=== block 1 ===
### Register map, names as in the netlist, block 1

The bar under the picture is 50 microns long.
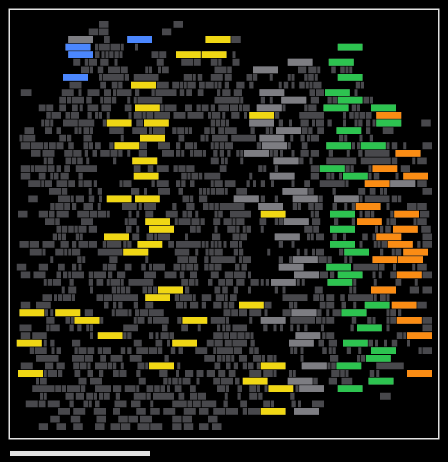

--- src/rtl/stage2_channel_acc_if.sv ---
// Channel accumulator bus: per-channel kernel sums in, requantized pixel out.
interface stage2_channel_acc_if #(
    parameter int unsigned AK_BW = 32,
    parameter int unsigned B_BW  = 16,
    parameter int unsigned O_BW  = 20
);
    logic                    i_in_valid;
    logic signed [AK_BW-1:0] i_kernel_acc;
    logic signed [B_BW-1:0]  i_bias;
    logic                    i_clear;
    logic                    o_busy;
    logic                    o_ot_valid;
    logic signed [O_BW-1:0]  o_ot_fmap;

    // Producer side: drives channel data, observes results
    modport master (
        output i_in_valid, i_kernel_acc, i_bias, i_clear,
        input  o_busy, o_ot_valid, o_ot_fmap
    );

    // Accumulator side
    modport slave (
        input  i_in_valid, i_kernel_acc, i_bias, i_clear,
        output o_busy, o_ot_valid, o_ot_fmap
    );
endinterface

--- src/rtl/stage2_channel_acc.sv ---
// stage2_channel_acc: sums CH_IN per-channel kernel partial sums plus bias,
// then rounds, shifts and saturates into one output pixel.
// Optional feature macro: STAGE2_CHANNEL_ACC_RELU_EN (ReLU clamp at zero).
// Pipeline: accumulator -> result stage -> round/shift stage -> saturated output.
module stage2_channel_acc #(
    parameter int unsigned CH_IN = 3,
    parameter int unsigned AK_BW = 32,
    parameter int unsigned B_BW  = 16,
    parameter int unsigned SHIFT = 8,
    parameter int unsigned O_BW  = 20
) (
    input  logic                clk,
    input  logic                reset_n,
    stage2_channel_acc_if.slave bus
);
    localparam int unsigned CNT_W = 4;
    localparam int unsigned ACC_W = AK_BW + 4;
    localparam int unsigned Q_W   = ACC_W + 1;

    localparam logic signed [Q_W-1:0] RND     = Q_W'(1) << (SHIFT - 1);
    localparam logic signed [Q_W-1:0] SAT_MAX = {{(Q_W-O_BW+1){1'b0}}, {(O_BW-1){1'b1}}};
    localparam logic signed [Q_W-1:0] SAT_MIN = {{(Q_W-O_BW+1){1'b1}}, {(O_BW-1){1'b0}}};

    logic [CNT_W-1:0]        cnt_q, cnt_d;
    logic signed [ACC_W-1:0] acc_q, acc_d, acc_upd, kern_ext;
    logic signed [ACC_W-1:0] res_q;
    logic                    res_v_q, res_v_d;
    logic signed [Q_W-1:0]   q_q, q_d;
    logic                    q_v_q;
    logic signed [O_BW-1:0]  fmap_q, sat_d;
    logic                    ot_valid_q;
    logic                    busy_q;
    logic                    first, last;

    // Channel counting and accumulation; clear wins over a coincident valid
    always_comb begin
        cnt_d    = cnt_q;
        acc_d    = acc_q;
        res_v_d  = 1'b0;
        first    = (cnt_q == '0);
        last     = (cnt_q == CNT_W'(CH_IN - 1));
        kern_ext = ACC_W'(bus.i_kernel_acc);
        acc_upd  = first ? (ACC_W'(bus.i_bias) + kern_ext) : (acc_q + kern_ext);
        if (bus.i_clear) begin
            cnt_d = '0;
            acc_d = '0;
        end else if (bus.i_in_valid) begin
            acc_d   = acc_upd;
            res_v_d = last;
            cnt_d   = last ? '0 : cnt_q + CNT_W'(1);
        end
    end

    // Round half up, then arithmetic shift
    always_comb begin
        q_d = (Q_W'(res_q) + RND) >>> SHIFT;
    end

    // Clamp to the output range
    always_comb begin
        sat_d = O_BW'(q_q);
`ifdef STAGE2_CHANNEL_ACC_RELU_EN
        if (q_q < 0) begin
            sat_d = '0;
        end else if (q_q > SAT_MAX) begin
            sat_d = O_BW'(SAT_MAX);
        end
`else
        if (q_q < SAT_MIN) begin
            sat_d = O_BW'(SAT_MIN);
        end else if (q_q > SAT_MAX) begin
            sat_d = O_BW'(SAT_MAX);
        end
`endif
    end

    // Accumulator, result stage, round stage and output registers
    always_ff @(posedge clk or negedge reset_n) begin
        if (!reset_n) begin
            cnt_q      <= '0;
            acc_q      <= '0;
            res_q      <= '0;
            res_v_q    <= 1'b0;
            q_q        <= '0;
            q_v_q      <= 1'b0;
            fmap_q     <= '0;
            ot_valid_q <= 1'b0;
            busy_q     <= 1'b0;
        end else begin
            cnt_q      <= cnt_d;
            acc_q      <= acc_d;
            busy_q     <= (cnt_d != '0);
            res_v_q    <= res_v_d;
            if (res_v_d) begin
                res_q <= acc_upd;
            end
            q_v_q      <= res_v_q;
            if (res_v_q) begin
                q_q <= q_d;
            end
            ot_valid_q <= q_v_q;
            if (q_v_q) begin
                fmap_q <= sat_d;
            end
        end
    end

    assign bus.o_busy     = busy_q;
    assign bus.o_ot_valid = ot_valid_q;
    assign bus.o_ot_fmap  = fmap_q;

endmodule

--- src/flat_wrapper.sv ---
// flat-port wrapper written by rule: the top's interface ports become plain ports
module stage2_channel_acc_flat 
#(
    parameter int unsigned CH_IN = 3,
    parameter int unsigned AK_BW = 32,
    parameter int unsigned B_BW  = 16,
    parameter int unsigned SHIFT = 8,
    parameter int unsigned O_BW  = 20
)
  (clk, reset_n, bus_i_in_valid, bus_i_kernel_acc, bus_i_bias, bus_i_clear, bus_o_busy, bus_o_ot_valid, bus_o_ot_fmap);
  stage2_channel_acc_if #(.AK_BW(AK_BW), .B_BW(B_BW), .O_BW(O_BW)) bus_i ();
  input  logic clk;
  input  logic reset_n;
  input wire logic [$bits(bus_i.i_in_valid)-1:0] bus_i_in_valid;
  input wire logic [$bits(bus_i.i_kernel_acc)-1:0] bus_i_kernel_acc;
  input wire logic [$bits(bus_i.i_bias)-1:0] bus_i_bias;
  input wire logic [$bits(bus_i.i_clear)-1:0] bus_i_clear;
  output wire logic [$bits(bus_i.o_busy)-1:0] bus_o_busy;
  output wire logic [$bits(bus_i.o_ot_valid)-1:0] bus_o_ot_valid;
  output wire logic [$bits(bus_i.o_ot_fmap)-1:0] bus_o_ot_fmap;
  assign bus_i.i_in_valid = bus_i_in_valid;
  assign bus_i.i_kernel_acc = bus_i_kernel_acc;
  assign bus_i.i_bias = bus_i_bias;
  assign bus_i.i_clear = bus_i_clear;
  assign bus_o_busy = bus_i.o_busy;
  assign bus_o_ot_valid = bus_i.o_ot_valid;
  assign bus_o_ot_fmap = bus_i.o_ot_fmap;
  stage2_channel_acc #(.CH_IN(CH_IN), .AK_BW(AK_BW), .B_BW(B_BW), .SHIFT(SHIFT), .O_BW(O_BW)) u_core (.clk(clk), .reset_n(reset_n), .bus(bus_i));
endmodule
--- config.mk ---
export PLATFORM = sky130hd
export DESIGN_NAME = stage2_channel_acc_flat
export DESIGN_NICKNAME = d
export VERILOG_FILES = /design/src/rtl/stage2_channel_acc_if.sv /design/src/rtl/stage2_channel_acc.sv /design/src/flat_wrapper.sv
export SDC_FILE = /design/constraint.sdc
export NUM_CORES = 1
export LEC_CHECK = 0
export CORE_MARGIN = 2
export CORE_UTILIZATION = 40
export CTS_BUF_LIST = sky130_fd_sc_hd__clkbuf_16
export DETAILED_ROUTE_END_ITERATION = 10
export GPL_TIMING_DRIVEN = 0
export PLACE_DENSITY = 0.58
export SLEW_MARGIN = 10
export SYNTH_ARGS = -nofsm -noshare
export SYNTH_HDL_FRONTEND = slang
export SYNTH_SLANG_ARGS = --single-unit
--- constraint.sdc ---
create_clock -name clk -period 3.19 [get_ports clk]
set_input_delay 0.638 -clock clk [delete_from_list [all_inputs] [get_ports clk]]
set_output_delay 0.638 -clock clk [all_outputs]
set_load 0.05 [all_outputs]
=== block 2 ===
$ cat src/rtl/fir2d_pkg.sv
// Shared types and constants for the 2D FIR front end.
package fir2d_pkg;

  localparam int PIX_W      = 8;
  localparam int ADDR_W     = 11;
  localparam int KERNEL     = 3;
  localparam int NBUF       = KERNEL - 1;
  localparam int BRAM_DEPTH = 2000;
  localparam int OUT_Y_W    = 11;

  typedef enum logic [1:0] {
    IDLE = 2'd0,
    FILL = 2'd1,
    RUN  = 2'd2,
    DONE = 2'd3
  } state_t;

  // Buffer index holding row (y - k), given that buffer 'sel' holds row (y - nbuf).
  function automatic int rot_index(input int sel, input int k, input int nbuf);
    int idx;
    idx = sel + nbuf - k;
    if (idx >= nbuf) begin
      idx = idx - nbuf;
    end else begin
      idx = idx;
    end
    return idx;
  endfunction

endpackage

$ cat src/rtl/pix_coord_counter.sv
// Raster x/y coordinate counters with row-wrap and end-of-frame flags.
module pix_coord_counter #(
  parameter int IMG_W = 1920,
  parameter int IMG_H = 1080,
  parameter int X_W   = 11,
  parameter int Y_W   = 11
) (
  input  logic           clk,
  input  logic           rst,
  input  logic           clear,
  input  logic           en,
  output logic [X_W-1:0] x,
  output logic [Y_W-1:0] y,
  output logic           x_wrap,
  output logic           last
);

  assign x_wrap = (x == X_W'(IMG_W - 1));
  assign last   = x_wrap && (y == Y_W'(IMG_H - 1));

  // Advance one pixel per enable; wrap x at row end and y at frame end.
  always_ff @(posedge clk or posedge rst) begin
    if (rst) begin
      x <= '0;
      y <= '0;
    end else if (clear) begin
      x <= '0;
      y <= '0;
    end else if (en) begin
      if (x_wrap) begin
        x <= '0;
        y <= last ? '0 : (y + Y_W'(1));
      end else begin
        x <= x + X_W'(1);
      end
    end
  end

endmodule

$ cat src/rtl/line_buffer_ctrl.sv
// Line buffer sequencer: writes the oldest row buffer, reads all buffers at the
// same column and emits one vertical KERNEL-pixel column per accepted pixel.
module line_buffer_ctrl
  import fir2d_pkg::*;
#(
  parameter int IMG_W  = 1920,
  parameter int IMG_H  = 1080,
  parameter int KERNEL = fir2d_pkg::KERNEL,
  parameter int ADDR_W = fir2d_pkg::ADDR_W
) (
  input  logic                          clk,
  input  logic                          rst,
  input  logic                          start,
  input  logic                          in_valid,
  input  logic [7:0]                    in_data,
  output logic                          in_ready,
  output logic [KERNEL-2:0]             bram_we,
  output logic [ADDR_W-1:0]             bram_addr_a,
  output logic [ADDR_W-1:0]             bram_addr_b,
  output logic [7:0]                    bram_din,
  input  logic [(KERNEL-1)*8-1:0]       bram_dout,
  output logic                          out_valid,
  output logic [KERNEL*8-1:0]           out_col,
  output logic [ADDR_W-1:0]             out_x,
  output logic [10:0]                   out_y,
  output logic                          out_full,
  output logic                          busy,
  output logic                          done
);

  localparam int NBUF  = KERNEL - 1;
  localparam int SEL_W = (NBUF > 1) ? $clog2(NBUF) : 1;
  localparam int Y_W   = OUT_Y_W;

  state_t                    state;
  logic [ADDR_W-1:0]         x;
  logic [Y_W-1:0]            y;
  logic                      x_wrap;
  logic                      last;
  logic                      accept;
  logic                      frame_start;
  logic [SEL_W-1:0]          wr_sel;
  logic [SEL_W-1:0]          sel_r;
  logic [PIX_W-1:0]          pix_r;
  logic [KERNEL*PIX_W-1:0]   col_live;
  logic [KERNEL*PIX_W-1:0]   col_hold;

  assign in_ready    = (state == FILL) || (state == RUN);
  assign busy        = in_ready;
  assign accept      = in_valid && in_ready;
  assign frame_start = start && (state == IDLE);

  assign bram_addr_a = x;
  assign bram_addr_b = x;
  assign bram_din    = in_data;

  pix_coord_counter #(
    .IMG_W (IMG_W),
    .IMG_H (IMG_H),
    .X_W   (ADDR_W),
    .Y_W   (Y_W)
  ) u_coord (
    .clk    (clk),
    .rst    (rst),
    .clear  (frame_start),
    .en     (accept),
    .x      (x),
    .y      (y),
    .x_wrap (x_wrap),
    .last   (last)
  );

  // Write only the buffer holding the oldest row, and only on an accepted pixel.
  always_comb begin
    bram_we = '0;
    if (accept) begin
      bram_we[wr_sel] = 1'b1;
    end else begin
      bram_we = '0;
    end
  end

  // Frame sequencing, buffer rotation and registered column metadata.
  always_ff @(posedge clk or posedge rst) begin
    if (rst) begin
      state     <= IDLE;
      wr_sel    <= '0;
      sel_r     <= '0;
      pix_r     <= '0;
      out_valid <= 1'b0;
      out_x     <= '0;
      out_y     <= '0;
      out_full  <= 1'b0;
      done      <= 1'b0;
    end else begin
      out_valid <= accept;
      done      <= accept && last;
      if (accept) begin
        pix_r    <= in_data;
        out_x    <= x;
        out_y    <= y;
        out_full <= (y >= Y_W'(KERNEL - 1));
        sel_r    <= wr_sel;
      end
      if (frame_start) begin
        wr_sel <= '0;
      end else if (accept && x_wrap) begin
        wr_sel <= (wr_sel == SEL_W'(NBUF - 1)) ? '0 : (wr_sel + SEL_W'(1));
      end
      case (state)
        IDLE: if (start) state <= FILL;
        FILL: if (accept && x_wrap && (y == Y_W'(KERNEL - 2))) state <= RUN;
        RUN:  if (accept && last) state <= DONE;
        DONE: state <= IDLE;
        default: state <= IDLE;
      endcase
    end
  end

  // Assemble the column: newest row from the pixel register, older rows from
  // the buffers reordered so that slot k carries row y-k.
  always_comb begin
    col_live = '0;
    col_live[PIX_W-1:0] = pix_r;
    for (int k = 1; k < KERNEL; k++) begin
      col_live[k*PIX_W +: PIX_W] = bram_dout[rot_index(int'(sel_r), k, NBUF)*PIX_W +: PIX_W];
    end
  end

  // Keep the last emitted column so out_col holds while no column is valid,
  // even though the buffer read data keeps moving.
  always_ff @(posedge clk or posedge rst) begin
    if (rst) begin
      col_hold <= '0;
    end else if (out_valid) begin
      col_hold <= col_live;
    end
  end

  assign out_col = out_valid ? col_live : col_hold;

endmodule

$ cat config.mk
export PLATFORM = sky130hd
export DESIGN_NAME = line_buffer_ctrl
export DESIGN_NICKNAME = d
export VERILOG_FILES = /design/src/rtl/fir2d_pkg.sv /design/src/rtl/pix_coord_counter.sv /design/src/rtl/line_buffer_ctrl.sv
export SDC_FILE = /design/constraint.sdc
export NUM_CORES = 1
export LEC_CHECK = 0
export CAP_MARGIN = 0
export CORE_MARGIN = 2
export CORE_UTILIZATION = 48
export DETAILED_ROUTE_END_ITERATION = 8
export MAX_ROUTING_LAYER = met4
export PLACE_DENSITY = 0.83
export SETUP_SLACK_MARGIN = 0.3
export SKIP_LAST_GASP = 1
export SLEW_MARGIN = 20
export SYNTH_ARGS = -nofsm -noshare
export SYNTH_HDL_FRONTEND = slang
export SYNTH_SLANG_ARGS = --single-unit
$ cat constraint.sdc
create_clock -name clk -period 3.85 [get_ports clk]
set_input_delay 0.385 -clock clk [delete_from_list [all_inputs] [get_ports clk]]
set_output_delay 0.385 -clock clk [all_outputs]
set_load 0.1 [all_outputs]
=== block 3 ===
## config.mk

```make
export PLATFORM = sky130hd
export DESIGN_NAME = slatch_arb
export DESIGN_NICKNAME = d
export VERILOG_FILES = /design/src/rtl/slatch_arb.sv
export SDC_FILE = /design/constraint.sdc
export NUM_CORES = 1
export LEC_CHECK = 0
export CORE_ASPECT_RATIO = 1.75
export CORE_MARGIN = 5
export CORE_UTILIZATION = 35
export CTS_CLUSTER_DIAMETER = 50
export CTS_CLUSTER_SIZE = 28
export DETAILED_ROUTE_END_ITERATION = 8
export GPL_TIMING_DRIVEN = 0
export PLACE_DENSITY = 0.76
export SYNTH_ARGS = -nofsm -noshare
export SYNTH_HDL_FRONTEND = slang
export SYNTH_SLANG_ARGS = --single-unit
export TNS_END_PERCENT = 100
```

## constraint.sdc

```tcl
create_clock -name clk -period 5.8 [get_ports clk]
set_input_delay 1.45 -clock clk [delete_from_list [all_inputs] [get_ports clk]]
set_output_delay 1.45 -clock clk [all_outputs]
set_load 0.01 [all_outputs]
```

## src/rtl/slatch_arb.sv

```systemverilog
// slatch_arb: shared W-bit status/control latch written by N requesters over
// independent 4-phase req/ack handshakes. Each write is load/set/clear/toggle.
// Rotating-priority arbitration grants at most one write per clock.
module slatch_arb #(
    parameter int             N    = 4,
    parameter int             W    = 8,
    parameter logic [W-1:0]   INIT = '0,
    parameter int             IW   = 2
) (
    input  logic              clk,
    input  logic              res,
    input  logic [N-1:0]      req,
    input  logic [2*N-1:0]    op,
    input  logic [W*N-1:0]    d,
    output logic [N-1:0]      ack,
    output logic [W-1:0]      q,
    output logic              upd,
    output logic [IW-1:0]     gnt_idx
);

    typedef enum logic [1:0] {
        OP_LOAD   = 2'b00,
        OP_SET    = 2'b01,
        OP_CLEAR  = 2'b10,
        OP_TOGGLE = 2'b11
    } op_e;

    logic [N-1:0]  r_ack;
    logic [W-1:0]  r_q;
    logic          r_upd;
    logic [IW-1:0] r_gnt_idx;
    logic [IW-1:0] r_ptr;

    logic [N-1:0]  w_elig;
    logic          w_found;
    logic [IW-1:0] w_gnt;
    logic [IW-1:0] w_idx;
    logic [IW-1:0] w_ptr_nxt;
    logic [1:0]    w_op;
    logic [W-1:0]  w_d;
    logic [W-1:0]  w_q_nxt;
    logic [N-1:0]  w_gnt_oh;

    // A requester already acked while still holding req is not eligible, so a
    // held request never receives a second grant.
    assign w_elig = req & ~r_ack;

    // Scan from the priority pointer, wrapping at N (works for non-power-of-two N).
    always_comb begin
        w_found = 1'b0;
        w_gnt   = '0;
        w_idx   = r_ptr;
        for (int k = 0; k < N; k++) begin
            if (!w_found && w_elig[w_idx]) begin
                w_found = 1'b1;
                w_gnt   = w_idx;
            end
            w_idx = (w_idx == IW'(N - 1)) ? '0 : w_idx + 1'b1;
        end
    end

    // Winner's operation, operand, next pointer and one-hot ack bit.
    always_comb begin
        w_op      = op[2*int'(w_gnt) +: 2];
        w_d       = d[W*int'(w_gnt) +: W];
        w_ptr_nxt = (w_gnt == IW'(N - 1)) ? '0 : w_gnt + 1'b1;
        w_gnt_oh  = '0;
        w_gnt_oh[w_gnt] = w_found;
        case (op_e'(w_op))
            OP_LOAD:   w_q_nxt = w_d;
            OP_SET:    w_q_nxt = r_q | w_d;
            OP_CLEAR:  w_q_nxt = r_q & ~w_d;
            OP_TOGGLE: w_q_nxt = r_q ^ w_d;
            default:   w_q_nxt = r_q;
        endcase
    end

    // Register update: ack clears follow req independently of the grant, so a
    // clear for one requester and a grant for another land on the same edge.
    always_ff @(posedge clk) begin
        if (res) begin
            r_ack     <= '0;
            r_q       <= INIT;
            r_upd     <= 1'b0;
            r_gnt_idx <= '0;
            r_ptr     <= '0;
        end else begin
            r_ack <= (r_ack & req) | w_gnt_oh;
            r_upd <= w_found;
            if (w_found) begin
                r_q       <= w_q_nxt;
                r_gnt_idx <= w_gnt;
                r_ptr     <= w_ptr_nxt;
            end
        end
    end

    assign ack     = r_ack;
    assign q       = r_q;
    assign upd     = r_upd;
    assign gnt_idx = r_gnt_idx;

endmodule

```

=== block 4 ===
### config.mk
export PLATFORM = sky130hd
export DESIGN_NAME = acc_writeback
export DESIGN_NICKNAME = d
export VERILOG_FILES = /design/src/rtl/tpu_pkg.sv /design/src/rtl/relu_unit.sv /design/src/rtl/acc_writeback.sv
export SDC_FILE = /design/constraint.sdc
export NUM_CORES = 1
export LEC_CHECK = 0
export CORE_UTILIZATION = 49
export DETAILED_ROUTE_END_ITERATION = 10
export GPL_ROUTABILITY_DRIVEN = 0
export GPL_TIMING_DRIVEN = 0
export PLACE_DENSITY = 0.92
export SLEW_MARGIN = 20
export SYNTH_ARGS = -nofsm -noshare
export SYNTH_HDL_FRONTEND = slang
export SYNTH_SLANG_ARGS = --single-unit
export TNS_END_PERCENT = 100
### constraint.sdc
create_clock -name clk -period 2.1 [get_ports clk]
set_input_delay 0.21 -clock clk [delete_from_list [all_inputs] [get_ports clk]]
set_output_delay 0.21 -clock clk [all_outputs]
set_load 0.05 [all_outputs]
### src/rtl/tpu_pkg.sv
// Shared widths and writeback FSM state encoding for the accumulator-to-buffer path.
package tpu_pkg;
  localparam int DATA_W_DEF = 32;
  localparam int ADDR_W_DEF = 8;

  typedef enum logic [2:0] {
    IDLE = 3'd0,
    ARM  = 3'd1,
    WR0  = 3'd2,
    WR1  = 3'd3,
    DONE = 3'd4
  } wb_state_t;
endpackage

### src/rtl/relu_unit.sv
// Combinational ReLU: a negative two's-complement input becomes zero when enabled.
module relu_unit #(
  parameter int DATA_W = 32
) (
  input  logic [DATA_W-1:0] din_i,
  input  logic              en_i,
  output logic [DATA_W-1:0] dout_o
);
  assign dout_o = (en_i && din_i[DATA_W-1]) ? '0 : din_i;
endmodule

### src/rtl/acc_writeback.sv
// Captures two accumulator results after full rises and writes them to the unified buffer.
module acc_writeback
  import tpu_pkg::*;
#(
  parameter int DATA_W = DATA_W_DEF,
  parameter int ADDR_W = ADDR_W_DEF
) (
  input  logic              clk,
  input  logic              reset,
  input  logic              full,
  input  logic [DATA_W-1:0] acc_mem_0,
  input  logic [DATA_W-1:0] acc_mem_1,
  input  logic              relu_en,
  input  logic [ADDR_W-1:0] base_addr,
  input  logic              wr_ready,
  output logic              wr_en,
  output logic [ADDR_W-1:0] wr_addr,
  output logic [DATA_W-1:0] wr_data,
  output logic              busy,
  output logic              done,
  output logic              overrun,
  output wb_state_t         state_dbg
);
  // Write port handshake: a write transfers on a cycle where wr_en and wr_ready are
  // both high; while wr_ready is low, wr_en/wr_addr/wr_data hold their values.

  wb_state_t         state_q, state_d;
  logic              full_q;
  logic              relu_q;
  logic [ADDR_W-1:0] base_q;
  logic [DATA_W-1:0] res0_q, res1_q;
  logic [DATA_W-1:0] relu0, relu1;
  logic              overrun_q;
  logic              rise;

  assign rise      = full & ~full_q;
  assign state_dbg = state_q;

  relu_unit #(.DATA_W(DATA_W)) u_relu0 (.din_i(acc_mem_0), .en_i(relu_q), .dout_o(relu0));
  relu_unit #(.DATA_W(DATA_W)) u_relu1 (.din_i(acc_mem_1), .en_i(relu_q), .dout_o(relu1));

  always_comb begin
    state_d = state_q;
    case (state_q)
      IDLE:    if (rise) state_d = ARM;
      ARM:     state_d = WR0;
      WR0:     if (wr_ready) state_d = WR1;
      WR1:     if (wr_ready) state_d = DONE;
      DONE:    state_d = IDLE;
      default: state_d = IDLE;
    endcase
  end

  always_ff @(posedge clk) begin
    if (reset) begin
      state_q   <= IDLE;
      full_q    <= 1'b0;
      relu_q    <= 1'b0;
      base_q    <= '0;
      res0_q    <= '0;
      res1_q    <= '0;
      overrun_q <= 1'b0;
    end else begin
      state_q <= state_d;
      full_q  <= full;
      if (state_q == IDLE && rise) begin
        relu_q <= relu_en;
        base_q <= base_addr;
      end
      if (state_q == ARM) begin
        res0_q <= relu0;
        res1_q <= relu1;
      end
      // DONE counts as busy, so a rise there is also an overrun.
      if (rise && state_q != IDLE) overrun_q <= 1'b1;
    end
  end

  // Outputs are forced quiet while reset is high so an aborted write never transfers.
  always_comb begin
    wr_en   = 1'b0;
    wr_addr = '0;
    wr_data = '0;
    busy    = 1'b0;
    done    = 1'b0;
    overrun = 1'b0;
    if (!reset) begin
      busy    = (state_q != IDLE);
      overrun = overrun_q;
      case (state_q)
        WR0: begin
          wr_en   = 1'b1;
          wr_addr = base_q;
          wr_data = res0_q;
        end
        WR1: begin
          wr_en   = 1'b1;
          wr_addr = base_q + ADDR_W'(1);
          wr_data = res1_q;
        end
        DONE:    done = 1'b1;
        default: ;
      endcase
    end
  end
endmodule

=== block 5 ===
$ cat config.mk
export PLATFORM = sky130hd
export DESIGN_NAME = instr_fetch_unit
export DESIGN_NICKNAME = d
export VERILOG_FILES = /design/src/rtl/instr_fetch_unit.sv
export SDC_FILE = /design/constraint.sdc
export NUM_CORES = 1
export LEC_CHECK = 0
export CAP_MARGIN = 5
export CORE_AREA = 2 2 141 143
export DETAILED_ROUTE_END_ITERATION = 10
export DIE_AREA = 0 0 143 145
export PLACE_DENSITY = 0.8
export REMOVE_ABC_BUFFERS = 1
export SLEW_MARGIN = 25
export SYNTH_ARGS = -nofsm -noshare
export SYNTH_HDL_FRONTEND = slang
export SYNTH_SLANG_ARGS = --single-unit
$ cat constraint.sdc
create_clock -name clk -period 3.4 [get_ports clk]
set_input_delay 0.68 -clock clk [delete_from_list [all_inputs] [get_ports clk]]
set_output_delay 0.68 -clock clk [all_outputs]
set_load 0.01 [all_outputs]
$ cat src/rtl/instr_fetch_unit.sv
// Instruction-fetch stage: owns the PC, addresses instruction memory and
// feeds the IF/ID register, bubbling it after reset and on branch redirects.
module instr_fetch_unit #(
  parameter logic [63:0] RESET_PC   = 64'd0,
  parameter int unsigned BR_BUBBLES = 0
) (
  input  logic        clk,
  input  logic        reset,
  input  logic        stall,
  input  logic        br_taken,
  input  logic [63:0] br_target,
  input  logic [31:0] instr_rdata,
  output logic [63:0] imem_addr,
  output logic [31:0] instruction,
  output logic [63:0] currPC,
  output logic [63:0] pc_plus4,
  output logic        IF_ID_flush,
  output logic        fetch_valid,
  output logic [31:0] fetch_count
);

  typedef enum logic [1:0] {
    S_BOOT     = 2'd0,
    S_RUN      = 2'd1,
    S_REDIRECT = 2'd2
  } state_t;

  localparam logic [63:0] RESET_PC_ALIGNED = {RESET_PC[63:2], 2'b00};
  localparam bit          HAS_BUBBLES      = (BR_BUBBLES != 0);
  localparam logic [2:0]  BCNT_RELOAD      = HAS_BUBBLES ? 3'(BR_BUBBLES - 1) : 3'd0;

  state_t      r_state;
  state_t      w_state_nxt;
  logic [63:0] r_pc;
  logic [63:0] w_pc_nxt;
  logic [2:0]  r_bcnt;
  logic [2:0]  w_bcnt_nxt;
  logic [31:0] r_fetch_count;
  logic [31:0] w_fetch_count_nxt;
  logic        w_flush;
  logic [1:0]  w_unused_br_lsb;

  // Target is always word aligned; the low bits are deliberately dropped.
  assign w_unused_br_lsb = br_target[1:0];

  // State, PC, bubble counter and fetch counter registers.
  always_ff @(posedge clk or posedge reset) begin
    if (reset) begin
      r_state       <= S_BOOT;
      r_pc          <= RESET_PC_ALIGNED;
      r_bcnt        <= 3'd0;
      r_fetch_count <= 32'd0;
    end else begin
      r_state       <= w_state_nxt;
      r_pc          <= w_pc_nxt;
      r_bcnt        <= w_bcnt_nxt;
      r_fetch_count <= w_fetch_count_nxt;
    end
  end

  // Next-state logic: a redirect overrides every state and ignores stall.
  always_comb begin
    w_state_nxt       = r_state;
    w_pc_nxt          = r_pc;
    w_bcnt_nxt        = r_bcnt;
    w_fetch_count_nxt = r_fetch_count;
    if (br_taken) begin
      w_pc_nxt    = {br_target[63:2], 2'b00};
      w_state_nxt = HAS_BUBBLES ? S_REDIRECT : S_RUN;
      w_bcnt_nxt  = BCNT_RELOAD;
    end else begin
      case (r_state)
        S_BOOT: begin
          w_state_nxt = S_RUN;
        end
        S_RUN: begin
          if (!stall) begin
            w_pc_nxt          = r_pc + 64'd4;
            w_fetch_count_nxt = r_fetch_count + 32'd1;
          end
        end
        S_REDIRECT: begin
          if (r_bcnt == 3'd0) begin
            w_state_nxt = S_RUN;
          end else begin
            w_bcnt_nxt = r_bcnt - 3'd1;
          end
        end
        default: begin
          w_state_nxt = S_BOOT;
        end
      endcase
    end
  end

  // Squash IF/ID outside RUN, and on the wrong-path fetch of a redirect cycle.
  assign w_flush     = (r_state != S_RUN) | br_taken;

  assign IF_ID_flush = w_flush;
  assign fetch_valid = ~w_flush;
  assign imem_addr   = r_pc;
  assign currPC      = r_pc;
  assign pc_plus4    = r_pc + 64'd4;
  assign instruction = instr_rdata;
  assign fetch_count = r_fetch_count;

endmodule

### Wire density map, block 3

The die is cut into 13 by 21 equal tiles; dark purple is low, yellow is high, scaled to the fullest tile. Values are wire area over tile area, all layers added.
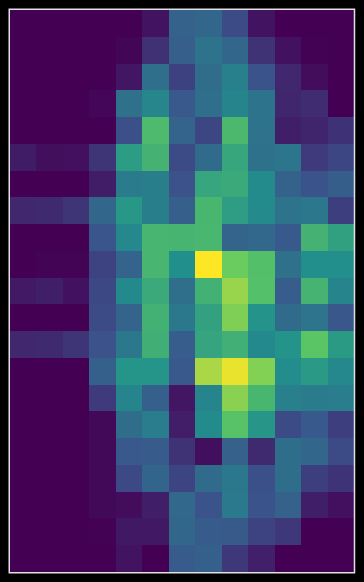
tiles over half the peak: 16%
densest ninth of the die: middle
nearly empty tiles: 27%
emptiest ninth of the die: bottom left
fullest tile: 0.47
mean over tiles: 0.12
gr usage total: 15.7%
via count: 1,683
WL final: 5.31 mm
WL/cell: 17.1 microns

==> changes_impl.md, block 3 <==
### Metrics

* MaxCap Viol Count at 0
* Chip area at 6900 sq um
* Post-route DRC at 0
* RePlAce Congestion at roughly 0.93
* Setup violators final at 0
* Vias in the first global route at approximately 1.8k
* Setup crit start: req[2]
* Yosys cell count at 192
* Reg-to-reg critical path endpoint: q[7]$_SDFFE_PP0P_
* Hold_buf cts at 0
* Final-stage net count at between 300 and 400
* First-pass GRT wire length at 8.54 mm
* Synth cell count leaders: 33 x mux2i_1, 21 x ha_1, 17 x dfxtp_1, 15 x mux2_2, 13 x a21oi_1
* Syn nets at ~260
* Worst R2R Path Depth at 11
* Final Max Slew Viols at 0
* Core ar. at 5210 sq um
* Status: complete, no violations
* Final Core Density at about 49%
block 3: metal layers:
layer,GRT usage [%],wire [microns],vias up,part of all wire [%]
met5,0,0,-,0
met4,5.14,43,0,0.81
met3,3.17,263,4,5.0
met2,30.4,3030,42,57
met1,16.0,1980,798,37
li1,-,-,839,-
block 3: kinds of logic (layout without fill, tap and decap cells):
logic type	count (synthesis)	count (layout)	synth area share, %
simple gates	47	47	15.1
mux	52	52	30.6
compound gates	33	33	14.8
fa+ha+maj	21	21	14.2
buf+inv	22	86	6.89
flops	17	17	18.4
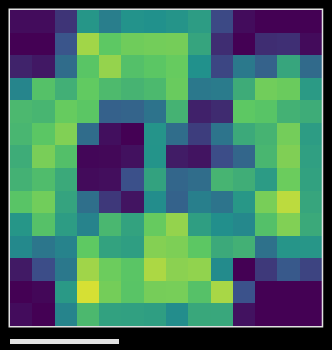
*Cell density map, block 5*
The bar under the picture is 50 microns long. The die is cut into 14 by 14 equal tiles; dark purple is low, yellow is high, 0 to 100% covered.
nearly empty tiles: 9.2%
densest ninth of the die: bottom middle
tiles over 75% full: 17%
mean over tiles: 47%
fullest tile: 94%

==> changes_impl.md, block 5 <==
### Metrics

* Total CTS buffers at 9
* Clock Path Buffers at 2
* Reg area at roughly 2400 sq um
* Drt initial violations at approximately 280
* Main logic family: simple AND/OR/NAND/NOR gates
* Cell area after layout at a little over 10,000 sq um
* Clk_skew at between 9 and 10 ps
* Worst slack, placed at about 83 ps
* Placed Cells at about 1.3k
* Adder Area Share at 0.374%
* Status: complete, no violations
* Worst R2R Path Depth at 9
* Met3 usage at about 8%
* Highest Signal Layer: met5
* Final hold slack at roughly 480 ps
* Critical-path cell list: nand4_1, nor3_1, and4_1, nand3_1, xnor2_1, clkdlybuf4s50_1
[block 5: kinds of logic after synthesis]
| group | Yosys count |
|---|---|
| muxes | 1 |
| AOI/OAI and AO/OA | 66 |
| and+or+nand+nor | 332 |
| buffers and inverters | 155 |
| adders and majority gates | 2 |
| DFF | 95 |
| xor gates and xnor gates | 144 |
| other | 2 |
[block 5: repair_timing]
action	in CTS	in global routing
setup endpoints to repair	32	29
setup buffers	5	6
hold buffers	0	0
cloned	0	0
resized	24	37
pin swaps	7	3
[block 5: state kept, by name (all words and copies together), names as in the netlist]
name,count
fetch_count,32
currPC,62
r_state,1
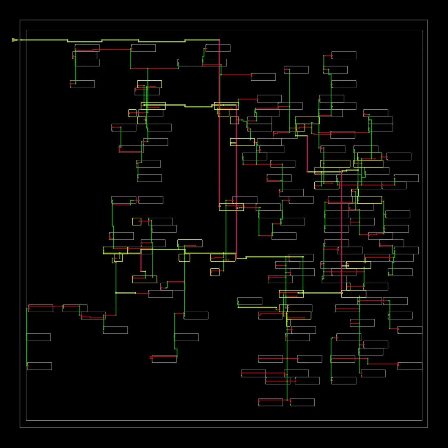
*The clock network, block 1*
total CTS buffers: 17
CLK BUF: 17
seq_cells: 122
clk_skew: 10.6 ps

### Wiring by layer, block 1

Two of the layers only.
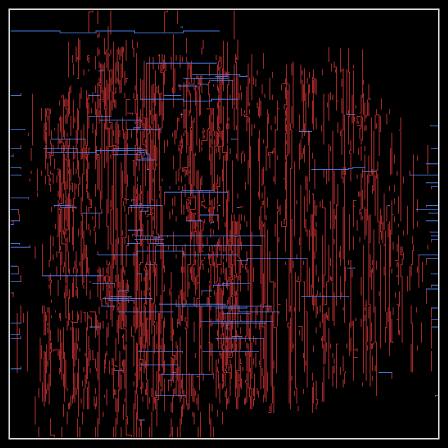
legend:
  metal 3:
    color: blue
    wire_length: 1,170 microns
  metal 2:
    color: red
    wire_length: 11,800 microns

## Picture notes: 'Register map, names as in the netlist' of block 1
legend:
  u_core.q_q:
    color: green
    placed_flops: 29
  u_core.acc_q:
    color: yellow
    placed_flops: 36
  u_core.bus.o_ot_fmap:
    color: orange
    placed_flops: 20
    where: right middle
  u_core.cnt_q:
    color: blue
    placed_flops: 4
    where: top left

==> changes_impl.md, block 1 <==
### Metrics

* I/O pin cnt at 74
* Metal-1 WL at 12.3 mm
* Cells after synthesis at approximately 1.1k
* MI comb cells at 880
* Post-route DRC at 0
* Arrival @ worst endpoint at roughly 3400 ps
* And-or/or-and share of the synthesized area at between 20% and 30%
* Fillers at 2,154
* Via count at 8,165
* Clock latency on the worst-skew pair at between 400 and 500 ps
* Die width at 153 microns
* Met3 usage at 3.43%
* Root buffer cell: clkbuf_16
* Worst path slowest cell: clkdlybuf4s50_1
* Max_slew headroom at 43.4%
* Crit start category: input pin
* Status: complete, no violations
* Router iterations before antenna repair at 5
* Non-clk buf share at ~9.7%
* Post-synthesis sequential area ratio at about a third
* Post-synthesis simple-gate area fraction at around 20%
* Setup violators final at 0
* Unrepaired setup endpoints after global routing: yes
* DP Wirelength at 19.7 mm
* GRT met1 Usage at approximately 31%
* Critical-path cell list: clkdlybuf4s50_1, ha_1, a211oi_2, o21bai_2, o31a_1, o211a_1, o21a_2, a21bo_4, a31oi_4, or4_1, o211ai_1
* Mux cell area share at approximately 1.1%
* RePlAce Congestion at 0.917
* Final Core Density at roughly half
* MaxCap Viol Count at 0
-- block 1: stage by stage --
| step | cells | instance area (sq um) | TNS [ps] | hold slack (ps) |
|---|---|---|---|---|
| after floorplan | 1087 | 8920 | 0 | 342 |
| after global placement | 1440 | 10000 | -459360 | 414 |
| after detailed placement | 1442 | 10000 | -23100 | 419 |
| after CTS | 1480 | 10800 | 0 | 167 |
| after global routing | 1484 | 11000 | -71.3 | 191 |
| final | 1484 | 11000 | 0 | 159 |
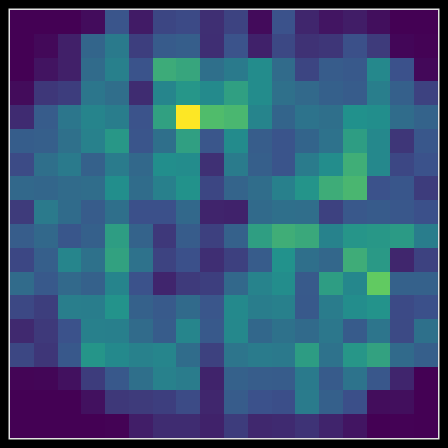
*Wire density map, block 4*
The die is cut into 18 by 18 equal tiles; dark purple is low, yellow is high, scaled to the fullest tile. Values are wire area over tile area, all layers added.
fullest tile: 0.70
nearly empty tiles: 7.4%
mean over tiles: 0.21
tiles over half the peak: 11%
WL final: 10.3 mm
via count: 3,697
WL/cell: 15.0 microns

### The clock network, block 4

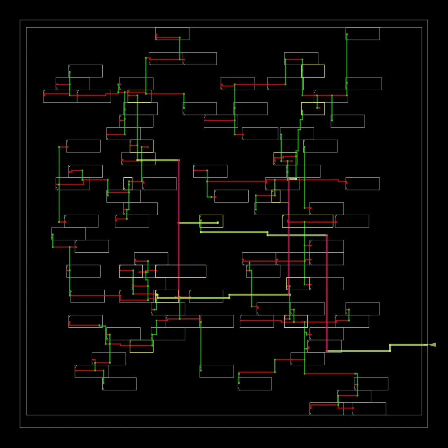
seq_cells: 78
CLK BUF: 11

==> changes_impl.md, block 4 <==
### Metrics

* Yosys warnings at 0
* And-or/or-and share of the synthesized area at between 10 and 15%
* Stage-log warning count at 28
* Met2 Use GR at between 40% and 50%
* CTS clk-pin slew, worst paths at ~80 ps
* Ys async rst share at 0%
* RR Startpoint: state_dbg[1]$_SDFFE_PP0P_
* Hold_buf cts at 0
* Setup crit start: state_dbg[1]$_SDFFE_PP0P_
* TNS Setup at 0 ps
* Hold Path Depth at 3
* Post-Syn Area at about 3700 sq um
* Status: complete, no violations
* Critical-path cell list: buf_6, nand2_1, clkbuf_2, nor2_1, clkdlybuf4s18_2
* Setup crit end: wr_data[6]
* EDFF count, synth at 0
* Top cells by area: dfxtp_1 42%, mux2i_1 11%, a21oi_1 9.1%
* # resized after CTS at around 140
* XORs/XNORs by Area at 1.19%
* Crit start category: register
* Yosys chip area at 3680 sq um
* Layout Cells excl Fill at 688
* Met3 usage at around 4.2%
-- block 4: cells in the mapped netlist (all sizes together) (2+ instances only) --
| cell | number |
|---|---|
| nor2b | 2 |
| xor2 | 4 |
| nor3 | 3 |
| nand2 | 68 |
| a21oi | 68 |
| dfxtp | 78 |
| o21ai | 4 |
| clkbuf | 16 |
| nor2 | 39 |
| nor4b | 2 |
| nand2b | 19 |
| nand4 | 4 |
| buf | 25 |
| nand3b | 2 |
| mux2i | 42 |
| or3 | 3 |
| nand3 | 64 |
### Wire density map, block 2

The die is cut into 19 by 19 equal tiles; dark purple is low, yellow is high, scaled to the fullest tile. Values are wire area over tile area, all layers added.
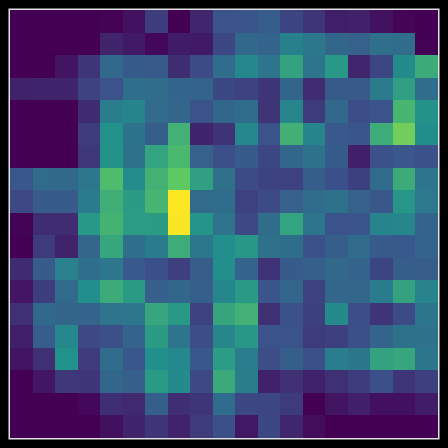
mean over tiles: 0.16
nearly empty tiles: 11%
fullest tile: 0.57
densest ninth of the die: middle
WL final: 8.97 mm
via count: 3,065
gr usage total: 21.9%
WL/cell: 15.2 microns

### Wiring by layer, block 2

Two of the layers only.
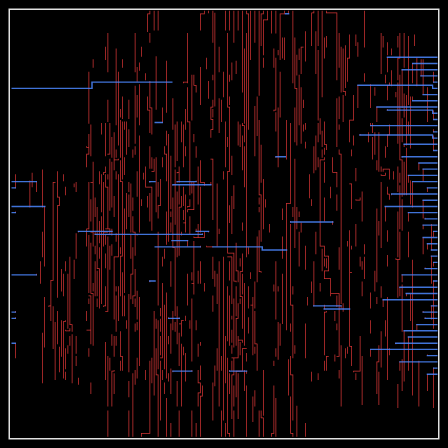
legend:
  metal 2:
    color: red
    wire_length: 4,300 microns
  metal 3:
    color: blue
    wire_length: 462 microns

==> changes_impl.md, block 2 <==
### Metrics

* RePlAce Congestion at approximately 0.85
* Top cell area share at between 50% and 60%
* Core Util at FP at between 40% and 50%
* Bufs w/o clock at 115
* Clk_skew at 6.37 ps
* Router iterations before antenna repair at 5
* Tap Count at 102
* Req. time, crit path at 3460 ps
* First-pass GRT wire length at between 10 and 15 mm
* Syn nets at between 400 and 500
* Yosys chip area at roughly 3900 sq um
* Clk tree area frac at slightly above 4%
* Crit start category: register
* Unrepaired setup endpoints after global routing: no
* GRT Residual Overflow at 0
* Total CTS buffers at 9
* Status: complete, no violations
* Crit path kind: register to output port
* Main logic family: simple AND/OR/NAND/NOR gates
* Comb gate area at around 1500 sq um
* Port buffer count at between 100 and 150
* Setup crit end: bram_we[1]
* Setup ws final at 976 ps
* Stage-log warning count at 31
* Arrival @ worst endpoint at about 2500 ps
* Largest net degree at the start of global routing at 46
* Worst R2R Path Depth at 6
* Worst hold path class: input pin to asynchronous set/reset pin
* MaxCap Viol Count at 0
* H-tree lvl count at 3
* Non-clk buf share at a little over a fifth
* DP Wirelength at approximately 6.4 mm
* CTS Sinks at between 80 and 90
* Post-Syn Area at ~3900 sq um
* Final-stage net count at 520
* Commonest cells after routing, fill and taps aside: 97 x nand2_1, 84 x clkdlybuf4s50_1, 82 x dfrtp_1
-- block 2: layer usage --
metal,share of wire [%],GRT usage [%],vias to the layer above
met5,0,-,-
met4,1.1,7.13,0
met3,5.1,3.55,8
met2,48,33.5,93
met1,46,30.2,1478
li1,-,-,1486

==> gallery <==
Register map, names as in the netlist.
shot_01.png
The bar under the picture is 20 microns long.
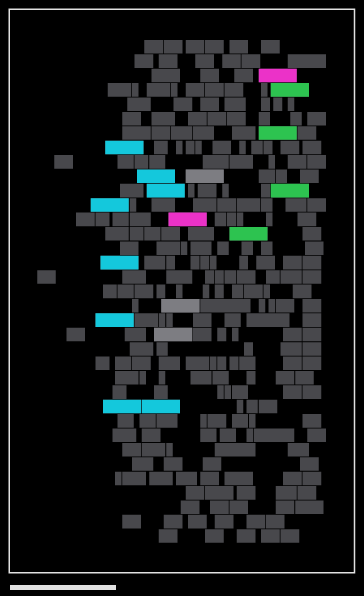
shot_02.png
The bar under the picture is 20 microns long.
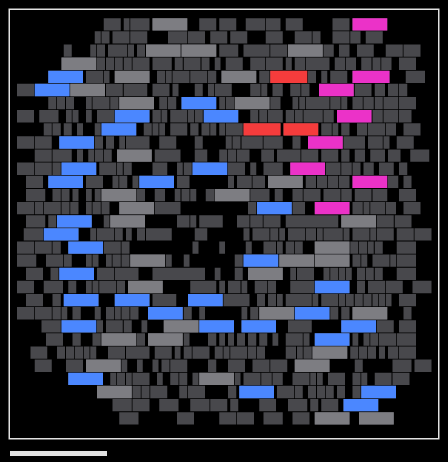
shot_03.png
The bar under the picture is 50 microns long.
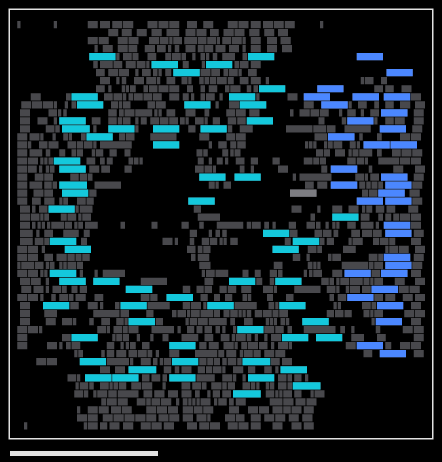
shot_04.png
The bar under the picture is 20 microns long.
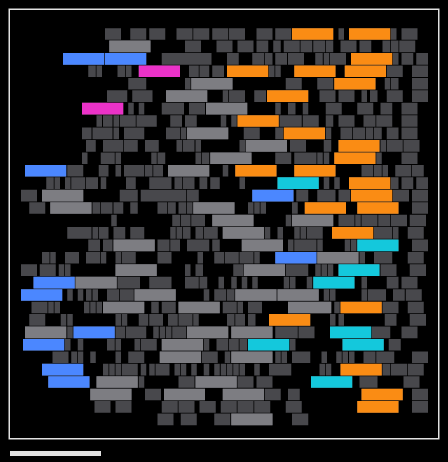
Of these, fewest cells: shot_01.png
Of these, most cells: shot_03.png
shot_03.png comes from block 5.
shot_02.png comes from block 4.
shot_01.png comes from block 3.
shot_04.png comes from block 2.


=== block 6 ===
### Wiring by layer, block 6

Two of the layers only.
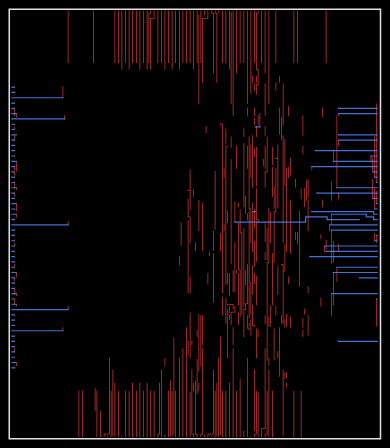

--- src/rtl/execute_sequencer_pkg.sv ---
// Shared control definitions for the execute sequencer: FSM states, one-hot op/encoding
// decode types, writeback/PC select codes and op classification helpers.
package execute_sequencer_pkg;

    typedef enum logic [2:0] {
        ST_IDLE,
        ST_FETCH,
        ST_DECODE,
        ST_EXEC,
        ST_MEM,
        ST_WB,
        ST_TRAP
    } exec_state_e;

    // Bit positions within the one-hot InstructionSet decode (RV32I base).
    typedef enum int unsigned {
        OP_LUI, OP_AUIPC, OP_JAL, OP_JALR,
        OP_BEQ, OP_BNE, OP_BLT, OP_BGE, OP_BLTU, OP_BGEU,
        OP_LB, OP_LH, OP_LW, OP_LBU, OP_LHU,
        OP_SB, OP_SH, OP_SW,
        OP_ADDI, OP_SLTI, OP_SLTIU, OP_XORI, OP_ORI, OP_ANDI,
        OP_SLLI, OP_SRLI, OP_SRAI,
        OP_ADD, OP_SUB, OP_SLL, OP_SLT, OP_SLTU, OP_XOR, OP_SRL, OP_SRA, OP_OR, OP_AND,
        OP_COUNT
    } op_idx_e;

    // Bit positions within the one-hot EncodingType decode.
    typedef enum int unsigned {
        ENC_R, ENC_I, ENC_S, ENC_B, ENC_U, ENC_J,
        ENC_COUNT
    } enc_idx_e;

    localparam int unsigned OP_W  = OP_COUNT;
    localparam int unsigned ENC_W = ENC_COUNT;

    typedef logic [OP_W-1:0]  instruction_set_t;
    typedef logic [ENC_W-1:0] encoding_type_t;

    localparam logic [1:0] WB_SEL_ALU  = 2'd0;
    localparam logic [1:0] WB_SEL_LOAD = 2'd1;
    localparam logic [1:0] WB_SEL_PC4  = 2'd2;

    localparam logic PC_SEL_PC4 = 1'b0;
    localparam logic PC_SEL_ALU = 1'b1;

    function automatic logic is_load(instruction_set_t op);
        return op[OP_LB] | op[OP_LH] | op[OP_LW] | op[OP_LBU] | op[OP_LHU];
    endfunction

    function automatic logic is_store(instruction_set_t op);
        return op[OP_SB] | op[OP_SH] | op[OP_SW];
    endfunction

    function automatic logic is_jump(instruction_set_t op);
        return op[OP_JAL] | op[OP_JALR];
    endfunction

    function automatic logic is_branch(instruction_set_t op);
        return op[OP_BEQ] | op[OP_BNE] | op[OP_BLT] | op[OP_BGE] | op[OP_BLTU] | op[OP_BGEU];
    endfunction

    // BEQ/BLT/BLTU take on a true compare, BNE/BGE/BGEU on a false one, jumps always.
    function automatic logic resolve_branch(instruction_set_t op, logic out_b);
        logic direct;
        logic inverted;
        direct   = op[OP_BEQ] | op[OP_BLT] | op[OP_BLTU];
        inverted = op[OP_BNE] | op[OP_BGE] | op[OP_BGEU];
        return (direct & out_b) | (inverted & ~out_b) | is_jump(op);
    endfunction

    function automatic logic [1:0] wb_select(instruction_set_t op);
        if (is_load(op)) begin
            return WB_SEL_LOAD;
        end
        if (is_jump(op)) begin
            return WB_SEL_PC4;
        end
        return WB_SEL_ALU;
    endfunction

endpackage

--- src/rtl/execute_sequencer_perf_counters.sv ---
// Free-running wrap-around cycle and retired-instruction counters for the execute sequencer.
module execute_sequencer_perf_counters #(
    parameter int unsigned CNT_W = 64
) (
    input  logic             clk,
    input  logic             reset,
    input  logic             inc_cycle,
    input  logic             inc_ret,
    output logic [CNT_W-1:0] cycle_count,
    output logic [CNT_W-1:0] instret
);

    always_ff @(posedge clk or posedge reset) begin
        if (reset) begin
            cycle_count <= '0;
            instret     <= '0;
        end else begin
            if (inc_cycle) begin
                cycle_count <= cycle_count + CNT_W'(1);
            end
            if (inc_ret) begin
                instret <= instret + CNT_W'(1);
            end
        end
    end

endmodule

--- src/rtl/execute_sequencer.sv ---
// Multi-cycle fetch/decode/execute/mem/writeback control FSM for the single-issue core.
// Define EXEC_SEQ_PERF_COUNTERS_EN to build the cycle/instret performance counters.
module execute_sequencer
    import execute_sequencer_pkg::*;
#(
    parameter int unsigned CNT_W          = 64,
    parameter int unsigned TIMEOUT_CYCLES = 0
) (
    input  logic             clk,
    input  logic             reset,
    input  logic             run,
    output logic             imem_req,
    input  logic             imem_ack,
    output logic             ir_load,
    input  instruction_set_t op,
    input  encoding_type_t   en,
    input  logic             alu_out_b,
    output logic             alu_en,
    output logic             dmem_req,
    output logic             dmem_we,
    input  logic             dmem_ack,
    output logic             rf_we,
    output logic [1:0]       wb_sel,
    output logic             pc_load,
    output logic             pc_sel,
    output logic             busy,
    output logic             trap,
    output logic [CNT_W-1:0] cycle_count,
    output logic [CNT_W-1:0] instret
);

    localparam int unsigned TO_W = (TIMEOUT_CYCLES > 1) ? $clog2(TIMEOUT_CYCLES) : 1;

    exec_state_e     state;
    exec_state_e     state_nxt;
    logic [TO_W-1:0] wait_cnt;
    logic            timeout_c;
    logic            branch_taken;
    logic            branch_take_c;
    logic            wait_hold_c;

    // Last permitted wait cycle of a pending request; disabled when TIMEOUT_CYCLES is 0.
    assign timeout_c     = (TIMEOUT_CYCLES != 0) && (wait_cnt == TO_W'(TIMEOUT_CYCLES - 1));
    assign branch_take_c = resolve_branch(op, alu_out_b);
    assign wait_hold_c   = (state_nxt == state) && ((state == ST_FETCH) || (state == ST_MEM));

    // Only combinational output: IR captures fetch data in the ack cycle.
    assign ir_load = (state == ST_FETCH) && imem_ack;

    always_comb begin
        state_nxt = state;
        unique case (state)
            ST_IDLE: begin
                if (run) begin
                    state_nxt = ST_FETCH;
                end
            end
            ST_FETCH: begin
                if (imem_ack) begin
                    state_nxt = ST_DECODE;
                end else if (timeout_c) begin
                    state_nxt = ST_TRAP;
                end
            end
            ST_DECODE: begin
                state_nxt = ((op == '0) || (en == '0)) ? ST_TRAP : ST_EXEC;
            end
            ST_EXEC: begin
                state_nxt = (is_load(op) || is_store(op)) ? ST_MEM : ST_WB;
            end
            ST_MEM: begin
                if (dmem_ack) begin
                    state_nxt = ST_WB;
                end else if (timeout_c) begin
                    state_nxt = ST_TRAP;
                end
            end
            ST_WB: begin
                state_nxt = run ? ST_FETCH : ST_IDLE;
            end
            ST_TRAP: begin
                state_nxt = ST_TRAP;
            end
            default: begin
                state_nxt = ST_TRAP;
            end
        endcase
    end

    // State register plus Moore outputs registered from the state being entered.
    always_ff @(posedge clk or posedge reset) begin
        if (reset) begin
            state        <= ST_IDLE;
            wait_cnt     <= '0;
            branch_taken <= 1'b0;
            imem_req     <= 1'b0;
            alu_en       <= 1'b0;
            dmem_req     <= 1'b0;
            dmem_we      <= 1'b0;
            rf_we        <= 1'b0;
            wb_sel       <= WB_SEL_ALU;
            pc_load      <= 1'b0;
            pc_sel       <= PC_SEL_PC4;
            busy         <= 1'b0;
            trap         <= 1'b0;
        end else begin
            state    <= state_nxt;
            wait_cnt <= wait_hold_c ? (wait_cnt + TO_W'(1)) : '0;

            if (state == ST_EXEC) begin
                branch_taken <= branch_take_c;
            end

            imem_req <= (state_nxt == ST_FETCH);
            alu_en   <= (state_nxt == ST_EXEC);
            dmem_req <= (state_nxt == ST_MEM);
            dmem_we  <= (state_nxt == ST_MEM) && is_store(op);
            pc_load  <= (state_nxt == ST_WB);
            rf_we    <= (state_nxt == ST_WB) && !is_branch(op) && !is_store(op);
            wb_sel   <= (state_nxt == ST_WB) ? wb_select(op) : WB_SEL_ALU;
            busy     <= (state_nxt != ST_IDLE) && (state_nxt != ST_TRAP);
            trap     <= (state_nxt == ST_TRAP);

            // Leaving EXEC the branch flop is still being written, so bypass its input.
            if (state_nxt == ST_WB) begin
                pc_sel <= ((state == ST_EXEC) ? branch_take_c : branch_taken) ? PC_SEL_ALU
                                                                               : PC_SEL_PC4;
            end else begin
                pc_sel <= PC_SEL_PC4;
            end
        end
    end

`ifdef EXEC_SEQ_PERF_COUNTERS_EN
    logic retire_c;

    assign retire_c = (state == ST_WB);

    execute_sequencer_perf_counters #(
        .CNT_W(CNT_W)
    ) u_perf_counters (
        .clk        (clk),
        .reset      (reset),
        .inc_cycle  (busy),
        .inc_ret    (retire_c),
        .cycle_count(cycle_count),
        .instret    (instret)
    );
`else
    assign cycle_count = '0;
    assign instret     = '0;
`endif

endmodule

--- config.mk ---
export PLATFORM = sky130hd
export DESIGN_NAME = execute_sequencer
export DESIGN_NICKNAME = d
export VERILOG_FILES = /design/src/rtl/execute_sequencer_pkg.sv /design/src/rtl/execute_sequencer_perf_counters.sv /design/src/rtl/execute_sequencer.sv
export SDC_FILE = /design/constraint.sdc
export NUM_CORES = 1
export LEC_CHECK = 0
export CAP_MARGIN = 20
export CORE_ASPECT_RATIO = 1.2
export CORE_MARGIN = 10
export CORE_UTILIZATION = 26
export DETAILED_ROUTE_END_ITERATION = 8
export GPL_ROUTABILITY_DRIVEN = 0
export PLACE_DENSITY_LB_ADDON = 0.2
export SLEW_MARGIN = 10
export SYNTH_ARGS = -nofsm -noshare
export SYNTH_HDL_FRONTEND = slang
export SYNTH_SLANG_ARGS = --single-unit
--- constraint.sdc ---
create_clock -name clk -period 1.6 [get_ports clk]
set_input_delay 0.16 -clock clk [delete_from_list [all_inputs] [get_ports clk]]
set_output_delay 0.16 -clock clk [all_outputs]
set_load 0.01 [all_outputs]
=== block 7 ===
**src/rtl/dc_arb_pkg.sv**
```systemverilog
// Shared definitions for the dcache port arbiter: grant state encoding and
// the width helper used to size the encoded read-grant id.
package dc_arb_pkg;

  typedef enum logic [1:0] {
    ST_IDLE = 2'b00,
    ST_RD   = 2'b01,
    ST_WR   = 2'b10
  } arb_state_e;

  // Bits needed to encode n channels, never less than one.
  function automatic int clog2_min1(input int n);
    int w;
    w = 1;
    while ((1 << w) < n) w++;
    return w;
  endfunction

endpackage

```
**src/rtl/dc_arbiter_rr_pick.sv**
```systemverilog
// Combinational round-robin picker: selects the first eligible channel at or
// after rr_ptr, wrapping to the lowest eligible index below it.
module rr_pick
  import dc_arb_pkg::*;
#(
  parameter int NUM_RD = 2,
  parameter int ID_W   = clog2_min1(NUM_RD)
) (
  input  logic [NUM_RD-1:0] eligible,
  input  logic [ID_W-1:0]   rr_ptr,
  output logic [NUM_RD-1:0] pick_onehot,
  output logic [ID_W-1:0]   pick_id,
  output logic              pick_valid
);

  // First pass covers indices at/after the pointer; the second pass only
  // fires when none were found there, so it yields the wrapped winner.
  always_comb begin
    pick_onehot = '0;
    pick_id     = '0;
    pick_valid  = 1'b0;
    for (int i = 0; i < NUM_RD; i++) begin
      if (!pick_valid && eligible[i] && (int'(rr_ptr) <= i)) begin
        pick_valid     = 1'b1;
        pick_onehot[i] = 1'b1;
        pick_id        = ID_W'(i);
      end
    end
    for (int i = 0; i < NUM_RD; i++) begin
      if (!pick_valid && eligible[i]) begin
        pick_valid     = 1'b1;
        pick_onehot[i] = 1'b1;
        pick_id        = ID_W'(i);
      end
    end
  end

endmodule

```
**src/rtl/dc_arbiter_mp.sv**
```systemverilog
// dcache port arbiter: NUM_RD round-robin load-read channels plus one store
// write-FIFO drain channel with urgency and anti-starvation priority.
module dc_arbiter_mp
  import dc_arb_pkg::*;
#(
  parameter  int NUM_RD      = 2,
  parameter  int WAIT_W      = 3,
  parameter  int MAX_WR_WAIT = 4,
  localparam int ID_W        = clog2_min1(NUM_RD)
) (
  input  logic              clk,
  input  logic              rst_n,
  input  logic [NUM_RD-1:0] rd_req,
  input  logic [NUM_RD-1:0] rd_conflict,
  input  logic              rd_done,
  input  logic              wr_fifo_empty,
  input  logic              wr_fifo_to_be_full,
  input  logic              wr_done,
  output logic              ren,
  output logic              wen,
  output logic [NUM_RD-1:0] rd_gnt,
  output logic [ID_W-1:0]   rd_gnt_id
);

  arb_state_e        state_q, state_n;
  logic [NUM_RD-1:0] gnt_q, gnt_n;
  logic [ID_W-1:0]   id_q, id_n;
  logic [ID_W-1:0]   ptr_q, ptr_n;
  logic [WAIT_W-1:0] starve_q, starve_n, starve_eff;

  logic [NUM_RD-1:0] eligible;
  logic [NUM_RD-1:0] pick_onehot;
  logic [ID_W-1:0]   pick_id;
  logic              pick_valid;
  logic [ID_W-1:0]   pick_ptr, ptr_after_owner;
  logic              owner_conflict, rd_finish, ptr_advance;
  logic              wr_urgent, wr_starved, arbitrate;

  assign eligible        = rd_req & ~rd_conflict;
  assign owner_conflict  = (state_q == ST_RD) && |(gnt_q & rd_conflict);
  assign rd_finish       = (state_q == ST_RD) && rd_done;
  assign ptr_advance     = rd_finish && !owner_conflict;
  assign ptr_after_owner = (id_q == ID_W'(NUM_RD - 1)) ? '0 : id_q + ID_W'(1);

  // A read finishing this cycle counts toward starvation immediately, so the
  // arbitration in its release cycle already sees the updated wait count.
  assign starve_eff = (rd_finish && (starve_q != '1)) ? starve_q + WAIT_W'(1) : starve_q;
  assign wr_urgent  = !wr_fifo_empty && wr_fifo_to_be_full;
  assign wr_starved = !wr_fifo_empty && (starve_eff >= WAIT_W'(MAX_WR_WAIT));
  assign pick_ptr   = ptr_advance ? ptr_after_owner : ptr_q;

  rr_pick #(
    .NUM_RD (NUM_RD),
    .ID_W   (ID_W)
  ) u_rr_pick (
    .eligible    (eligible),
    .rr_ptr      (pick_ptr),
    .pick_onehot (pick_onehot),
    .pick_id     (pick_id),
    .pick_valid  (pick_valid)
  );

  // Release and re-arbitration share one cycle so grants go back-to-back.
  always_comb begin
    state_n   = state_q;
    gnt_n     = gnt_q;
    id_n      = id_q;
    ptr_n     = pick_ptr;
    arbitrate = 1'b0;
    case (state_q)
      ST_IDLE: arbitrate = 1'b1;
      ST_RD:   arbitrate = owner_conflict || rd_done;
      ST_WR:   arbitrate = wr_done;
      default: arbitrate = 1'b1;
    endcase
    if (arbitrate) begin
      gnt_n = '0;
      id_n  = '0;
      if (wr_urgent || wr_starved) begin
        state_n = ST_WR;
      end else if (pick_valid) begin
        state_n = ST_RD;
        gnt_n   = pick_onehot;
        id_n    = pick_id;
      end else if (!wr_fifo_empty) begin
        state_n = ST_WR;
      end else begin
        state_n = ST_IDLE;
      end
    end
    if (wr_fifo_empty || (state_n == ST_WR)) begin
      starve_n = '0;
    end else begin
      starve_n = starve_eff;
    end
  end

  always_ff @(posedge clk or negedge rst_n) begin
    if (!rst_n) begin
      state_q  <= ST_IDLE;
      gnt_q    <= '0;
      id_q     <= '0;
      ptr_q    <= '0;
      starve_q <= '0;
    end else begin
      state_q  <= state_n;
      gnt_q    <= gnt_n;
      id_q     <= id_n;
      ptr_q    <= ptr_n;
      starve_q <= starve_n;
    end
  end

  // The state encoding is one-hot over RD/WR, so each grant is a register bit.
  assign ren       = state_q[0];
  assign wen       = state_q[1];
  assign rd_gnt    = gnt_q;
  assign rd_gnt_id = id_q;

endmodule

```
**config.mk**
```make
export PLATFORM = sky130hd
export DESIGN_NAME = dc_arbiter_mp
export DESIGN_NICKNAME = d
export VERILOG_FILES = /design/src/rtl/dc_arb_pkg.sv /design/src/rtl/dc_arbiter_rr_pick.sv /design/src/rtl/dc_arbiter_mp.sv
export SDC_FILE = /design/constraint.sdc
export NUM_CORES = 1
export LEC_CHECK = 0
export ABC_AREA = 1
export CAP_MARGIN = 15
export CORE_AREA = 5 5 42 44
export DETAILED_ROUTE_END_ITERATION = 8
export DIE_AREA = 0 0 47 49
export PLACE_DENSITY = 0.71
export SLEW_MARGIN = 10
export SYNTH_ARGS = -nofsm -noshare
export SYNTH_HDL_FRONTEND = slang
export SYNTH_SLANG_ARGS = --single-unit
```
**constraint.sdc**
```tcl
create_clock -name clk -period 1.7 [get_ports clk]
set_clock_uncertainty 0.05 [all_clocks]
set_input_delay 0.425 -clock clk [delete_from_list [all_inputs] [get_ports clk]]
set_output_delay 0.425 -clock clk [all_outputs]
set_load 0.02 [all_outputs]
```

==> layout pictures side by side <==
Cell density map.
(a)
The bar under the picture is 20 microns long. The die is cut into 9 by 11 equal tiles; dark purple is low, yellow is high, 0 to 100% covered.
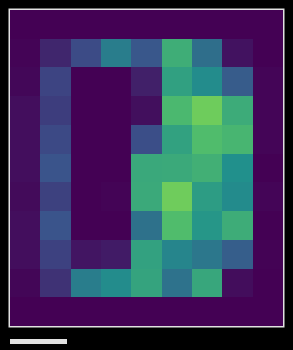
(b)
The bar under the picture is 10 microns long. The die is cut into 9 by 10 equal tiles; dark purple is low, yellow is high, 0 to 100% covered.
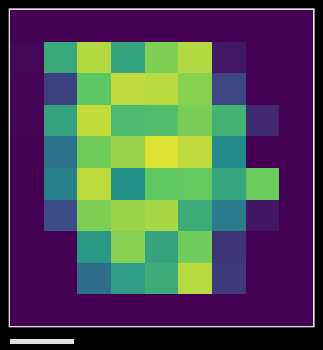
Block 6 is (a).
Block 7 is (b).

### Wire density map, block 6

The die is cut into 19 by 22 equal tiles; dark purple is low, yellow is high, scaled to the fullest tile. Values are wire area over tile area, all layers added.
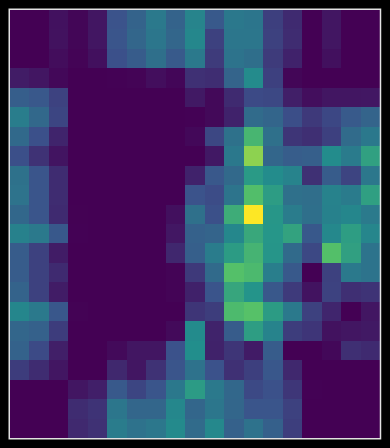
fullest tile: 0.43
emptiest ninth of the die: top left
tiles over half the peak: 6.7%
densest ninth of the die: right middle
mean over tiles: 0.081
nearly empty tiles: 33%

Notes on 'Wiring by layer' of block 6 above:
legend:
  metal 3:
    color: blue
    wire_length: 405 microns
  metal 2:
    color: red
    wire_length: 2,930 microns

==> changes_impl.md, block 6 <==
### Metrics

* Setup violators final at 12
* Top reg by flops: state
* Mux cell area share at roughly 1.8%
* Final hold violations at 0
* Ys async rst share at 100%
* And-or/or-and share of the synthesized area at around 7.1%
* Final Power at 2360 uW
* Gr usage total at between 8 and 9%
* Critical path fanouts, max at 5
* I/O pin cnt at 189
* H-tree lvl count at 1
* Fillers at approximately 700
* Comb gate area at between 900 and 1000 sq um
* Worst hold path class: input pin to asynchronous set/reset pin
* Port buffer count at roughly 60
* Top cells by area: buf_4 55%, dfrtp_1 21%, nor4_1 2.5%
* Status: finished, violations left
* Post-synthesis sequential area ratio at a little over a fifth
* Sequential cell area share at 16.2%
* Failing checks: setup timing
* Adder Area Share at 0%
* Post-Syn Area per Cell at 8.42 sq um
* Placed Cells at ~370
* Area Growth Syn to Fin at 33.0%
* Die width at approximately 95 microns
* Max_slew headroom at 61.0%
* Num rows at 32
* Met3 usage at 2.11%
* Setup ws final at -247 ps
* Sequential fraction of design power at 26.3%
* Root buffer cell: clkbuf_8
* Yosys chip area at approximately 1800 sq um
block 6: worst max path at each step:
stage | from | to | slack [ps]
2_1_floorplan | op[10] | busy$_DFF_PP0_ | -380
3_3_place_gp | op[10] | busy$_DFF_PP0_ | -780
3_5_place_dp | op[10] | dmem_we$_DFF_PP0_ | -800
4_1_cts | op[14] | busy$_DFF_PP0_ | -260
5_1_grt | op[1] | busy$_DFF_PP0_ | -310
6_report | op[14] | busy$_DFF_PP0_ | -250
block 6: what timing repair did:
action,in CTS,in global routing
buffers inserted,8,4
gates resized,39,7
setup endpoints to repair,13,13
pin swaps,19,3
cloned,1,0
### Wiring by layer, block 7

Two of the layers only.
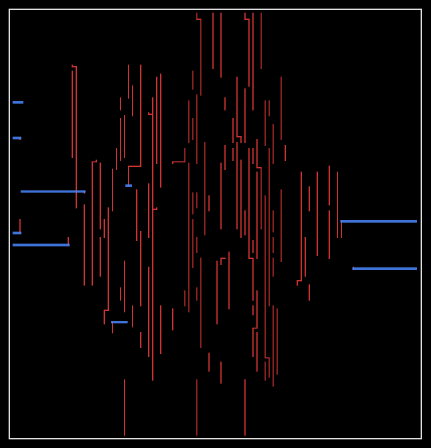
legend:
  metal 2:
    color: red
    wire_length: 639 microns
  metal 3:
    color: blue
    wire_length: 33.1 microns

### The clock network, block 7

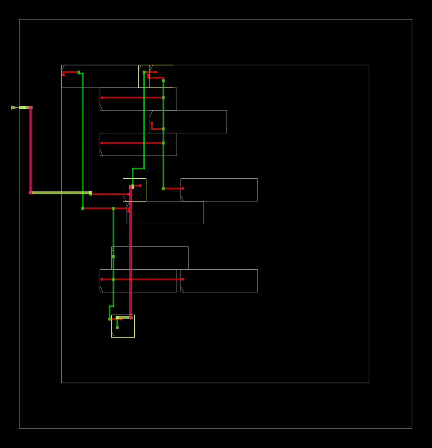
CTS Sinks: 9
CLK BUF: 4
clock group total power: 166 uW
total CTS buffers: 3
clock latency on the worst-skew pair: 260 ps

==> changes_impl.md, block 7 <==
### Metrics

* Crit-path max cell delay at 390 ps
* Most frequent logic cell in the layout: nand2_1
* Setup ws final at just under 7 ps
* Seq. pwr at ~330 uW
* RePlAce Congestion at around 0.80
* Root buffer cell: clkbuf_4
* Met2 wire length at roughly 640 microns
* Clock power frac at 15.4%
* And-or/or-and share of the synthesized area at under 10%
* Post-Syn Area at 559 sq um
* I/O pin cnt at 15
* Initial antenna violation count at 0
* Sequential fraction of design power at a little under a third
* GRT Residual Overflow at 0
* Yosys warnings at 0
* Arrival @ worst endpoint at about 1800 ps
* Status: complete, no violations
* Adder Area Share at about 8.9%
* Critical Path Sink Type: register
* Critical path fanouts, max at 3
* Syn nets at about 86
* Largest area contributor in the netlist: dfrtp_1
[block 7: timing repair]
action / in CTS / in global routing
resized: 7 / 4
setup endpoints to repair: 8 / 6
hold buffers: 0 / 0
pin swaps: 3 / 8
[block 7: area by class of cell]
cell class	count	area, sq um
repair buffers	18	164
inverters	13	48.8
well taps	16	20.0
fillers	146	604
flip-flops and latches	9	225
multi-input cells	50	313
clock buffers	4	26.3
[block 7: flip-flops by register name, indices dropped and copies added (netlist names)]
register / cells
starve_q: 3
rd_gnt: 2
ptr_q: 1
state_q: 2
rd_gnt_id: 1

=== block 8 ===
<file path="src/rtl/serial_pattern_detector.sv">
// Serial bit-pattern detector: compares the last W accepted bits against a
// programmable pattern and pulses y on each match. A saturating counter tallies the matches.
module serial_pattern_detector #(
    parameter int W     = 4,
    parameter int CNT_W = 8
) (
    input  logic             clk,
    input  logic             rst,
    input  logic             in_valid,
    input  logic             x,
    input  logic [W-1:0]     pattern,
    input  logic             overlap,
    input  logic             clr_cnt,
    output logic             y,
    output logic [CNT_W-1:0] match_cnt,
    output logic             cnt_sat
);

    localparam int FILL_W = $clog2(W);
    localparam logic [FILL_W-1:0] FILL_MAX = FILL_W'(W - 1);

    logic [W-2:0]       hist_q, hist_d;
    logic [FILL_W-1:0]  fill_q, fill_d;
    logic               y_q, y_d;
    logic [CNT_W-1:0]   cnt_q, cnt_d, cnt_base;
    logic               sat_q, sat_d;
    logic [W-1:0]       cand;
    logic               match;

    always_comb begin
        cand   = {hist_q, x};
        match  = in_valid && (fill_q == FILL_MAX) && (cand == pattern);
        hist_d = hist_q;
        fill_d = fill_q;
        if (in_valid) begin
            hist_d = cand[W-2:0];
            // Non-overlapping search needs W fresh bits after every match.
            if (match && !overlap)
                fill_d = '0;
            else if (fill_q != FILL_MAX)
                fill_d = fill_q + 1'b1;
        end
        y_d = match;

        // The clear takes effect first, so a match on the same edge counts as 1.
        cnt_base = clr_cnt ? '0 : cnt_q;
        cnt_d    = cnt_base;
        if (match && (cnt_base != {CNT_W{1'b1}}))
            cnt_d = cnt_base + 1'b1;
        sat_d = &cnt_d;
    end

    always_ff @(posedge clk or posedge rst) begin
        if (rst) begin
            hist_q <= '0;
            fill_q <= '0;
            y_q    <= 1'b0;
            cnt_q  <= '0;
            sat_q  <= 1'b0;
        end else begin
            hist_q <= hist_d;
            fill_q <= fill_d;
            y_q    <= y_d;
            cnt_q  <= cnt_d;
            sat_q  <= sat_d;
        end
    end

    assign y         = y_q;
    assign match_cnt = cnt_q;
    assign cnt_sat   = sat_q;

endmodule

</file>
<file path="config.mk">
export PLATFORM = sky130hd
export DESIGN_NAME = serial_pattern_detector
export DESIGN_NICKNAME = d
export VERILOG_FILES = /design/src/rtl/serial_pattern_detector.sv
export SDC_FILE = /design/constraint.sdc
export NUM_CORES = 1
export LEC_CHECK = 0
export CAP_MARGIN = 15
export CORE_ASPECT_RATIO = 1.2
export CORE_UTILIZATION = 45
export DETAILED_ROUTE_END_ITERATION = 10
export DONT_BUFFER_PORTS = 1
export MAX_ROUTING_LAYER = met4
export SLEW_MARGIN = 20
export SYNTH_ARGS = -nofsm -noshare
export SYNTH_HDL_FRONTEND = slang
export SYNTH_SLANG_ARGS = --single-unit
</file>
<file path="constraint.sdc">
create_clock -name clk -period 1.7 [get_ports clk]
set_clock_uncertainty 0.15 [all_clocks]
set_input_delay 0.255 -clock clk [delete_from_list [all_inputs] [get_ports clk]]
set_output_delay 0.255 -clock clk [all_outputs]
set_load 0.01 [all_outputs]
</file>
=== block 9 ===
$ cat config.mk
export PLATFORM = sky130hd
export DESIGN_NAME = apb_master
export DESIGN_NICKNAME = d
export VERILOG_FILES = /design/src/rtl/apb_pkg.sv /design/src/rtl/apb_master.sv
export SDC_FILE = /design/constraint.sdc
export NUM_CORES = 1
export LEC_CHECK = 0
export CAP_MARGIN = 0
export CORE_MARGIN = 1.5
export CORE_UTILIZATION = 40
export DETAILED_ROUTE_END_ITERATION = 12
export PLACE_DENSITY = 0.9
export SETUP_SLACK_MARGIN = 0.5
export SLEW_MARGIN = 20
export SYNTH_ARGS = -nofsm -noshare
export SYNTH_HDL_FRONTEND = slang
export SYNTH_SLANG_ARGS = --single-unit
$ cat constraint.sdc
create_clock -name clk -period 2.2 [get_ports clk]
set_input_delay 0.44 -clock clk [delete_from_list [all_inputs] [get_ports clk]]
set_output_delay 0.44 -clock clk [all_outputs]
set_load 0.05 [all_outputs]
$ cat src/rtl/apb_pkg.sv
// Shared types and default sizing for the APB requester.
package apb_pkg;

  typedef enum logic [1:0] {
    IDLE   = 2'b00,
    SETUP  = 2'b01,
    ACCESS = 2'b10
  } apb_state_t;

  localparam int APB_ADDR_W  = 8;
  localparam int APB_DATA_W  = 8;
  localparam int APB_TIMEOUT = 16;

endpackage

$ cat src/rtl/apb_master.sv
// APB requester: turns a valid/ready command into one SETUP/ACCESS bus
// transfer, holds address/data/direction across it, and returns a one-cycle
// response pulse. A wait-state counter aborts transfers to a silent slave.
module apb_master
  import apb_pkg::*;
#(
  parameter int ADDR_W  = APB_ADDR_W,
  parameter int DATA_W  = APB_DATA_W,
  parameter int TIMEOUT = APB_TIMEOUT
) (
  input  logic              clk,
  input  logic              rst,
  input  logic              req_valid,
  input  logic              req_write,
  input  logic [ADDR_W-1:0] req_addr,
  input  logic [DATA_W-1:0] req_wdata,
  output logic              req_ready,
  output logic              rsp_valid,
  output logic [DATA_W-1:0] rsp_rdata,
  output logic              rsp_timeout,
  output logic              sel,
  output logic              enable,
  output logic              w_en,
  output logic [ADDR_W-1:0] add,
  output logic [DATA_W-1:0] wdata,
  input  logic              ready,
  input  logic [DATA_W-1:0] rdata
);

  // A zero TIMEOUT disables the abort, but the counter still needs one bit.
  localparam int               CNT_W    = (TIMEOUT > 0) ? $clog2(TIMEOUT + 1) : 1;
  localparam logic [CNT_W-1:0] CNT_MAX  = '1;
  localparam logic [CNT_W-1:0] CNT_LAST = CNT_W'((TIMEOUT > 0) ? TIMEOUT - 1 : 0);
  localparam bit               TO_EN    = (TIMEOUT != 0);

  apb_state_t        state_q, state_d;
  logic [CNT_W-1:0]  cnt_q, cnt_d;
  logic              accept, done_ok, done_to;

  logic              sel_q, enable_q, w_en_q;
  logic [ADDR_W-1:0] add_q;
  logic [DATA_W-1:0] wdata_q;
  logic              rsp_valid_q, rsp_timeout_q;
  logic [DATA_W-1:0] rsp_rdata_q;

  // Next-state, wait counter and completion decode.
  always_comb begin
    state_d = state_q;
    cnt_d   = cnt_q;
    accept  = 1'b0;
    done_ok = 1'b0;
    done_to = 1'b0;
    unique case (state_q)
      IDLE: begin
        if (req_valid) begin
          accept  = 1'b1;
          state_d = SETUP;
        end
      end
      SETUP: begin
        state_d = ACCESS;
        cnt_d   = '0;
      end
      ACCESS: begin
        // A slave answering in the last allowed cycle still succeeds.
        if (ready) begin
          done_ok = 1'b1;
          state_d = IDLE;
        end else if (TO_EN && (cnt_q == CNT_LAST)) begin
          done_to = 1'b1;
          state_d = IDLE;
        end else if (cnt_q != CNT_MAX) begin
          cnt_d = cnt_q + 1'b1;
        end
      end
      default: state_d = IDLE;
    endcase
  end

  // State and wait-counter registers.
  always_ff @(posedge clk) begin
    if (rst) begin
      state_q <= IDLE;
      cnt_q   <= '0;
    end else begin
      state_q <= state_d;
      cnt_q   <= cnt_d;
    end
  end

  // Registered bus outputs; command fields are held until the next accept.
  always_ff @(posedge clk) begin
    if (rst) begin
      sel_q    <= 1'b0;
      enable_q <= 1'b0;
      w_en_q   <= 1'b0;
      add_q    <= '0;
      wdata_q  <= '0;
    end else begin
      sel_q    <= (state_d != IDLE);
      enable_q <= (state_d == ACCESS);
      if (accept) begin
        w_en_q  <= req_write;
        add_q   <= req_addr;
        wdata_q <= req_wdata;
      end
    end
  end

  // One-cycle response pulse; read data is only passed on for good reads.
  always_ff @(posedge clk) begin
    if (rst) begin
      rsp_valid_q   <= 1'b0;
      rsp_timeout_q <= 1'b0;
      rsp_rdata_q   <= '0;
    end else begin
      rsp_valid_q   <= done_ok | done_to;
      rsp_timeout_q <= done_to;
      rsp_rdata_q   <= (done_ok && !w_en_q) ? rdata : '0;
    end
  end

  assign req_ready   = (state_q == IDLE);
  assign sel         = sel_q;
  assign enable      = enable_q;
  assign w_en        = w_en_q;
  assign add         = add_q;
  assign wdata       = wdata_q;
  assign rsp_valid   = rsp_valid_q;
  assign rsp_timeout = rsp_timeout_q;
  assign rsp_rdata   = rsp_rdata_q;

endmodule
=== block 10 ===
## config.mk

```make
export PLATFORM = sky130hd
export DESIGN_NAME = fp_cvt_scheduler
export DESIGN_NICKNAME = d
export VERILOG_FILES = /design/src/rtl/fp_cvt_pkg.sv /design/src/rtl/fp_cvt_scheduler_rr_arbiter.sv /design/src/rtl/fp_cvt_scheduler.sv
export SDC_FILE = /design/constraint.sdc
export NUM_CORES = 1
export LEC_CHECK = 0
export ABC_AREA = 0
export CORE_ASPECT_RATIO = 0.8
export CORE_MARGIN = 2
export CORE_UTILIZATION = 55
export DETAILED_ROUTE_END_ITERATION = 10
export GPL_TIMING_DRIVEN = 0
export PLACE_DENSITY = 0.85
export SLEW_MARGIN = 20
export SYNTH_ARGS = -nofsm -noshare
export SYNTH_HDL_FRONTEND = slang
export SYNTH_HIERARCHICAL = 1
export SYNTH_SLANG_ARGS = --single-unit
```

## constraint.sdc

```tcl
create_clock -name clk -period 3.5 [get_ports clk]
set_input_delay 0.875 -clock clk [delete_from_list [all_inputs] [get_ports clk]]
set_output_delay 0.875 -clock clk [all_outputs]
set_load 0.01 [all_outputs]
```

## src/rtl/fp_cvt_pkg.sv

```systemverilog
// Shared types, constants and operand classification for the float-to-uint8 converter.
package fp_cvt_pkg;

   typedef enum logic [1:0] {IDLE, CLASS, SHIFT, DONE} state_t;

   localparam logic [7:0] FP_BIAS     = 8'd127;
   localparam logic [7:0] EXP_SPECIAL = 8'd255;

   localparam int FLG_OVF = 0;
   localparam int FLG_NEG = 1;
   localparam int FLG_NAN = 2;

   typedef struct packed {
      logic [7:0] value;
      logic [2:0] flags;
      logic       normal;
      logic [2:0] k;
   } class_t;

   // Highest-priority rule wins; only finite positives with exponent 0..7 take the shift path.
   function automatic class_t classify(input logic [31:0] fp);
      class_t     c;
      logic       s;
      logic [7:0] e;
      logic [22:0] m;
      s = fp[31];
      e = fp[30:23];
      m = fp[22:0];
      c = '0;
      if (e == EXP_SPECIAL) begin
         if (m != 23'd0) begin
            c.flags[FLG_NAN] = 1'b1;
         end else if (!s) begin
            c.value          = 8'd255;
            c.flags[FLG_OVF] = 1'b1;
         end else begin
            c.flags[FLG_NEG] = 1'b1;
         end
      end else if (s && (e != 8'd0)) begin
         c.flags[FLG_NEG] = 1'b1;
      end else if (e > (FP_BIAS + 8'd7)) begin
         c.value          = 8'd255;
         c.flags[FLG_OVF] = 1'b1;
      end else if (e >= FP_BIAS) begin
         c.normal = 1'b1;
         c.k      = 3'(e - FP_BIAS);
      end
      return c;
   endfunction

endpackage

```

## src/rtl/fp_cvt_scheduler_rr_arbiter.sv

```systemverilog
// Round-robin arbiter: searches from the requester after the last accepted one.
module rr_arbiter #(
   parameter int NREQ = 2,
   parameter int IDW  = $clog2(NREQ)
) (
   input  logic            clk,
   input  logic            rst_n,
   input  logic [NREQ-1:0] req,
   input  logic            advance,
   output logic [NREQ-1:0] grant,
   output logic [IDW-1:0]  grant_id,
   output logic [IDW-1:0]  last_grant
);

   always_comb begin
      int         tmp;
      logic [IDW-1:0] idx;
      logic       found;
      grant    = '0;
      grant_id = '0;
      found    = 1'b0;
      tmp      = 0;
      idx      = '0;
      for (int off = 1; off <= NREQ; off++) begin
         tmp = int'(last_grant) + off;
         if (tmp >= NREQ) begin
            tmp = tmp - NREQ;
         end
         idx = IDW'(tmp);
         if (!found && req[idx]) begin
            found      = 1'b1;
            grant[idx] = 1'b1;
            grant_id   = idx;
         end
      end
   end

   // Reset to the highest index so requester 0 is first in line.
   always_ff @(posedge clk or negedge rst_n) begin
      if (!rst_n) begin
         last_grant <= IDW'(NREQ - 1);
      end else if (advance) begin
         last_grant <= grant_id;
      end
   end

endmodule

```

## src/rtl/fp_cvt_scheduler.sv

```systemverilog
// Shared iterative float32 -> uint8 converter serving NREQ requesters round-robin.
module fp_cvt_scheduler
   import fp_cvt_pkg::*;
#(
   parameter int NREQ = 2,
   parameter int IDW  = $clog2(NREQ)
) (
   input  logic               clk,
   input  logic               rst_n,
   input  logic [NREQ-1:0]    req_valid,
   input  logic [32*NREQ-1:0] req_fp,
   output logic [NREQ-1:0]    req_ready,
   output logic               res_valid,
   input  logic               res_ready,
   output logic [IDW-1:0]     res_id,
   output logic [7:0]         res_int,
   output logic [2:0]         res_flags
);

   state_t          state;
   state_t          state_nxt;
   logic [NREQ-1:0] grant;
   logic [IDW-1:0]  grant_id;
   logic [IDW-1:0]  last_grant;
   logic            accept;
   logic [31:0]     op_fp;
   logic [IDW-1:0]  op_id;
   logic [23:0]     mant_sr;
   logic [7:0]      acc;
   logic [7:0]      acc_shifted;
   logic [2:0]      count;
   class_t          cls;

   rr_arbiter #(.NREQ(NREQ), .IDW(IDW)) u_arb (
      .clk        (clk),
      .rst_n      (rst_n),
      .req        (req_valid),
      .advance    (accept),
      .grant      (grant),
      .grant_id   (grant_id),
      .last_grant (last_grant)
   );

   assign accept      = (state == IDLE) && (|grant);
   assign req_ready   = ((state == IDLE) && rst_n) ? grant : '0;
   assign cls         = classify(op_fp);
   assign acc_shifted = {acc[6:0], mant_sr[23]};
   assign res_valid   = (state == DONE);
   assign res_id      = op_id;

   always_ff @(posedge clk or negedge rst_n) begin
      if (!rst_n) begin
         state <= IDLE;
      end else begin
         state <= state_nxt;
      end
   end

   always_comb begin
      state_nxt = state;
      case (state)
         IDLE:    if (accept) state_nxt = CLASS;
         CLASS:   state_nxt = cls.normal ? SHIFT : DONE;
         SHIFT:   if (count == 3'd0) state_nxt = DONE;
         DONE:    if (res_ready) state_nxt = IDLE;
         default: state_nxt = IDLE;
      endcase
   end

   // Normal path shifts {1,m} MSB-first into acc for k+1 cycles, leaving floor(value).
   always_ff @(posedge clk or negedge rst_n) begin
      if (!rst_n) begin
         op_fp     <= '0;
         op_id     <= '0;
         mant_sr   <= '0;
         acc       <= '0;
         count     <= '0;
         res_int   <= '0;
         res_flags <= '0;
      end else begin
         case (state)
            IDLE: begin
               if (accept) begin
                  op_fp <= req_fp[int'(grant_id)*32 +: 32];
                  op_id <= grant_id;
               end
            end
            CLASS: begin
               if (cls.normal) begin
                  acc     <= '0;
                  mant_sr <= {1'b1, op_fp[22:0]};
                  count   <= cls.k;
               end else begin
                  res_int   <= cls.value;
                  res_flags <= cls.flags;
               end
            end
            SHIFT: begin
               acc     <= acc_shifted;
               mant_sr <= {mant_sr[22:0], 1'b0};
               count   <= count - 3'd1;
               if (count == 3'd0) begin
                  res_int   <= acc_shifted;
                  res_flags <= '0;
               end
            end
            default: begin
            end
         endcase
      end
   end

endmodule
```


==> screenshots <==
Cell density map.
Plate I
The bar under the picture is 20 microns long. The die is cut into 10 by 8 equal tiles; dark purple is low, yellow is high, 0 to 100% covered.
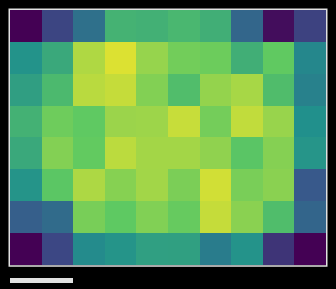
Plate II
The bar under the picture is 20 microns long. The die is cut into 6 by 6 equal tiles; dark purple is low, yellow is high, 0 to 100% covered.
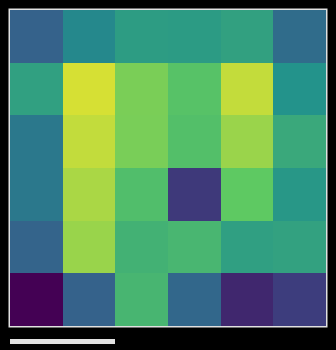
Plate III
The bar under the picture is 10 microns long. The die is cut into 8 by 10 equal tiles; dark purple is low, yellow is high, 0 to 100% covered.
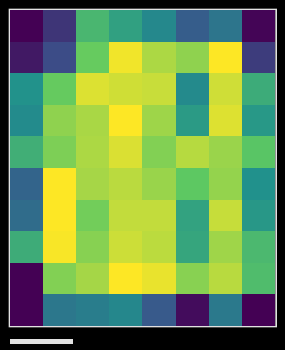
- block 9 = Plate II
- block 8 = Plate III
- block 10 = Plate I
Of these, largest die: Plate I
Of these, smallest die: Plate III

### Wire density map, block 10

The die is cut into 20 by 16 equal tiles; dark purple is low, yellow is high, scaled to the fullest tile. Values are wire area over tile area, all layers added.
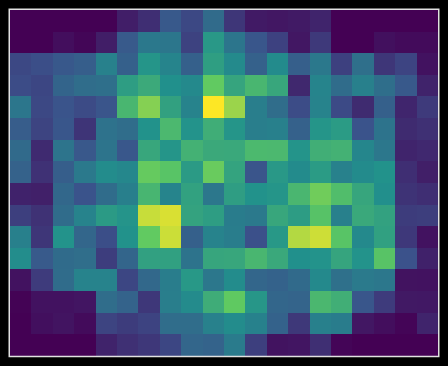
nearly empty tiles: 8.4%
densest ninth of the die: middle
mean over tiles: 0.18
tiles over half the peak: 26%
fullest tile: 0.53
gr usage total: 25.1%
WL final: 9.48 mm
via count: 3,308

### The clock network, block 10

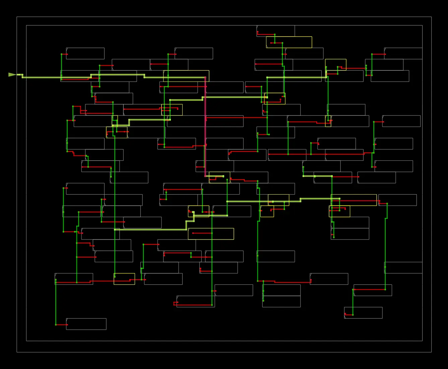
CTS Sinks: 81
clock latency on the worst-skew pair: 360 ps
clock group total power: 886 uW
clk_skew: 12.6 ps

==> changes_impl.md, block 10 <==
### Metrics

* Switching pwr at between 1500 and 2000 uW
* Crit-path max cell delay at 530 ps
* EDFF count, synth at 0
* Mux cell area share at between 10% and 20%
* Layout Cells excl Fill at ~580
* # resized after CTS at 0
* Layout cell share with drive strength beyond 1 at approximately 7.7%
* Inverters at 13
* Switch share at 37.8%
* Setup crit start: req_valid[0]
* Int Power at 2760 uW
* Chip area at between 8000 and 9000 sq um
* Drt initial violations at around 160
* Crit start category: input pin
* Root buffer cell: clkbuf_8
* Crit path kind: input pin to output port
* Adder Area Share at under 10%
* Final Max Slew Viols at 0
* Final hold violations at 0
* Largest net degree at the start of global routing at 47
* Number of setup buffers added after CTS at 0
* CLK BUF at 11
* Gate power share at a little over two fifths
* Area Growth Syn to Fin at 30.0%
* Largest area contributor in the netlist: dfrtp_1
* Non-clk buf share at roughly 18%
* Status: complete, no violations
* Final-stage net count at 567
* Synth cell count leaders: 80 x dfrtp_1, 75 x nand2_1, 56 x mux2i_1, 55 x o21ai_0, 14 x clkbuf_1
* Vias per inst at between 5 and 6
* Arrival @ worst endpoint at roughly 2400 ps
* Final Power at around 4400 uW
* Cell variety after synth at approximately 45
* Top pwr grp: combinational cells
* Vias in the first global route at roughly 3.3k
* Pwr dens at about 840 nW/um^2
* Critical Path Sink Type: output port
* Biggest regs: op_fp (32), mant_sr (24), res_int (8)
* Worst-Margin Slew at between 800 and 900 ps
* CTS tree: yes
* Port buffer count at about 83
* Hold_buf cts at 0
* MaxCap Viol Count at 0
[block 10: worst min path at each step]
stage,cells after the start,startpoint,end,slack (ps)
finish,1,rst_n,res_int[1]$_DFFE_PN0P_,480
floorplan,2,mant_sr[10]$_DFFE_PN0P_,mant_sr[10]$_DFFE_PN0P_,450
global route,1,rst_n,res_int[3]$_DFFE_PN0P_,500
CTS,1,rst_n,res_int[1]$_DFFE_PN0P_,490
global placement,2,mant_sr[20]$_DFFE_PN0P_,mant_sr[20]$_DFFE_PN0P_,460
detailed placement,2,mant_sr[8]$_DFFE_PN0P_,mant_sr[8]$_DFFE_PN0P_,480
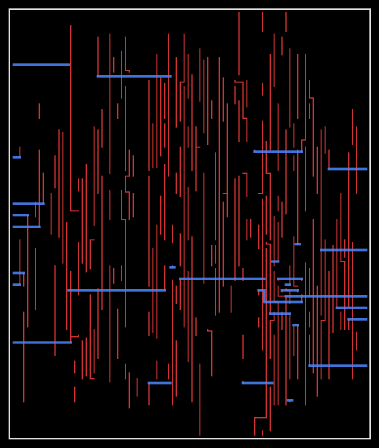
*Wiring by layer, block 8*
Two of the layers only.
legend:
  metal 3:
    color: blue
    wire_length: 111 microns
  metal 2:
    color: red
    wire_length: 1,330 microns

==> changes_impl.md, block 8 <==
### Metrics

* Worst R2R Path Depth at 5
* Post-Syn Area per Cell at 10.9 sq um
* EDFF count, synth at 0
* Setup crit start: match_cnt[2]$_DFF_PP0_
* Setup ws final at -129 ps
* Most frequent logic cell in the layout: buf_4
* Worst Hold End: match_cnt[1]$_DFF_PP0_
* Hold wc startpoint: clr_cnt
* Failing checks: setup timing
* Unrepaired setup endpoints after global routing: yes
* WP depth at 5
* XORs/XNORs by Area at around 8%
* Layout Cells excl Fill at 139
* CTS Sinks at 15
* Commonest cells after routing, fill and taps aside: 28 x buf_4, 12 x dfrtp_1, 6 x buf_6
* Switch share at between 30% and 40%
* Met2 wire length at roughly 1.3 mm
* Comb area share at 45.5%
* Bufs w/o clock at 39
* Status: finished, violations left
* Setup violators final at 8
* Max_slew headroom at between 60 and 70%
* Critical path fanouts, max at 5
block 8: worst reg2reg max path: stages (launching register included):
cell and delay (ps):
dfrtp_2 430, and4_4 260, nand4_1 160, nor4_4 360, xnor2_2 120, nor4b_2 260
block 8: flip-flops by register name, indices dropped and copies added (netlist names):
name,cells
fill_q,2
cnt_sat,1
match_cnt,8
y,1
hist_q,3
block 8: cells in the mapped netlist, types with 2 or more instances:
library cell   n
nand3_1        3
nor2_1         6
nor2b_1        2
and3_1         2
mux2_2         4
nor4_1         4
xnor2_1        8
inv_1          3
o21a_1         2
o31a_2         2
o31ai_1        3
nor3_1         2
dfrtp_1       15
nand2_1        5
### Wiring by layer, block 9

Two of the layers only.
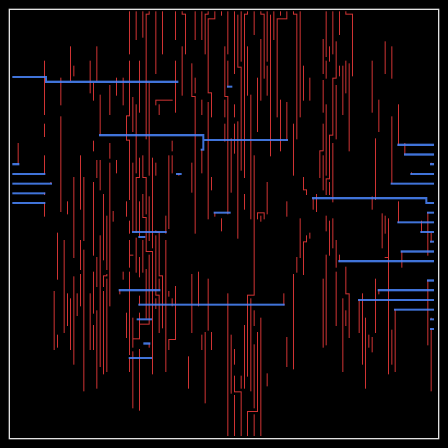
legend:
  metal 2:
    color: red
    wire_length: 1,660 microns
  metal 3:
    color: blue
    wire_length: 194 microns
via count: 1,098
WL final: 3.12 mm
gr usage total: 17.8%
WL/cell: 13.4 microns

==> changes_impl.md, block 9 <==
### Metrics

* Largest area contributor in the netlist: dfxtp_1
* Port buffer count at around 58
* WP buf/inv at 0
* Combinational power at about 280 uW
* WP depth at 6
* Final Core Density at 67.3%
* And-or/or-and share of the synthesized area at under 10%
* Final hold slack at approximately 480 ps
* Chip area at between 3000 and 4000 sq um
* Largest net degree at the start of global routing at 18
* Post-synthesis sequential area ratio at about 55%
* Cells after synthesis at 119
* FF-to-FF setup slack at 360 ps
* Area Growth Syn to Fin at 59.0%
* Yosys cell count at 119
* DP Wirelength at 2.31 mm
* Die height at about 60 microns
* Met2 Use GR at a little under a third
* Worst-Margin Slew at 522 ps
* Ys async rst share at 0%
* Final hold violations at 0
* Setup crit start: cnt_q[0]$_SDFFE_PP0P_
* Flops after synth at 36
* Status: complete, no violations
==> block 9: worst register-to-register path: stages, from the launching register on <==
cell and delay, ps:
dfxtp_4 370, ha_4 160, and3_4 190, ha_4 160, or4b_4 510, o211ai_4 240, mux2i_1 120
==> block 9: area by class of cell <==
| class | count | area, sq um |
|---|---|---|
| fillers | 245 | 1010 |
| flip-flops and latches | 36 | 726 |
| repair buffers | 66 | 607 |
| multi-input cells | 75 | 592 |
| well taps | 44 | 55.1 |
| clock buffers | 6 | 41.3 |
| clock inverters | 2 | 35.0 |
| inverters | 4 | 15.0 |

=== block 11 ===
### Cell density map, block 11

The bar under the picture is 20 microns long. The die is cut into 10 by 10 equal tiles; dark purple is low, yellow is high, 0 to 100% covered.
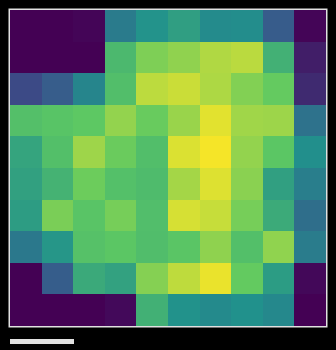

===== src/rtl/systolic_pkg.sv =====
// Shared definitions for the systolic result path: collector states,
// default widths and a lowest-set-lane helper used to order the drain.
package systolic_pkg;

  localparam int DEF_W      = 8;
  localparam int DEF_ACC_W  = 16;
  localparam int DEF_N_MACS = 4;
  localparam int LANE_W     = $clog2(DEF_N_MACS);

  typedef enum logic [1:0] {
    COLLECT = 2'd0,
    DRAIN   = 2'd1,
    DONE    = 2'd2
  } coll_state_e;

  // Index of the lowest set bit; 0 when no bit is set.
  function automatic logic [LANE_W-1:0] lowest_lane(input logic [DEF_N_MACS-1:0] m);
    logic [LANE_W-1:0] idx;
    idx = '0;
    for (int i = DEF_N_MACS - 1; i >= 0; i--) begin
      if (m[i]) idx = LANE_W'(i);
    end
    return idx;
  endfunction

endpackage


===== src/rtl/requant_sat.sv =====
// Requantizer: arithmetic right shift, optional ReLU, then saturation to a
// signed W-bit range, sign-extended back to ACC_W.
// Optional feature macro: COLLECT_RELU_EN (negative values clamp to zero).
module requant_sat #(
  parameter int W     = 8,
  parameter int ACC_W = 16,
  parameter int SHIFT = 0
) (
  input  logic signed [ACC_W-1:0] i_x,
  output logic signed [ACC_W-1:0] o_y
);

  localparam logic signed [ACC_W-1:0] MAX_V = ACC_W'((1 << (W - 1)) - 1);
  localparam logic signed [ACC_W-1:0] MIN_V = ~MAX_V;

  logic signed [ACC_W-1:0] w_s;
  logic signed [ACC_W-1:0] w_r;

  assign w_s = i_x >>> SHIFT;

`ifdef COLLECT_RELU_EN
  assign w_r = w_s[ACC_W-1] ? '0 : w_s;
`else
  assign w_r = w_s;
`endif

  // Clamp into the signed W-bit range.
  always_comb begin
    o_y = w_r;
    if (w_r > MAX_V)      o_y = MAX_V;
    else if (w_r < MIN_V) o_y = MIN_V;
  end

endmodule


===== src/rtl/mac_result_collector.sv =====
// Collects one accumulator per enabled mac_array lane (captured on the rising
// edge of that lane's valid), then streams requantized results in lane order
// over a valid/ready port and pulses layer_start once the batch has drained.
// Optional feature macro: COLLECT_RELU_EN (forwarded to requant_sat).
//
// state   | meaning
// COLLECT | waiting for every lane in mask_q to deliver one result
// DRAIN   | presenting captured lanes lowest-first, one beat per handshake
// DONE    | single cycle: layer_start high, then reload mask and collect
module mac_result_collector
  import systolic_pkg::*;
#(
  parameter int W      = DEF_W,
  parameter int ACC_W  = DEF_ACC_W,
  parameter int N_MACS = DEF_N_MACS,
  parameter int SHIFT  = 0
) (
  input  logic               clk,
  input  logic               rst,
  input  logic [N_MACS-1:0]  lane_mask,
  input  logic [ACC_W-1:0]   acc_in_0,
  input  logic [ACC_W-1:0]   acc_in_1,
  input  logic [ACC_W-1:0]   acc_in_2,
  input  logic [ACC_W-1:0]   acc_in_3,
  input  logic [N_MACS-1:0]  valid_in,
  output logic [ACC_W-1:0]   out_data,
  output logic [LANE_W-1:0]  out_lane,
  output logic               out_valid,
  input  logic               out_ready,
  output logic               layer_start,
  output logic               busy,
  output logic               overrun,
  input  logic               clear_overrun
);

  coll_state_e        r_state;
  logic [N_MACS-1:0]  r_valid_q;
  logic [N_MACS-1:0]  r_captured;
  logic [N_MACS-1:0]  r_mask_q;
  logic [N_MACS-1:0]  r_remaining;
  logic [ACC_W-1:0]   r_buf [N_MACS];
  logic               r_out_valid;
  logic [LANE_W-1:0]  r_out_lane;
  logic               r_layer_start;
  logic               r_overrun;

  logic [ACC_W-1:0]   w_acc [N_MACS];
  logic [N_MACS-1:0]  w_rise;
  logic [N_MACS-1:0]  w_new;
  logic [N_MACS-1:0]  w_cap_all;
  logic [N_MACS-1:0]  w_rem_next;
  logic               w_ovr_set;
  logic [ACC_W-1:0]   w_sel;
  logic [ACC_W-1:0]   w_req;

  assign w_acc[0] = acc_in_0;
  assign w_acc[1] = acc_in_1;
  assign w_acc[2] = acc_in_2;
  assign w_acc[3] = acc_in_3;

  assign w_rise     = valid_in & ~r_valid_q;
  assign w_new      = w_rise & r_mask_q & ~r_captured;
  assign w_cap_all  = r_captured | w_new;
  // Outside COLLECT every rise is a lost result; inside, only repeats on masked lanes are.
  assign w_ovr_set  = (r_state == COLLECT) ? |(w_rise & r_mask_q & r_captured) : |w_rise;
  assign w_rem_next = r_remaining & ~(N_MACS'(1) << r_out_lane);
  assign w_sel      = r_buf[r_out_lane];

  requant_sat #(
    .W     (W),
    .ACC_W (ACC_W),
    .SHIFT (SHIFT)
  ) u_requant (
    .i_x (w_sel),
    .o_y (w_req)
  );

  assign out_data    = w_req;
  assign out_lane    = r_out_lane;
  assign out_valid   = r_out_valid;
  assign layer_start = r_layer_start;
  assign overrun     = r_overrun;
  assign busy        = (|r_captured) || (r_state != COLLECT);

  // Collector FSM with edge detect, capture buffers and registered stream outputs.
  always_ff @(posedge clk) begin
    if (!rst) begin
      r_state       <= COLLECT;
      r_valid_q     <= '0;
      r_captured    <= '0;
      r_mask_q      <= lane_mask;
      r_remaining   <= '0;
      r_out_valid   <= 1'b0;
      r_out_lane    <= '0;
      r_layer_start <= 1'b0;
      r_overrun     <= 1'b0;
      for (int i = 0; i < N_MACS; i++) r_buf[i] <= '0;
    end else begin
      r_valid_q <= valid_in;

      if (w_ovr_set)          r_overrun <= 1'b1;
      else if (clear_overrun) r_overrun <= 1'b0;

      case (r_state)
        COLLECT: begin
          for (int i = 0; i < N_MACS; i++) begin
            if (w_new[i]) r_buf[i] <= w_acc[i];
          end
          r_captured <= w_cap_all;
          if ((r_mask_q != '0) && (w_cap_all == r_mask_q)) begin
            r_state     <= DRAIN;
            r_remaining <= r_mask_q;
          end
        end
        DRAIN: begin
          // First DRAIN cycle only loads the lane; afterwards one beat per handshake.
          if (!r_out_valid) begin
            r_out_valid <= 1'b1;
            r_out_lane  <= lowest_lane(r_remaining);
          end else if (out_ready) begin
            r_remaining <= w_rem_next;
            if (w_rem_next == '0) begin
              r_out_valid   <= 1'b0;
              r_layer_start <= 1'b1;
              r_state       <= DONE;
            end else begin
              r_out_lane <= lowest_lane(w_rem_next);
            end
          end
        end
        DONE: begin
          r_layer_start <= 1'b0;
          r_captured    <= '0;
          r_mask_q      <= lane_mask;
          r_state       <= COLLECT;
        end
        default: r_state <= COLLECT;
      endcase
    end
  end

endmodule


===== config.mk =====
export PLATFORM = sky130hd
export DESIGN_NAME = mac_result_collector
export DESIGN_NICKNAME = d
export VERILOG_FILES = /design/src/rtl/systolic_pkg.sv /design/src/rtl/requant_sat.sv /design/src/rtl/mac_result_collector.sv
export SDC_FILE = /design/constraint.sdc
export NUM_CORES = 1
export LEC_CHECK = 0
export CAP_MARGIN = 10
export CORE_UTILIZATION = 45
export DETAILED_ROUTE_END_ITERATION = 12
export GPL_TIMING_DRIVEN = 1
export PLACE_DENSITY = 0.8
export SLEW_MARGIN = 20
export SYNTH_ARGS = -nofsm -noshare
export SYNTH_HDL_FRONTEND = slang
export SYNTH_HIERARCHICAL = 1
export SYNTH_SLANG_ARGS = --single-unit

===== constraint.sdc =====
create_clock -name clk -period 3.1 [get_ports clk]
set_input_delay 0.62 -clock clk [delete_from_list [all_inputs] [get_ports clk]]
set_output_delay 0.62 -clock clk [all_outputs]
set_load 0.01 [all_outputs]

=== block 12 ===
==> config.mk <==
export PLATFORM = sky130hd
export DESIGN_NAME = ula_serial_ctrl
export DESIGN_NICKNAME = d
export VERILOG_FILES = /design/src/rtl/ula_serial_ctrl.sv
export SDC_FILE = /design/constraint.sdc
export NUM_CORES = 1
export LEC_CHECK = 0
export CORE_MARGIN = 10
export CORE_UTILIZATION = 52
export CTS_CLUSTER_DIAMETER = 30
export DETAILED_ROUTE_END_ITERATION = 8
export PLACE_DENSITY = 0.92
export SETUP_SLACK_MARGIN = 0.2
export SLEW_MARGIN = 20
export SYNTH_ARGS = -nofsm -noshare
export SYNTH_HDL_FRONTEND = slang
export SYNTH_SLANG_ARGS = --single-unit
==> constraint.sdc <==
create_clock -name clk -period 3.5 [get_ports clk]
set_input_delay 0.875 -clock clk [delete_from_list [all_inputs] [get_ports clk]]
set_output_delay 0.875 -clock clk [all_outputs]
set_load 0.01 [all_outputs]
==> src/rtl/ula_serial_ctrl.sv <==
// Bit-serial ALU controller: feeds operand bits LSB-first to an external 1-bit slice and collects the result.
// Optional flag registers are enabled with macro ULA_SERIAL_FLAGS_EN.
module ula_serial_ctrl #(
  parameter int WIDTH = 8
) (
  input  logic             clk,
  input  logic             rst,
  input  logic             start,
  input  logic [WIDTH-1:0] op_a,
  input  logic [WIDTH-1:0] op_b,
  input  logic [2:0]       op_func,
  output logic             busy,
  output logic             done,
  output logic [WIDTH-1:0] result,
  output logic             carry_flag,
  output logic             zero_flag,
  output logic             slice_a,
  output logic             slice_b,
  output logic [2:0]       slice_func,
  output logic             slice_cin,
  output logic             slice_cin_comp,
  input  logic             slice_r,
  input  logic             slice_cout,
  input  logic             slice_cout_comp
);

  localparam int CW = (WIDTH > 1) ? $clog2(WIDTH) : 1;
  localparam logic [2:0] FUNC_ADD = 3'b000;
  localparam logic [2:0] FUNC_SUB = 3'b001;

  typedef enum logic [1:0] {
    IDLE = 2'd0,
    RUN  = 2'd1,
    DONE = 2'd2
  } state_t;

  state_t           state_reg, state_next;
  logic [WIDTH-1:0] a_shift_reg, b_shift_reg, r_shift_reg, result_reg;
  logic [2:0]       func_reg;
  logic [CW-1:0]    cnt_reg;
  logic             cout_reg, cout_comp_reg;
  logic             accept, in_run, last_bit;
  logic [WIDTH-1:0] r_shift_next;

  assign accept       = (state_reg == IDLE) && start;
  assign in_run       = (state_reg == RUN);
  assign last_bit     = in_run && (cnt_reg == CW'(WIDTH - 1));
  assign r_shift_next = {slice_r, r_shift_reg[WIDTH-1:1]};

  always_ff @(posedge clk or posedge rst) begin
    if (rst) begin
      state_reg <= IDLE;
    end else begin
      state_reg <= state_next;
    end
  end

  always_comb begin
    state_next = state_reg;
    case (state_reg)
      IDLE:    if (start) state_next = RUN;
      RUN:     if (cnt_reg == CW'(WIDTH - 1)) state_next = DONE;
      DONE:    state_next = IDLE;
      default: state_next = IDLE;
    endcase
  end

  // Bit 0 starts the carry chains fresh; later bits take the carries registered from the previous bit.
  always_comb begin
    busy           = (state_reg == RUN);
    done           = (state_reg == DONE);
    slice_a        = 1'b0;
    slice_b        = 1'b0;
    slice_cin      = 1'b0;
    slice_cin_comp = 1'b0;
    if (state_reg == RUN) begin
      slice_a = a_shift_reg[0];
      slice_b = b_shift_reg[0];
      if (cnt_reg == '0) begin
        slice_cin      = 1'b0;
        slice_cin_comp = (func_reg == FUNC_SUB);
      end else begin
        slice_cin      = cout_reg;
        slice_cin_comp = cout_comp_reg;
      end
    end
  end

  assign slice_func = func_reg;
  assign result     = result_reg;

  always_ff @(posedge clk or posedge rst) begin
    if (rst) begin
      a_shift_reg   <= '0;
      b_shift_reg   <= '0;
      r_shift_reg   <= '0;
      result_reg    <= '0;
      func_reg      <= '0;
      cnt_reg       <= '0;
      cout_reg      <= 1'b0;
      cout_comp_reg <= 1'b0;
    end else if (accept) begin
      a_shift_reg <= op_a;
      b_shift_reg <= op_b;
      func_reg    <= op_func;
      cnt_reg     <= '0;
    end else if (in_run) begin
      a_shift_reg   <= a_shift_reg >> 1;
      b_shift_reg   <= b_shift_reg >> 1;
      r_shift_reg   <= r_shift_next;
      cout_reg      <= slice_cout;
      cout_comp_reg <= slice_cout_comp;
      cnt_reg       <= cnt_reg + 1'b1;
      if (last_bit) begin
        result_reg <= r_shift_next;
      end
    end
  end

`ifdef ULA_SERIAL_FLAGS_EN
  logic carry_reg, zero_reg;

  always_ff @(posedge clk or posedge rst) begin
    if (rst) begin
      carry_reg <= 1'b0;
      zero_reg  <= 1'b0;
    end else if (last_bit) begin
      carry_reg <= ((func_reg == FUNC_ADD) || (func_reg == FUNC_SUB)) && slice_cout;
      zero_reg  <= (r_shift_next == '0);
    end
  end

  assign carry_flag = carry_reg;
  assign zero_flag  = zero_reg;
`else
  assign carry_flag = 1'b0;
  assign zero_flag  = 1'b0;
`endif

endmodule

=== block 13 ===
<file path="src/rtl/pipe_hazard_ctrl.sv">
// Hazard and sequencing control for a 5-stage pipeline: latch enables, flushes, PC control,
// E-stage forwarding selects and interrupt drain. Define FWD_EN to enable operand forwarding.
module pipe_hazard_ctrl #(
    parameter int unsigned REG_AW    = 2,
    parameter int unsigned DRAIN_CYC = 3
) (
    input  logic              clk_i,
    input  logic              rst_ni,
    input  logic [REG_AW-1:0] d_ra_i,
    input  logic [REG_AW-1:0] d_rb_i,
    input  logic              d_use_a_i,
    input  logic              d_use_b_i,
    input  logic [REG_AW-1:0] e_ra_i,
    input  logic [REG_AW-1:0] e_rb_i,
    input  logic [REG_AW-1:0] e_rd_i,
    input  logic              e_rw_i,
    input  logic              e_mr_i,
    input  logic              e_br_taken_i,
    input  logic [REG_AW-1:0] m_rd_i,
    input  logic              m_rw_i,
    input  logic [REG_AW-1:0] w_rd_i,
    input  logic              w_rw_i,
    input  logic              mem_busy_i,
    input  logic              irq_i,
    output logic              pc_en_o,
    output logic              pc_vec_o,
    output logic              fd_en_o,
    output logic              fd_flush_o,
    output logic              de_en_o,
    output logic              de_flush_o,
    output logic              em_en_o,
    output logic [1:0]        fwd_a_o,
    output logic [1:0]        fwd_b_o,
    output logic              int_ack_o
);

    typedef enum logic [1:0] {StRun, StDrain, StVector} state_e;

    localparam logic [2:0] CntInit = 3'(DRAIN_CYC - 1);

    state_e     state_q, state_d;
    logic [2:0] cnt_q, cnt_d;

    logic       load_use;
    logic       stall;
    logic [1:0] fwd_a, fwd_b;

    assign load_use = e_mr_i & e_rw_i &
                      ((d_use_a_i & (d_ra_i == e_rd_i)) | (d_use_b_i & (d_rb_i == e_rd_i)));

`ifdef FWD_EN
    assign stall = load_use;

    // M-stage result is younger than WB, so it takes precedence.
    always_comb begin
        fwd_a = 2'b00;
        fwd_b = 2'b00;
        if (m_rw_i && (m_rd_i == e_ra_i)) begin
            fwd_a = 2'b01;
        end else if (w_rw_i && (w_rd_i == e_ra_i)) begin
            fwd_a = 2'b10;
        end
        if (m_rw_i && (m_rd_i == e_rb_i)) begin
            fwd_b = 2'b01;
        end else if (w_rw_i && (w_rd_i == e_rb_i)) begin
            fwd_b = 2'b10;
        end
    end
`else
    logic raw_e, raw_m;
    logic unused_fwd;

    // Without forwarding, hold D until its producers reach WB (write-first regfile).
    assign raw_e = e_rw_i &
                   ((d_use_a_i & (d_ra_i == e_rd_i)) | (d_use_b_i & (d_rb_i == e_rd_i)));
    assign raw_m = m_rw_i &
                   ((d_use_a_i & (d_ra_i == m_rd_i)) | (d_use_b_i & (d_rb_i == m_rd_i)));
    assign stall = raw_e | raw_m | load_use;
    assign fwd_a = 2'b00;
    assign fwd_b = 2'b00;
    assign unused_fwd = ^{e_ra_i, e_rb_i, w_rd_i, w_rw_i};
`endif

    always_ff @(posedge clk_i or negedge rst_ni) begin
        if (!rst_ni) begin
            state_q <= StRun;
            cnt_q   <= 3'd0;
        end else begin
            state_q <= state_d;
            cnt_q   <= cnt_d;
        end
    end

    always_comb begin
        state_d    = state_q;
        cnt_d      = cnt_q;
        pc_en_o    = 1'b1;
        pc_vec_o   = 1'b0;
        fd_en_o    = 1'b1;
        fd_flush_o = 1'b0;
        de_en_o    = 1'b1;
        de_flush_o = 1'b0;
        em_en_o    = 1'b1;
        int_ack_o  = 1'b0;
        fwd_a_o    = fwd_a;
        fwd_b_o    = fwd_b;

        if (!rst_ni) begin
            pc_en_o    = 1'b0;
            fd_en_o    = 1'b0;
            de_en_o    = 1'b0;
            em_en_o    = 1'b0;
            fd_flush_o = 1'b1;
            de_flush_o = 1'b1;
            fwd_a_o    = 2'b00;
            fwd_b_o    = 2'b00;
        end else begin
            unique case (state_q)
                StRun: begin
                    if (mem_busy_i) begin
                        pc_en_o = 1'b0;
                        fd_en_o = 1'b0;
                        de_en_o = 1'b0;
                        em_en_o = 1'b0;
                    end else if (e_br_taken_i) begin
                        fd_flush_o = 1'b1;
                        de_flush_o = 1'b1;
                    end else if (stall) begin
                        pc_en_o    = 1'b0;
                        fd_en_o    = 1'b0;
                        de_flush_o = 1'b1;
                    end else if (irq_i) begin
                        pc_en_o    = 1'b0;
                        fd_flush_o = 1'b1;
                        state_d    = StDrain;
                        cnt_d      = CntInit;
                    end
                end
                StDrain: begin
                    // A taken branch while draining updates the saved return PC.
                    pc_en_o    = e_br_taken_i;
                    fd_flush_o = 1'b1;
                    de_flush_o = 1'b1;
                    if (mem_busy_i) begin
                        pc_en_o = 1'b0;
                        fd_en_o = 1'b0;
                        de_en_o = 1'b0;
                        em_en_o = 1'b0;
                    end else if (cnt_q == 3'd0) begin
                        state_d = StVector;
                    end else begin
                        cnt_d = cnt_q - 3'd1;
                    end
                end
                StVector: begin
                    pc_vec_o   = 1'b1;
                    fd_flush_o = 1'b1;
                    if (mem_busy_i) begin
                        pc_en_o = 1'b0;
                        fd_en_o = 1'b0;
                        de_en_o = 1'b0;
                        em_en_o = 1'b0;
                    end else begin
                        int_ack_o = 1'b1;
                        state_d   = StRun;
                    end
                end
                default: state_d = StRun;
            endcase
        end
    end

endmodule
</file>
<file path="config.mk">
export PLATFORM = sky130hd
export DESIGN_NAME = pipe_hazard_ctrl
export DESIGN_NICKNAME = d
export VERILOG_FILES = /design/src/rtl/pipe_hazard_ctrl.sv
export SDC_FILE = /design/constraint.sdc
export NUM_CORES = 1
export LEC_CHECK = 0
export ABC_AREA = 1
export CAP_MARGIN = 20
export CORE_MARGIN = 3
export CORE_UTILIZATION = 35
export DETAILED_ROUTE_END_ITERATION = 8
export HOLD_SLACK_MARGIN = 0.08
export PLACE_DENSITY = 0.81
export SLEW_MARGIN = 40
export SYNTH_ARGS = -nofsm -noshare
export SYNTH_HDL_FRONTEND = slang
export SYNTH_SLANG_ARGS = --single-unit
</file>
<file path="constraint.sdc">
create_clock -name clk_i -period 1.3 [get_ports clk_i]
set_input_delay 0.195 -clock clk_i [delete_from_list [all_inputs] [get_ports clk_i]]
set_output_delay 0.195 -clock clk_i [all_outputs]
set_load 0.01 [all_outputs]
</file>
### Register map, names as in the netlist, block 11

The bar under the picture is 20 microns long.
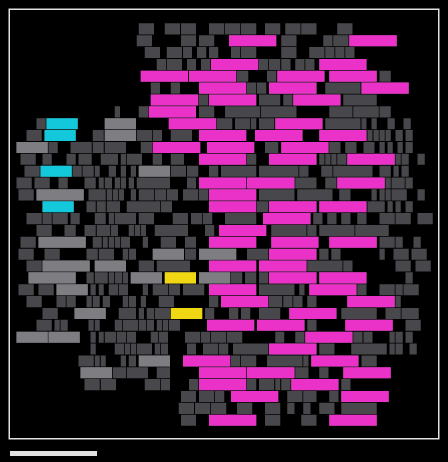
legend:
  r_buf:
    color: magenta
    placed_flops: 64
  r_valid_q:
    color: cyan
    placed_flops: 4
  out_lane:
    color: yellow
    placed_flops: 2
not colored: 19

### Wire density map, block 11

The die is cut into 20 by 20 equal tiles; dark purple is low, yellow is high, scaled to the fullest tile. Values are wire area over tile area, all layers added.
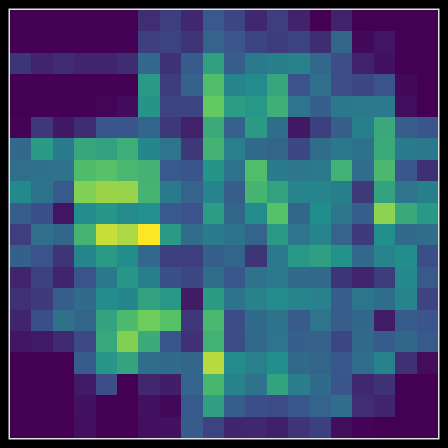
tiles over half the peak: 17%
densest ninth of the die: left middle
emptiest ninth of the die: top left
mean over tiles: 0.17
fullest tile: 0.57

Notes on 'Cell density map' of block 11 above:
nearly empty tiles: 12%
tiles over 75% full: 35%
emptiest ninth of the die: top left
fullest tile: 99%
densest ninth of the die: middle
mean over tiles: 58%

==> changes_impl.md, block 11 <==
### Metrics

* Status: finished, violations left
* Failing checks: DRC
* Final hold violations at 0
* WP buf/inv at 5
* Post-route DRC at 4
* Inverters at 13
* Clk_skew at between 10 and 15 ps
* Root buffer cell: clkbuf_8
* Number of setup buffers added after CTS at 4
* MaxCap Viol Count at 0
* Gr usage total at ~22%
* WL final at 10.2 mm
* Mux cell area share at roughly a tenth
* Final hold slack at just over 500 ps
* RePlAce Congestion at 0.846
* Core Util at FP at 47.0%
* Setup violators final at 0
* Total CTS buffers at 9
* Commonest cells after routing, fill and taps aside: 81 x clkdlybuf4s50_1, 69 x and2_1, 68 x edfxtp_1
* ANT cells at 0
* Critical path fanouts, max at 6
* Top FF cell, synth: edfxtp_1
* Cell family with most CP delay: buffers and inverters
* Met2 wire length at around 5.3 mm
* Adder Area Share at less than 1%
* TNS Setup at 0 ps
* Area Growth Syn to Fin at 36.9%
* Bufs w/o clock at approximately 120
* Hold Path Depth at 2
* Top cell area share at roughly half
* Largest register FFs at roughly 64
* XORs/XNORs by Area at 0%
* Post-Syn Area at 4160 sq um
* Ys async rst share at 0%
* Comb gate area at around 1700 sq um
* Hold wc startpoint: r_remaining[0]$_SDFFE_PN0P_
* Core ar. at between 8000 and 9000 sq um
* Vias in the first global route at around 3.3k
* MI comb cells at about 230
block 11: synth_stat cells (3+ instances only):
cell type / count
a21oi_1: 3
and2_1: 69
clkbuf_1: 12
dfxtp_1: 21
edfxtp_1: 68
inv_1: 13
mux2i_1: 5
mux4_2: 16
nand2_1: 23
nand2b_1: 6
nand3_1: 5
nor2_1: 36
nor2b_1: 5
nor3_1: 7
nor3b_1: 3
o21ai_0: 12
o31ai_1: 5
block 11: power breakdown:
part	internal, uW	switching (uW)
clock network	310	461
registers	1380	57.1
logic	369	330
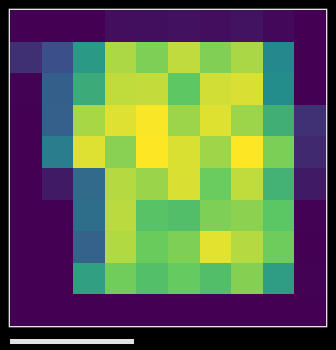
*Cell density map, block 13*
The bar under the picture is 20 microns long. The die is cut into 10 by 10 equal tiles; dark purple is low, yellow is high, 0 to 100% covered.
nearly empty tiles: 29%
mean over tiles: 46%
densest ninth of the die: middle
fullest tile: 100%
tiles over 75% full: 39%

### Wire density map, block 13

The die is cut into 10 by 10 equal tiles; dark purple is low, yellow is high, scaled to the fullest tile. Values are wire area over tile area, all layers added.
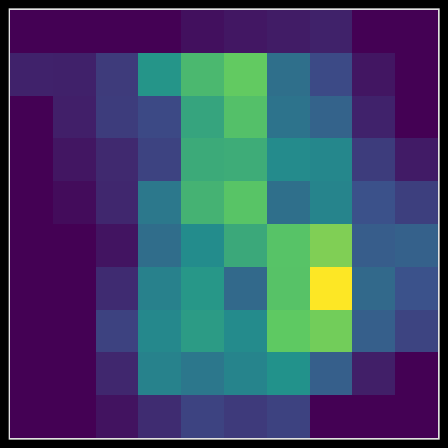
densest ninth of the die: middle
nearly empty tiles: 25%
mean over tiles: 0.14
fullest tile: 0.54

==> changes_impl.md, block 13 <==
### Metrics

* Gate power share at 75.5%
* CTS tree: yes
* Critical-path cell list: inv_4, ha_4, inv_2, o211ai_1, o21ai_1, a21oi_2, buf_2
* Gr usage total at 18.2%
* Worst hold path class: input pin to asynchronous set/reset pin
* Crit start category: register
* Placed Instance Area at about 1100 sq um
* Clock Path Buffers at 2
* I/O pin cnt at 37
* And-or/or-and share of the synthesized area at approximately 15%
* Yosys warnings at 0
* Failing checks: setup timing
* Tcrit/Tclk final at 129%
* WL final at ~2.3 mm
* Main logic family: simple AND/OR/NAND/NOR gates
* Status: finished, violations left
* Setup violators final at 13
* First-pass GRT wire length at 3.66 mm
* Area Growth Syn to Fin at 73.1%
* Setup ws final at -379 ps
* Fmax at a little under 600 MHz
block 13: final cells by class:
type / instances / area, sq um / area share [%]
clock inverter: 1 / 5.00 / 0.407
clock buffer: 3 / 22.5 / 1.83
inverter: 25 / 101 / 8.24
multi-input combinational: 86 / 584 / 47.5
sequential: 5 / 128 / 10.4
tap: 25 / 31.3 / 2.54
timing repair buffer: 44 / 358 / 29.1
block 13: per-layer routing:
metal | up-vias | track usage (%) | part of all wire [%]
li1 | 456 | - | -
met1 | 406 | 20.1 | 40
met2 | 38 | 33.0 | 53
met3 | 4 | 4.08 | 6.2
met4 | 0 | 7.17 | 1.3
met5 | - | 0 | 0
### Cell density map, block 12

The bar under the picture is 20 microns long. The die is cut into 8 by 8 equal tiles; dark purple is low, yellow is high, 0 to 100% covered.
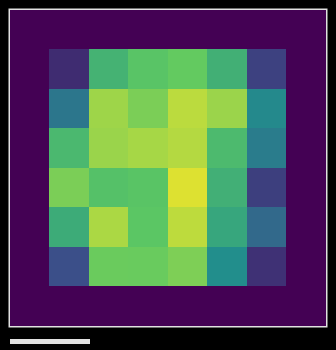
densest ninth of the die: middle
nearly empty tiles: 44%
mean over tiles: 36%
tiles over 75% full: 23%

### Register map, names as in the netlist, block 12

The bar under the picture is 20 microns long.
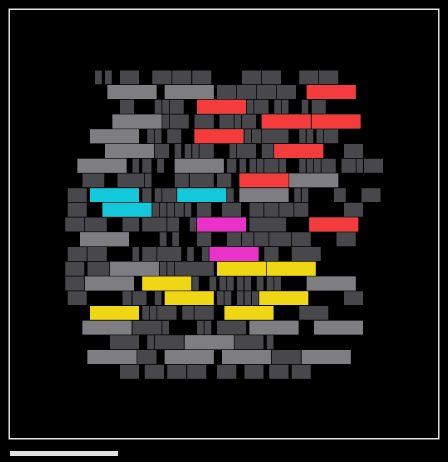
legend:
  r_shift_reg:
    color: yellow
    placed_flops: 7
  state_reg:
    color: magenta
    placed_flops: 2
  a_shift_reg:
    color: red
    placed_flops: 8
  cnt_reg:
    color: cyan
    placed_flops: 3
not colored: 21

==> changes_impl.md, block 12 <==
### Metrics

* Vias per inst at between 4 and 5
* Met3 usage at 3.04%
* Hold wc startpoint: b_shift_reg[0]$_DFFE_PP0P_
* Drt initial violations at 85
* Status: complete, no violations
* Yosys chip area at around 1800 sq um
* FF-to-FF setup slack at approximately 2000 ps
* I/O pin cnt at roughly 44
* Chip area at roughly 6300 sq um
* Worst VDD drop at 0.409 mV
* Post-route DRC at 0
* Largest net degree at the start of global routing at about 42
* MaxCap Viol Count at 0
* Global route hottest layer: met2
* GRT Residual Overflow at 0
* Ys async rst share at 100%
* RePlAce Congestion at about 0.73
* Final hold slack at around 480 ps
==> block 12: synthesized netlist by cell type (2+ instances only) <==
master     n
nand2b_1   2
mux2_2     3
buf_6      3
o21bai_1   2
o21ai_0    5
mux2_4     8
and2_1     2
inv_1      4
nand2_1   62
buf_2      4
a22oi_1   14
dfrtp_1   41
buf_4      2
ha_1       3
==> block 12: where the power goes <==
part           total, uW  internal, uW  switching, uW
Combinational        823           426            397
Sequential           814           681            133
Clock                262           117            146


==> layout pictures side by side <==
Cell density map.
panel A
The bar under the picture is 20 microns long. The die is cut into 6 by 11 equal tiles; dark purple is low, yellow is high, 0 to 100% covered.
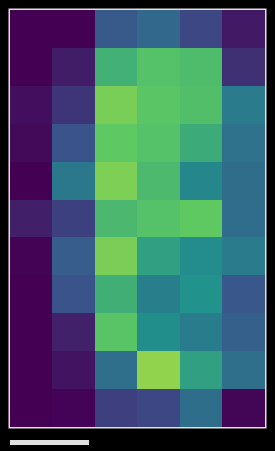
panel B
The bar under the picture is 50 microns long. The die is cut into 15 by 15 equal tiles; dark purple is low, yellow is high, 0 to 100% covered.
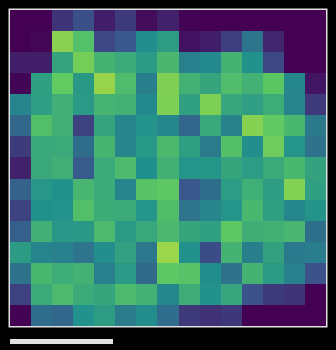
panel C
The bar under the picture is 20 microns long. The die is cut into 9 by 9 equal tiles; dark purple is low, yellow is high, 0 to 100% covered.
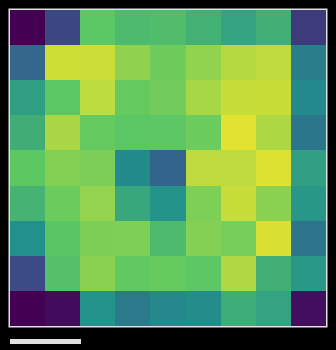
panel D
The bar under the picture is 20 microns long. The die is cut into 9 by 9 equal tiles; dark purple is low, yellow is high, 0 to 100% covered.
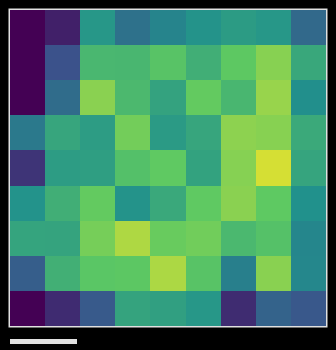
- largest die: panel B
Block 2 is panel D.
Block 4 is panel C.
Block 3 is panel A.
Block 1 is panel B.


==> screenshots <==
Wiring by layer.
Two of the layers only.
picture 1
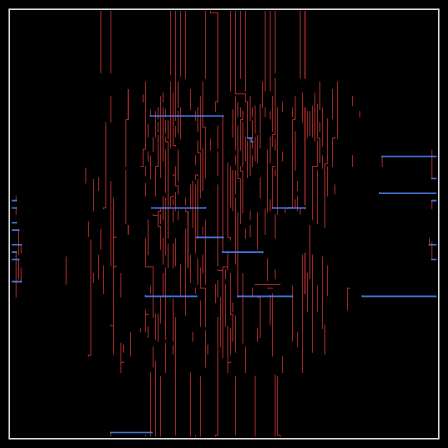
picture 2
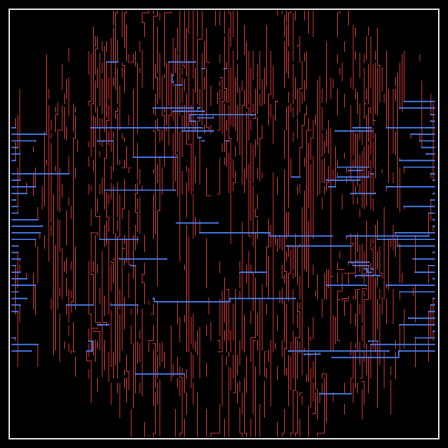
picture 3
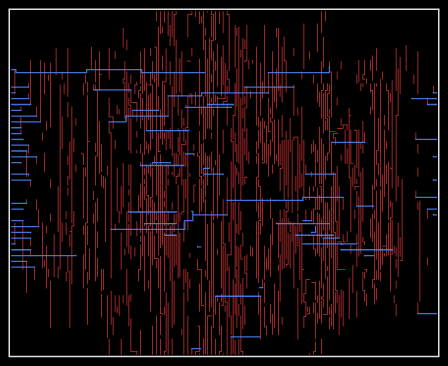
picture 4
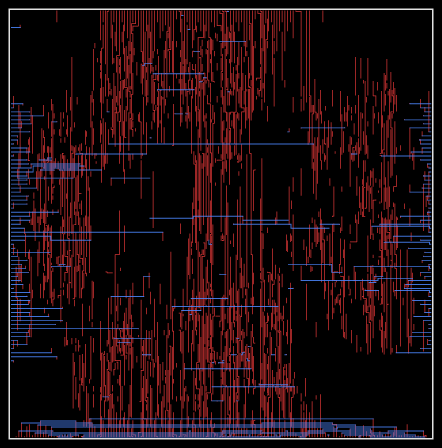
picture 5
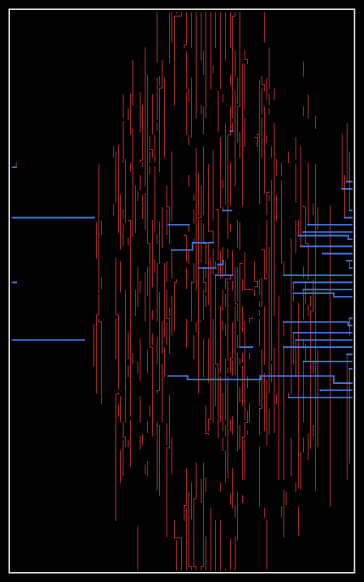
picture 6
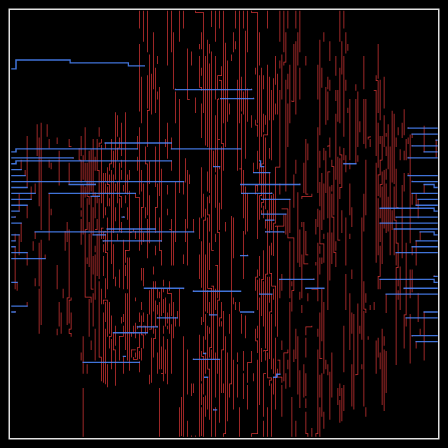
| from | picture |
|---|---|
| block 3 | picture 5 |
| block 5 | picture 4 |
| block 11 | picture 6 |
| block 10 | picture 3 |
| block 12 | picture 1 |
| block 4 | picture 2 |
Of these, most wire: picture 4
Of these, least wire: picture 1

Power figures rest on the tool's default switching activity, not on a simulated workload.
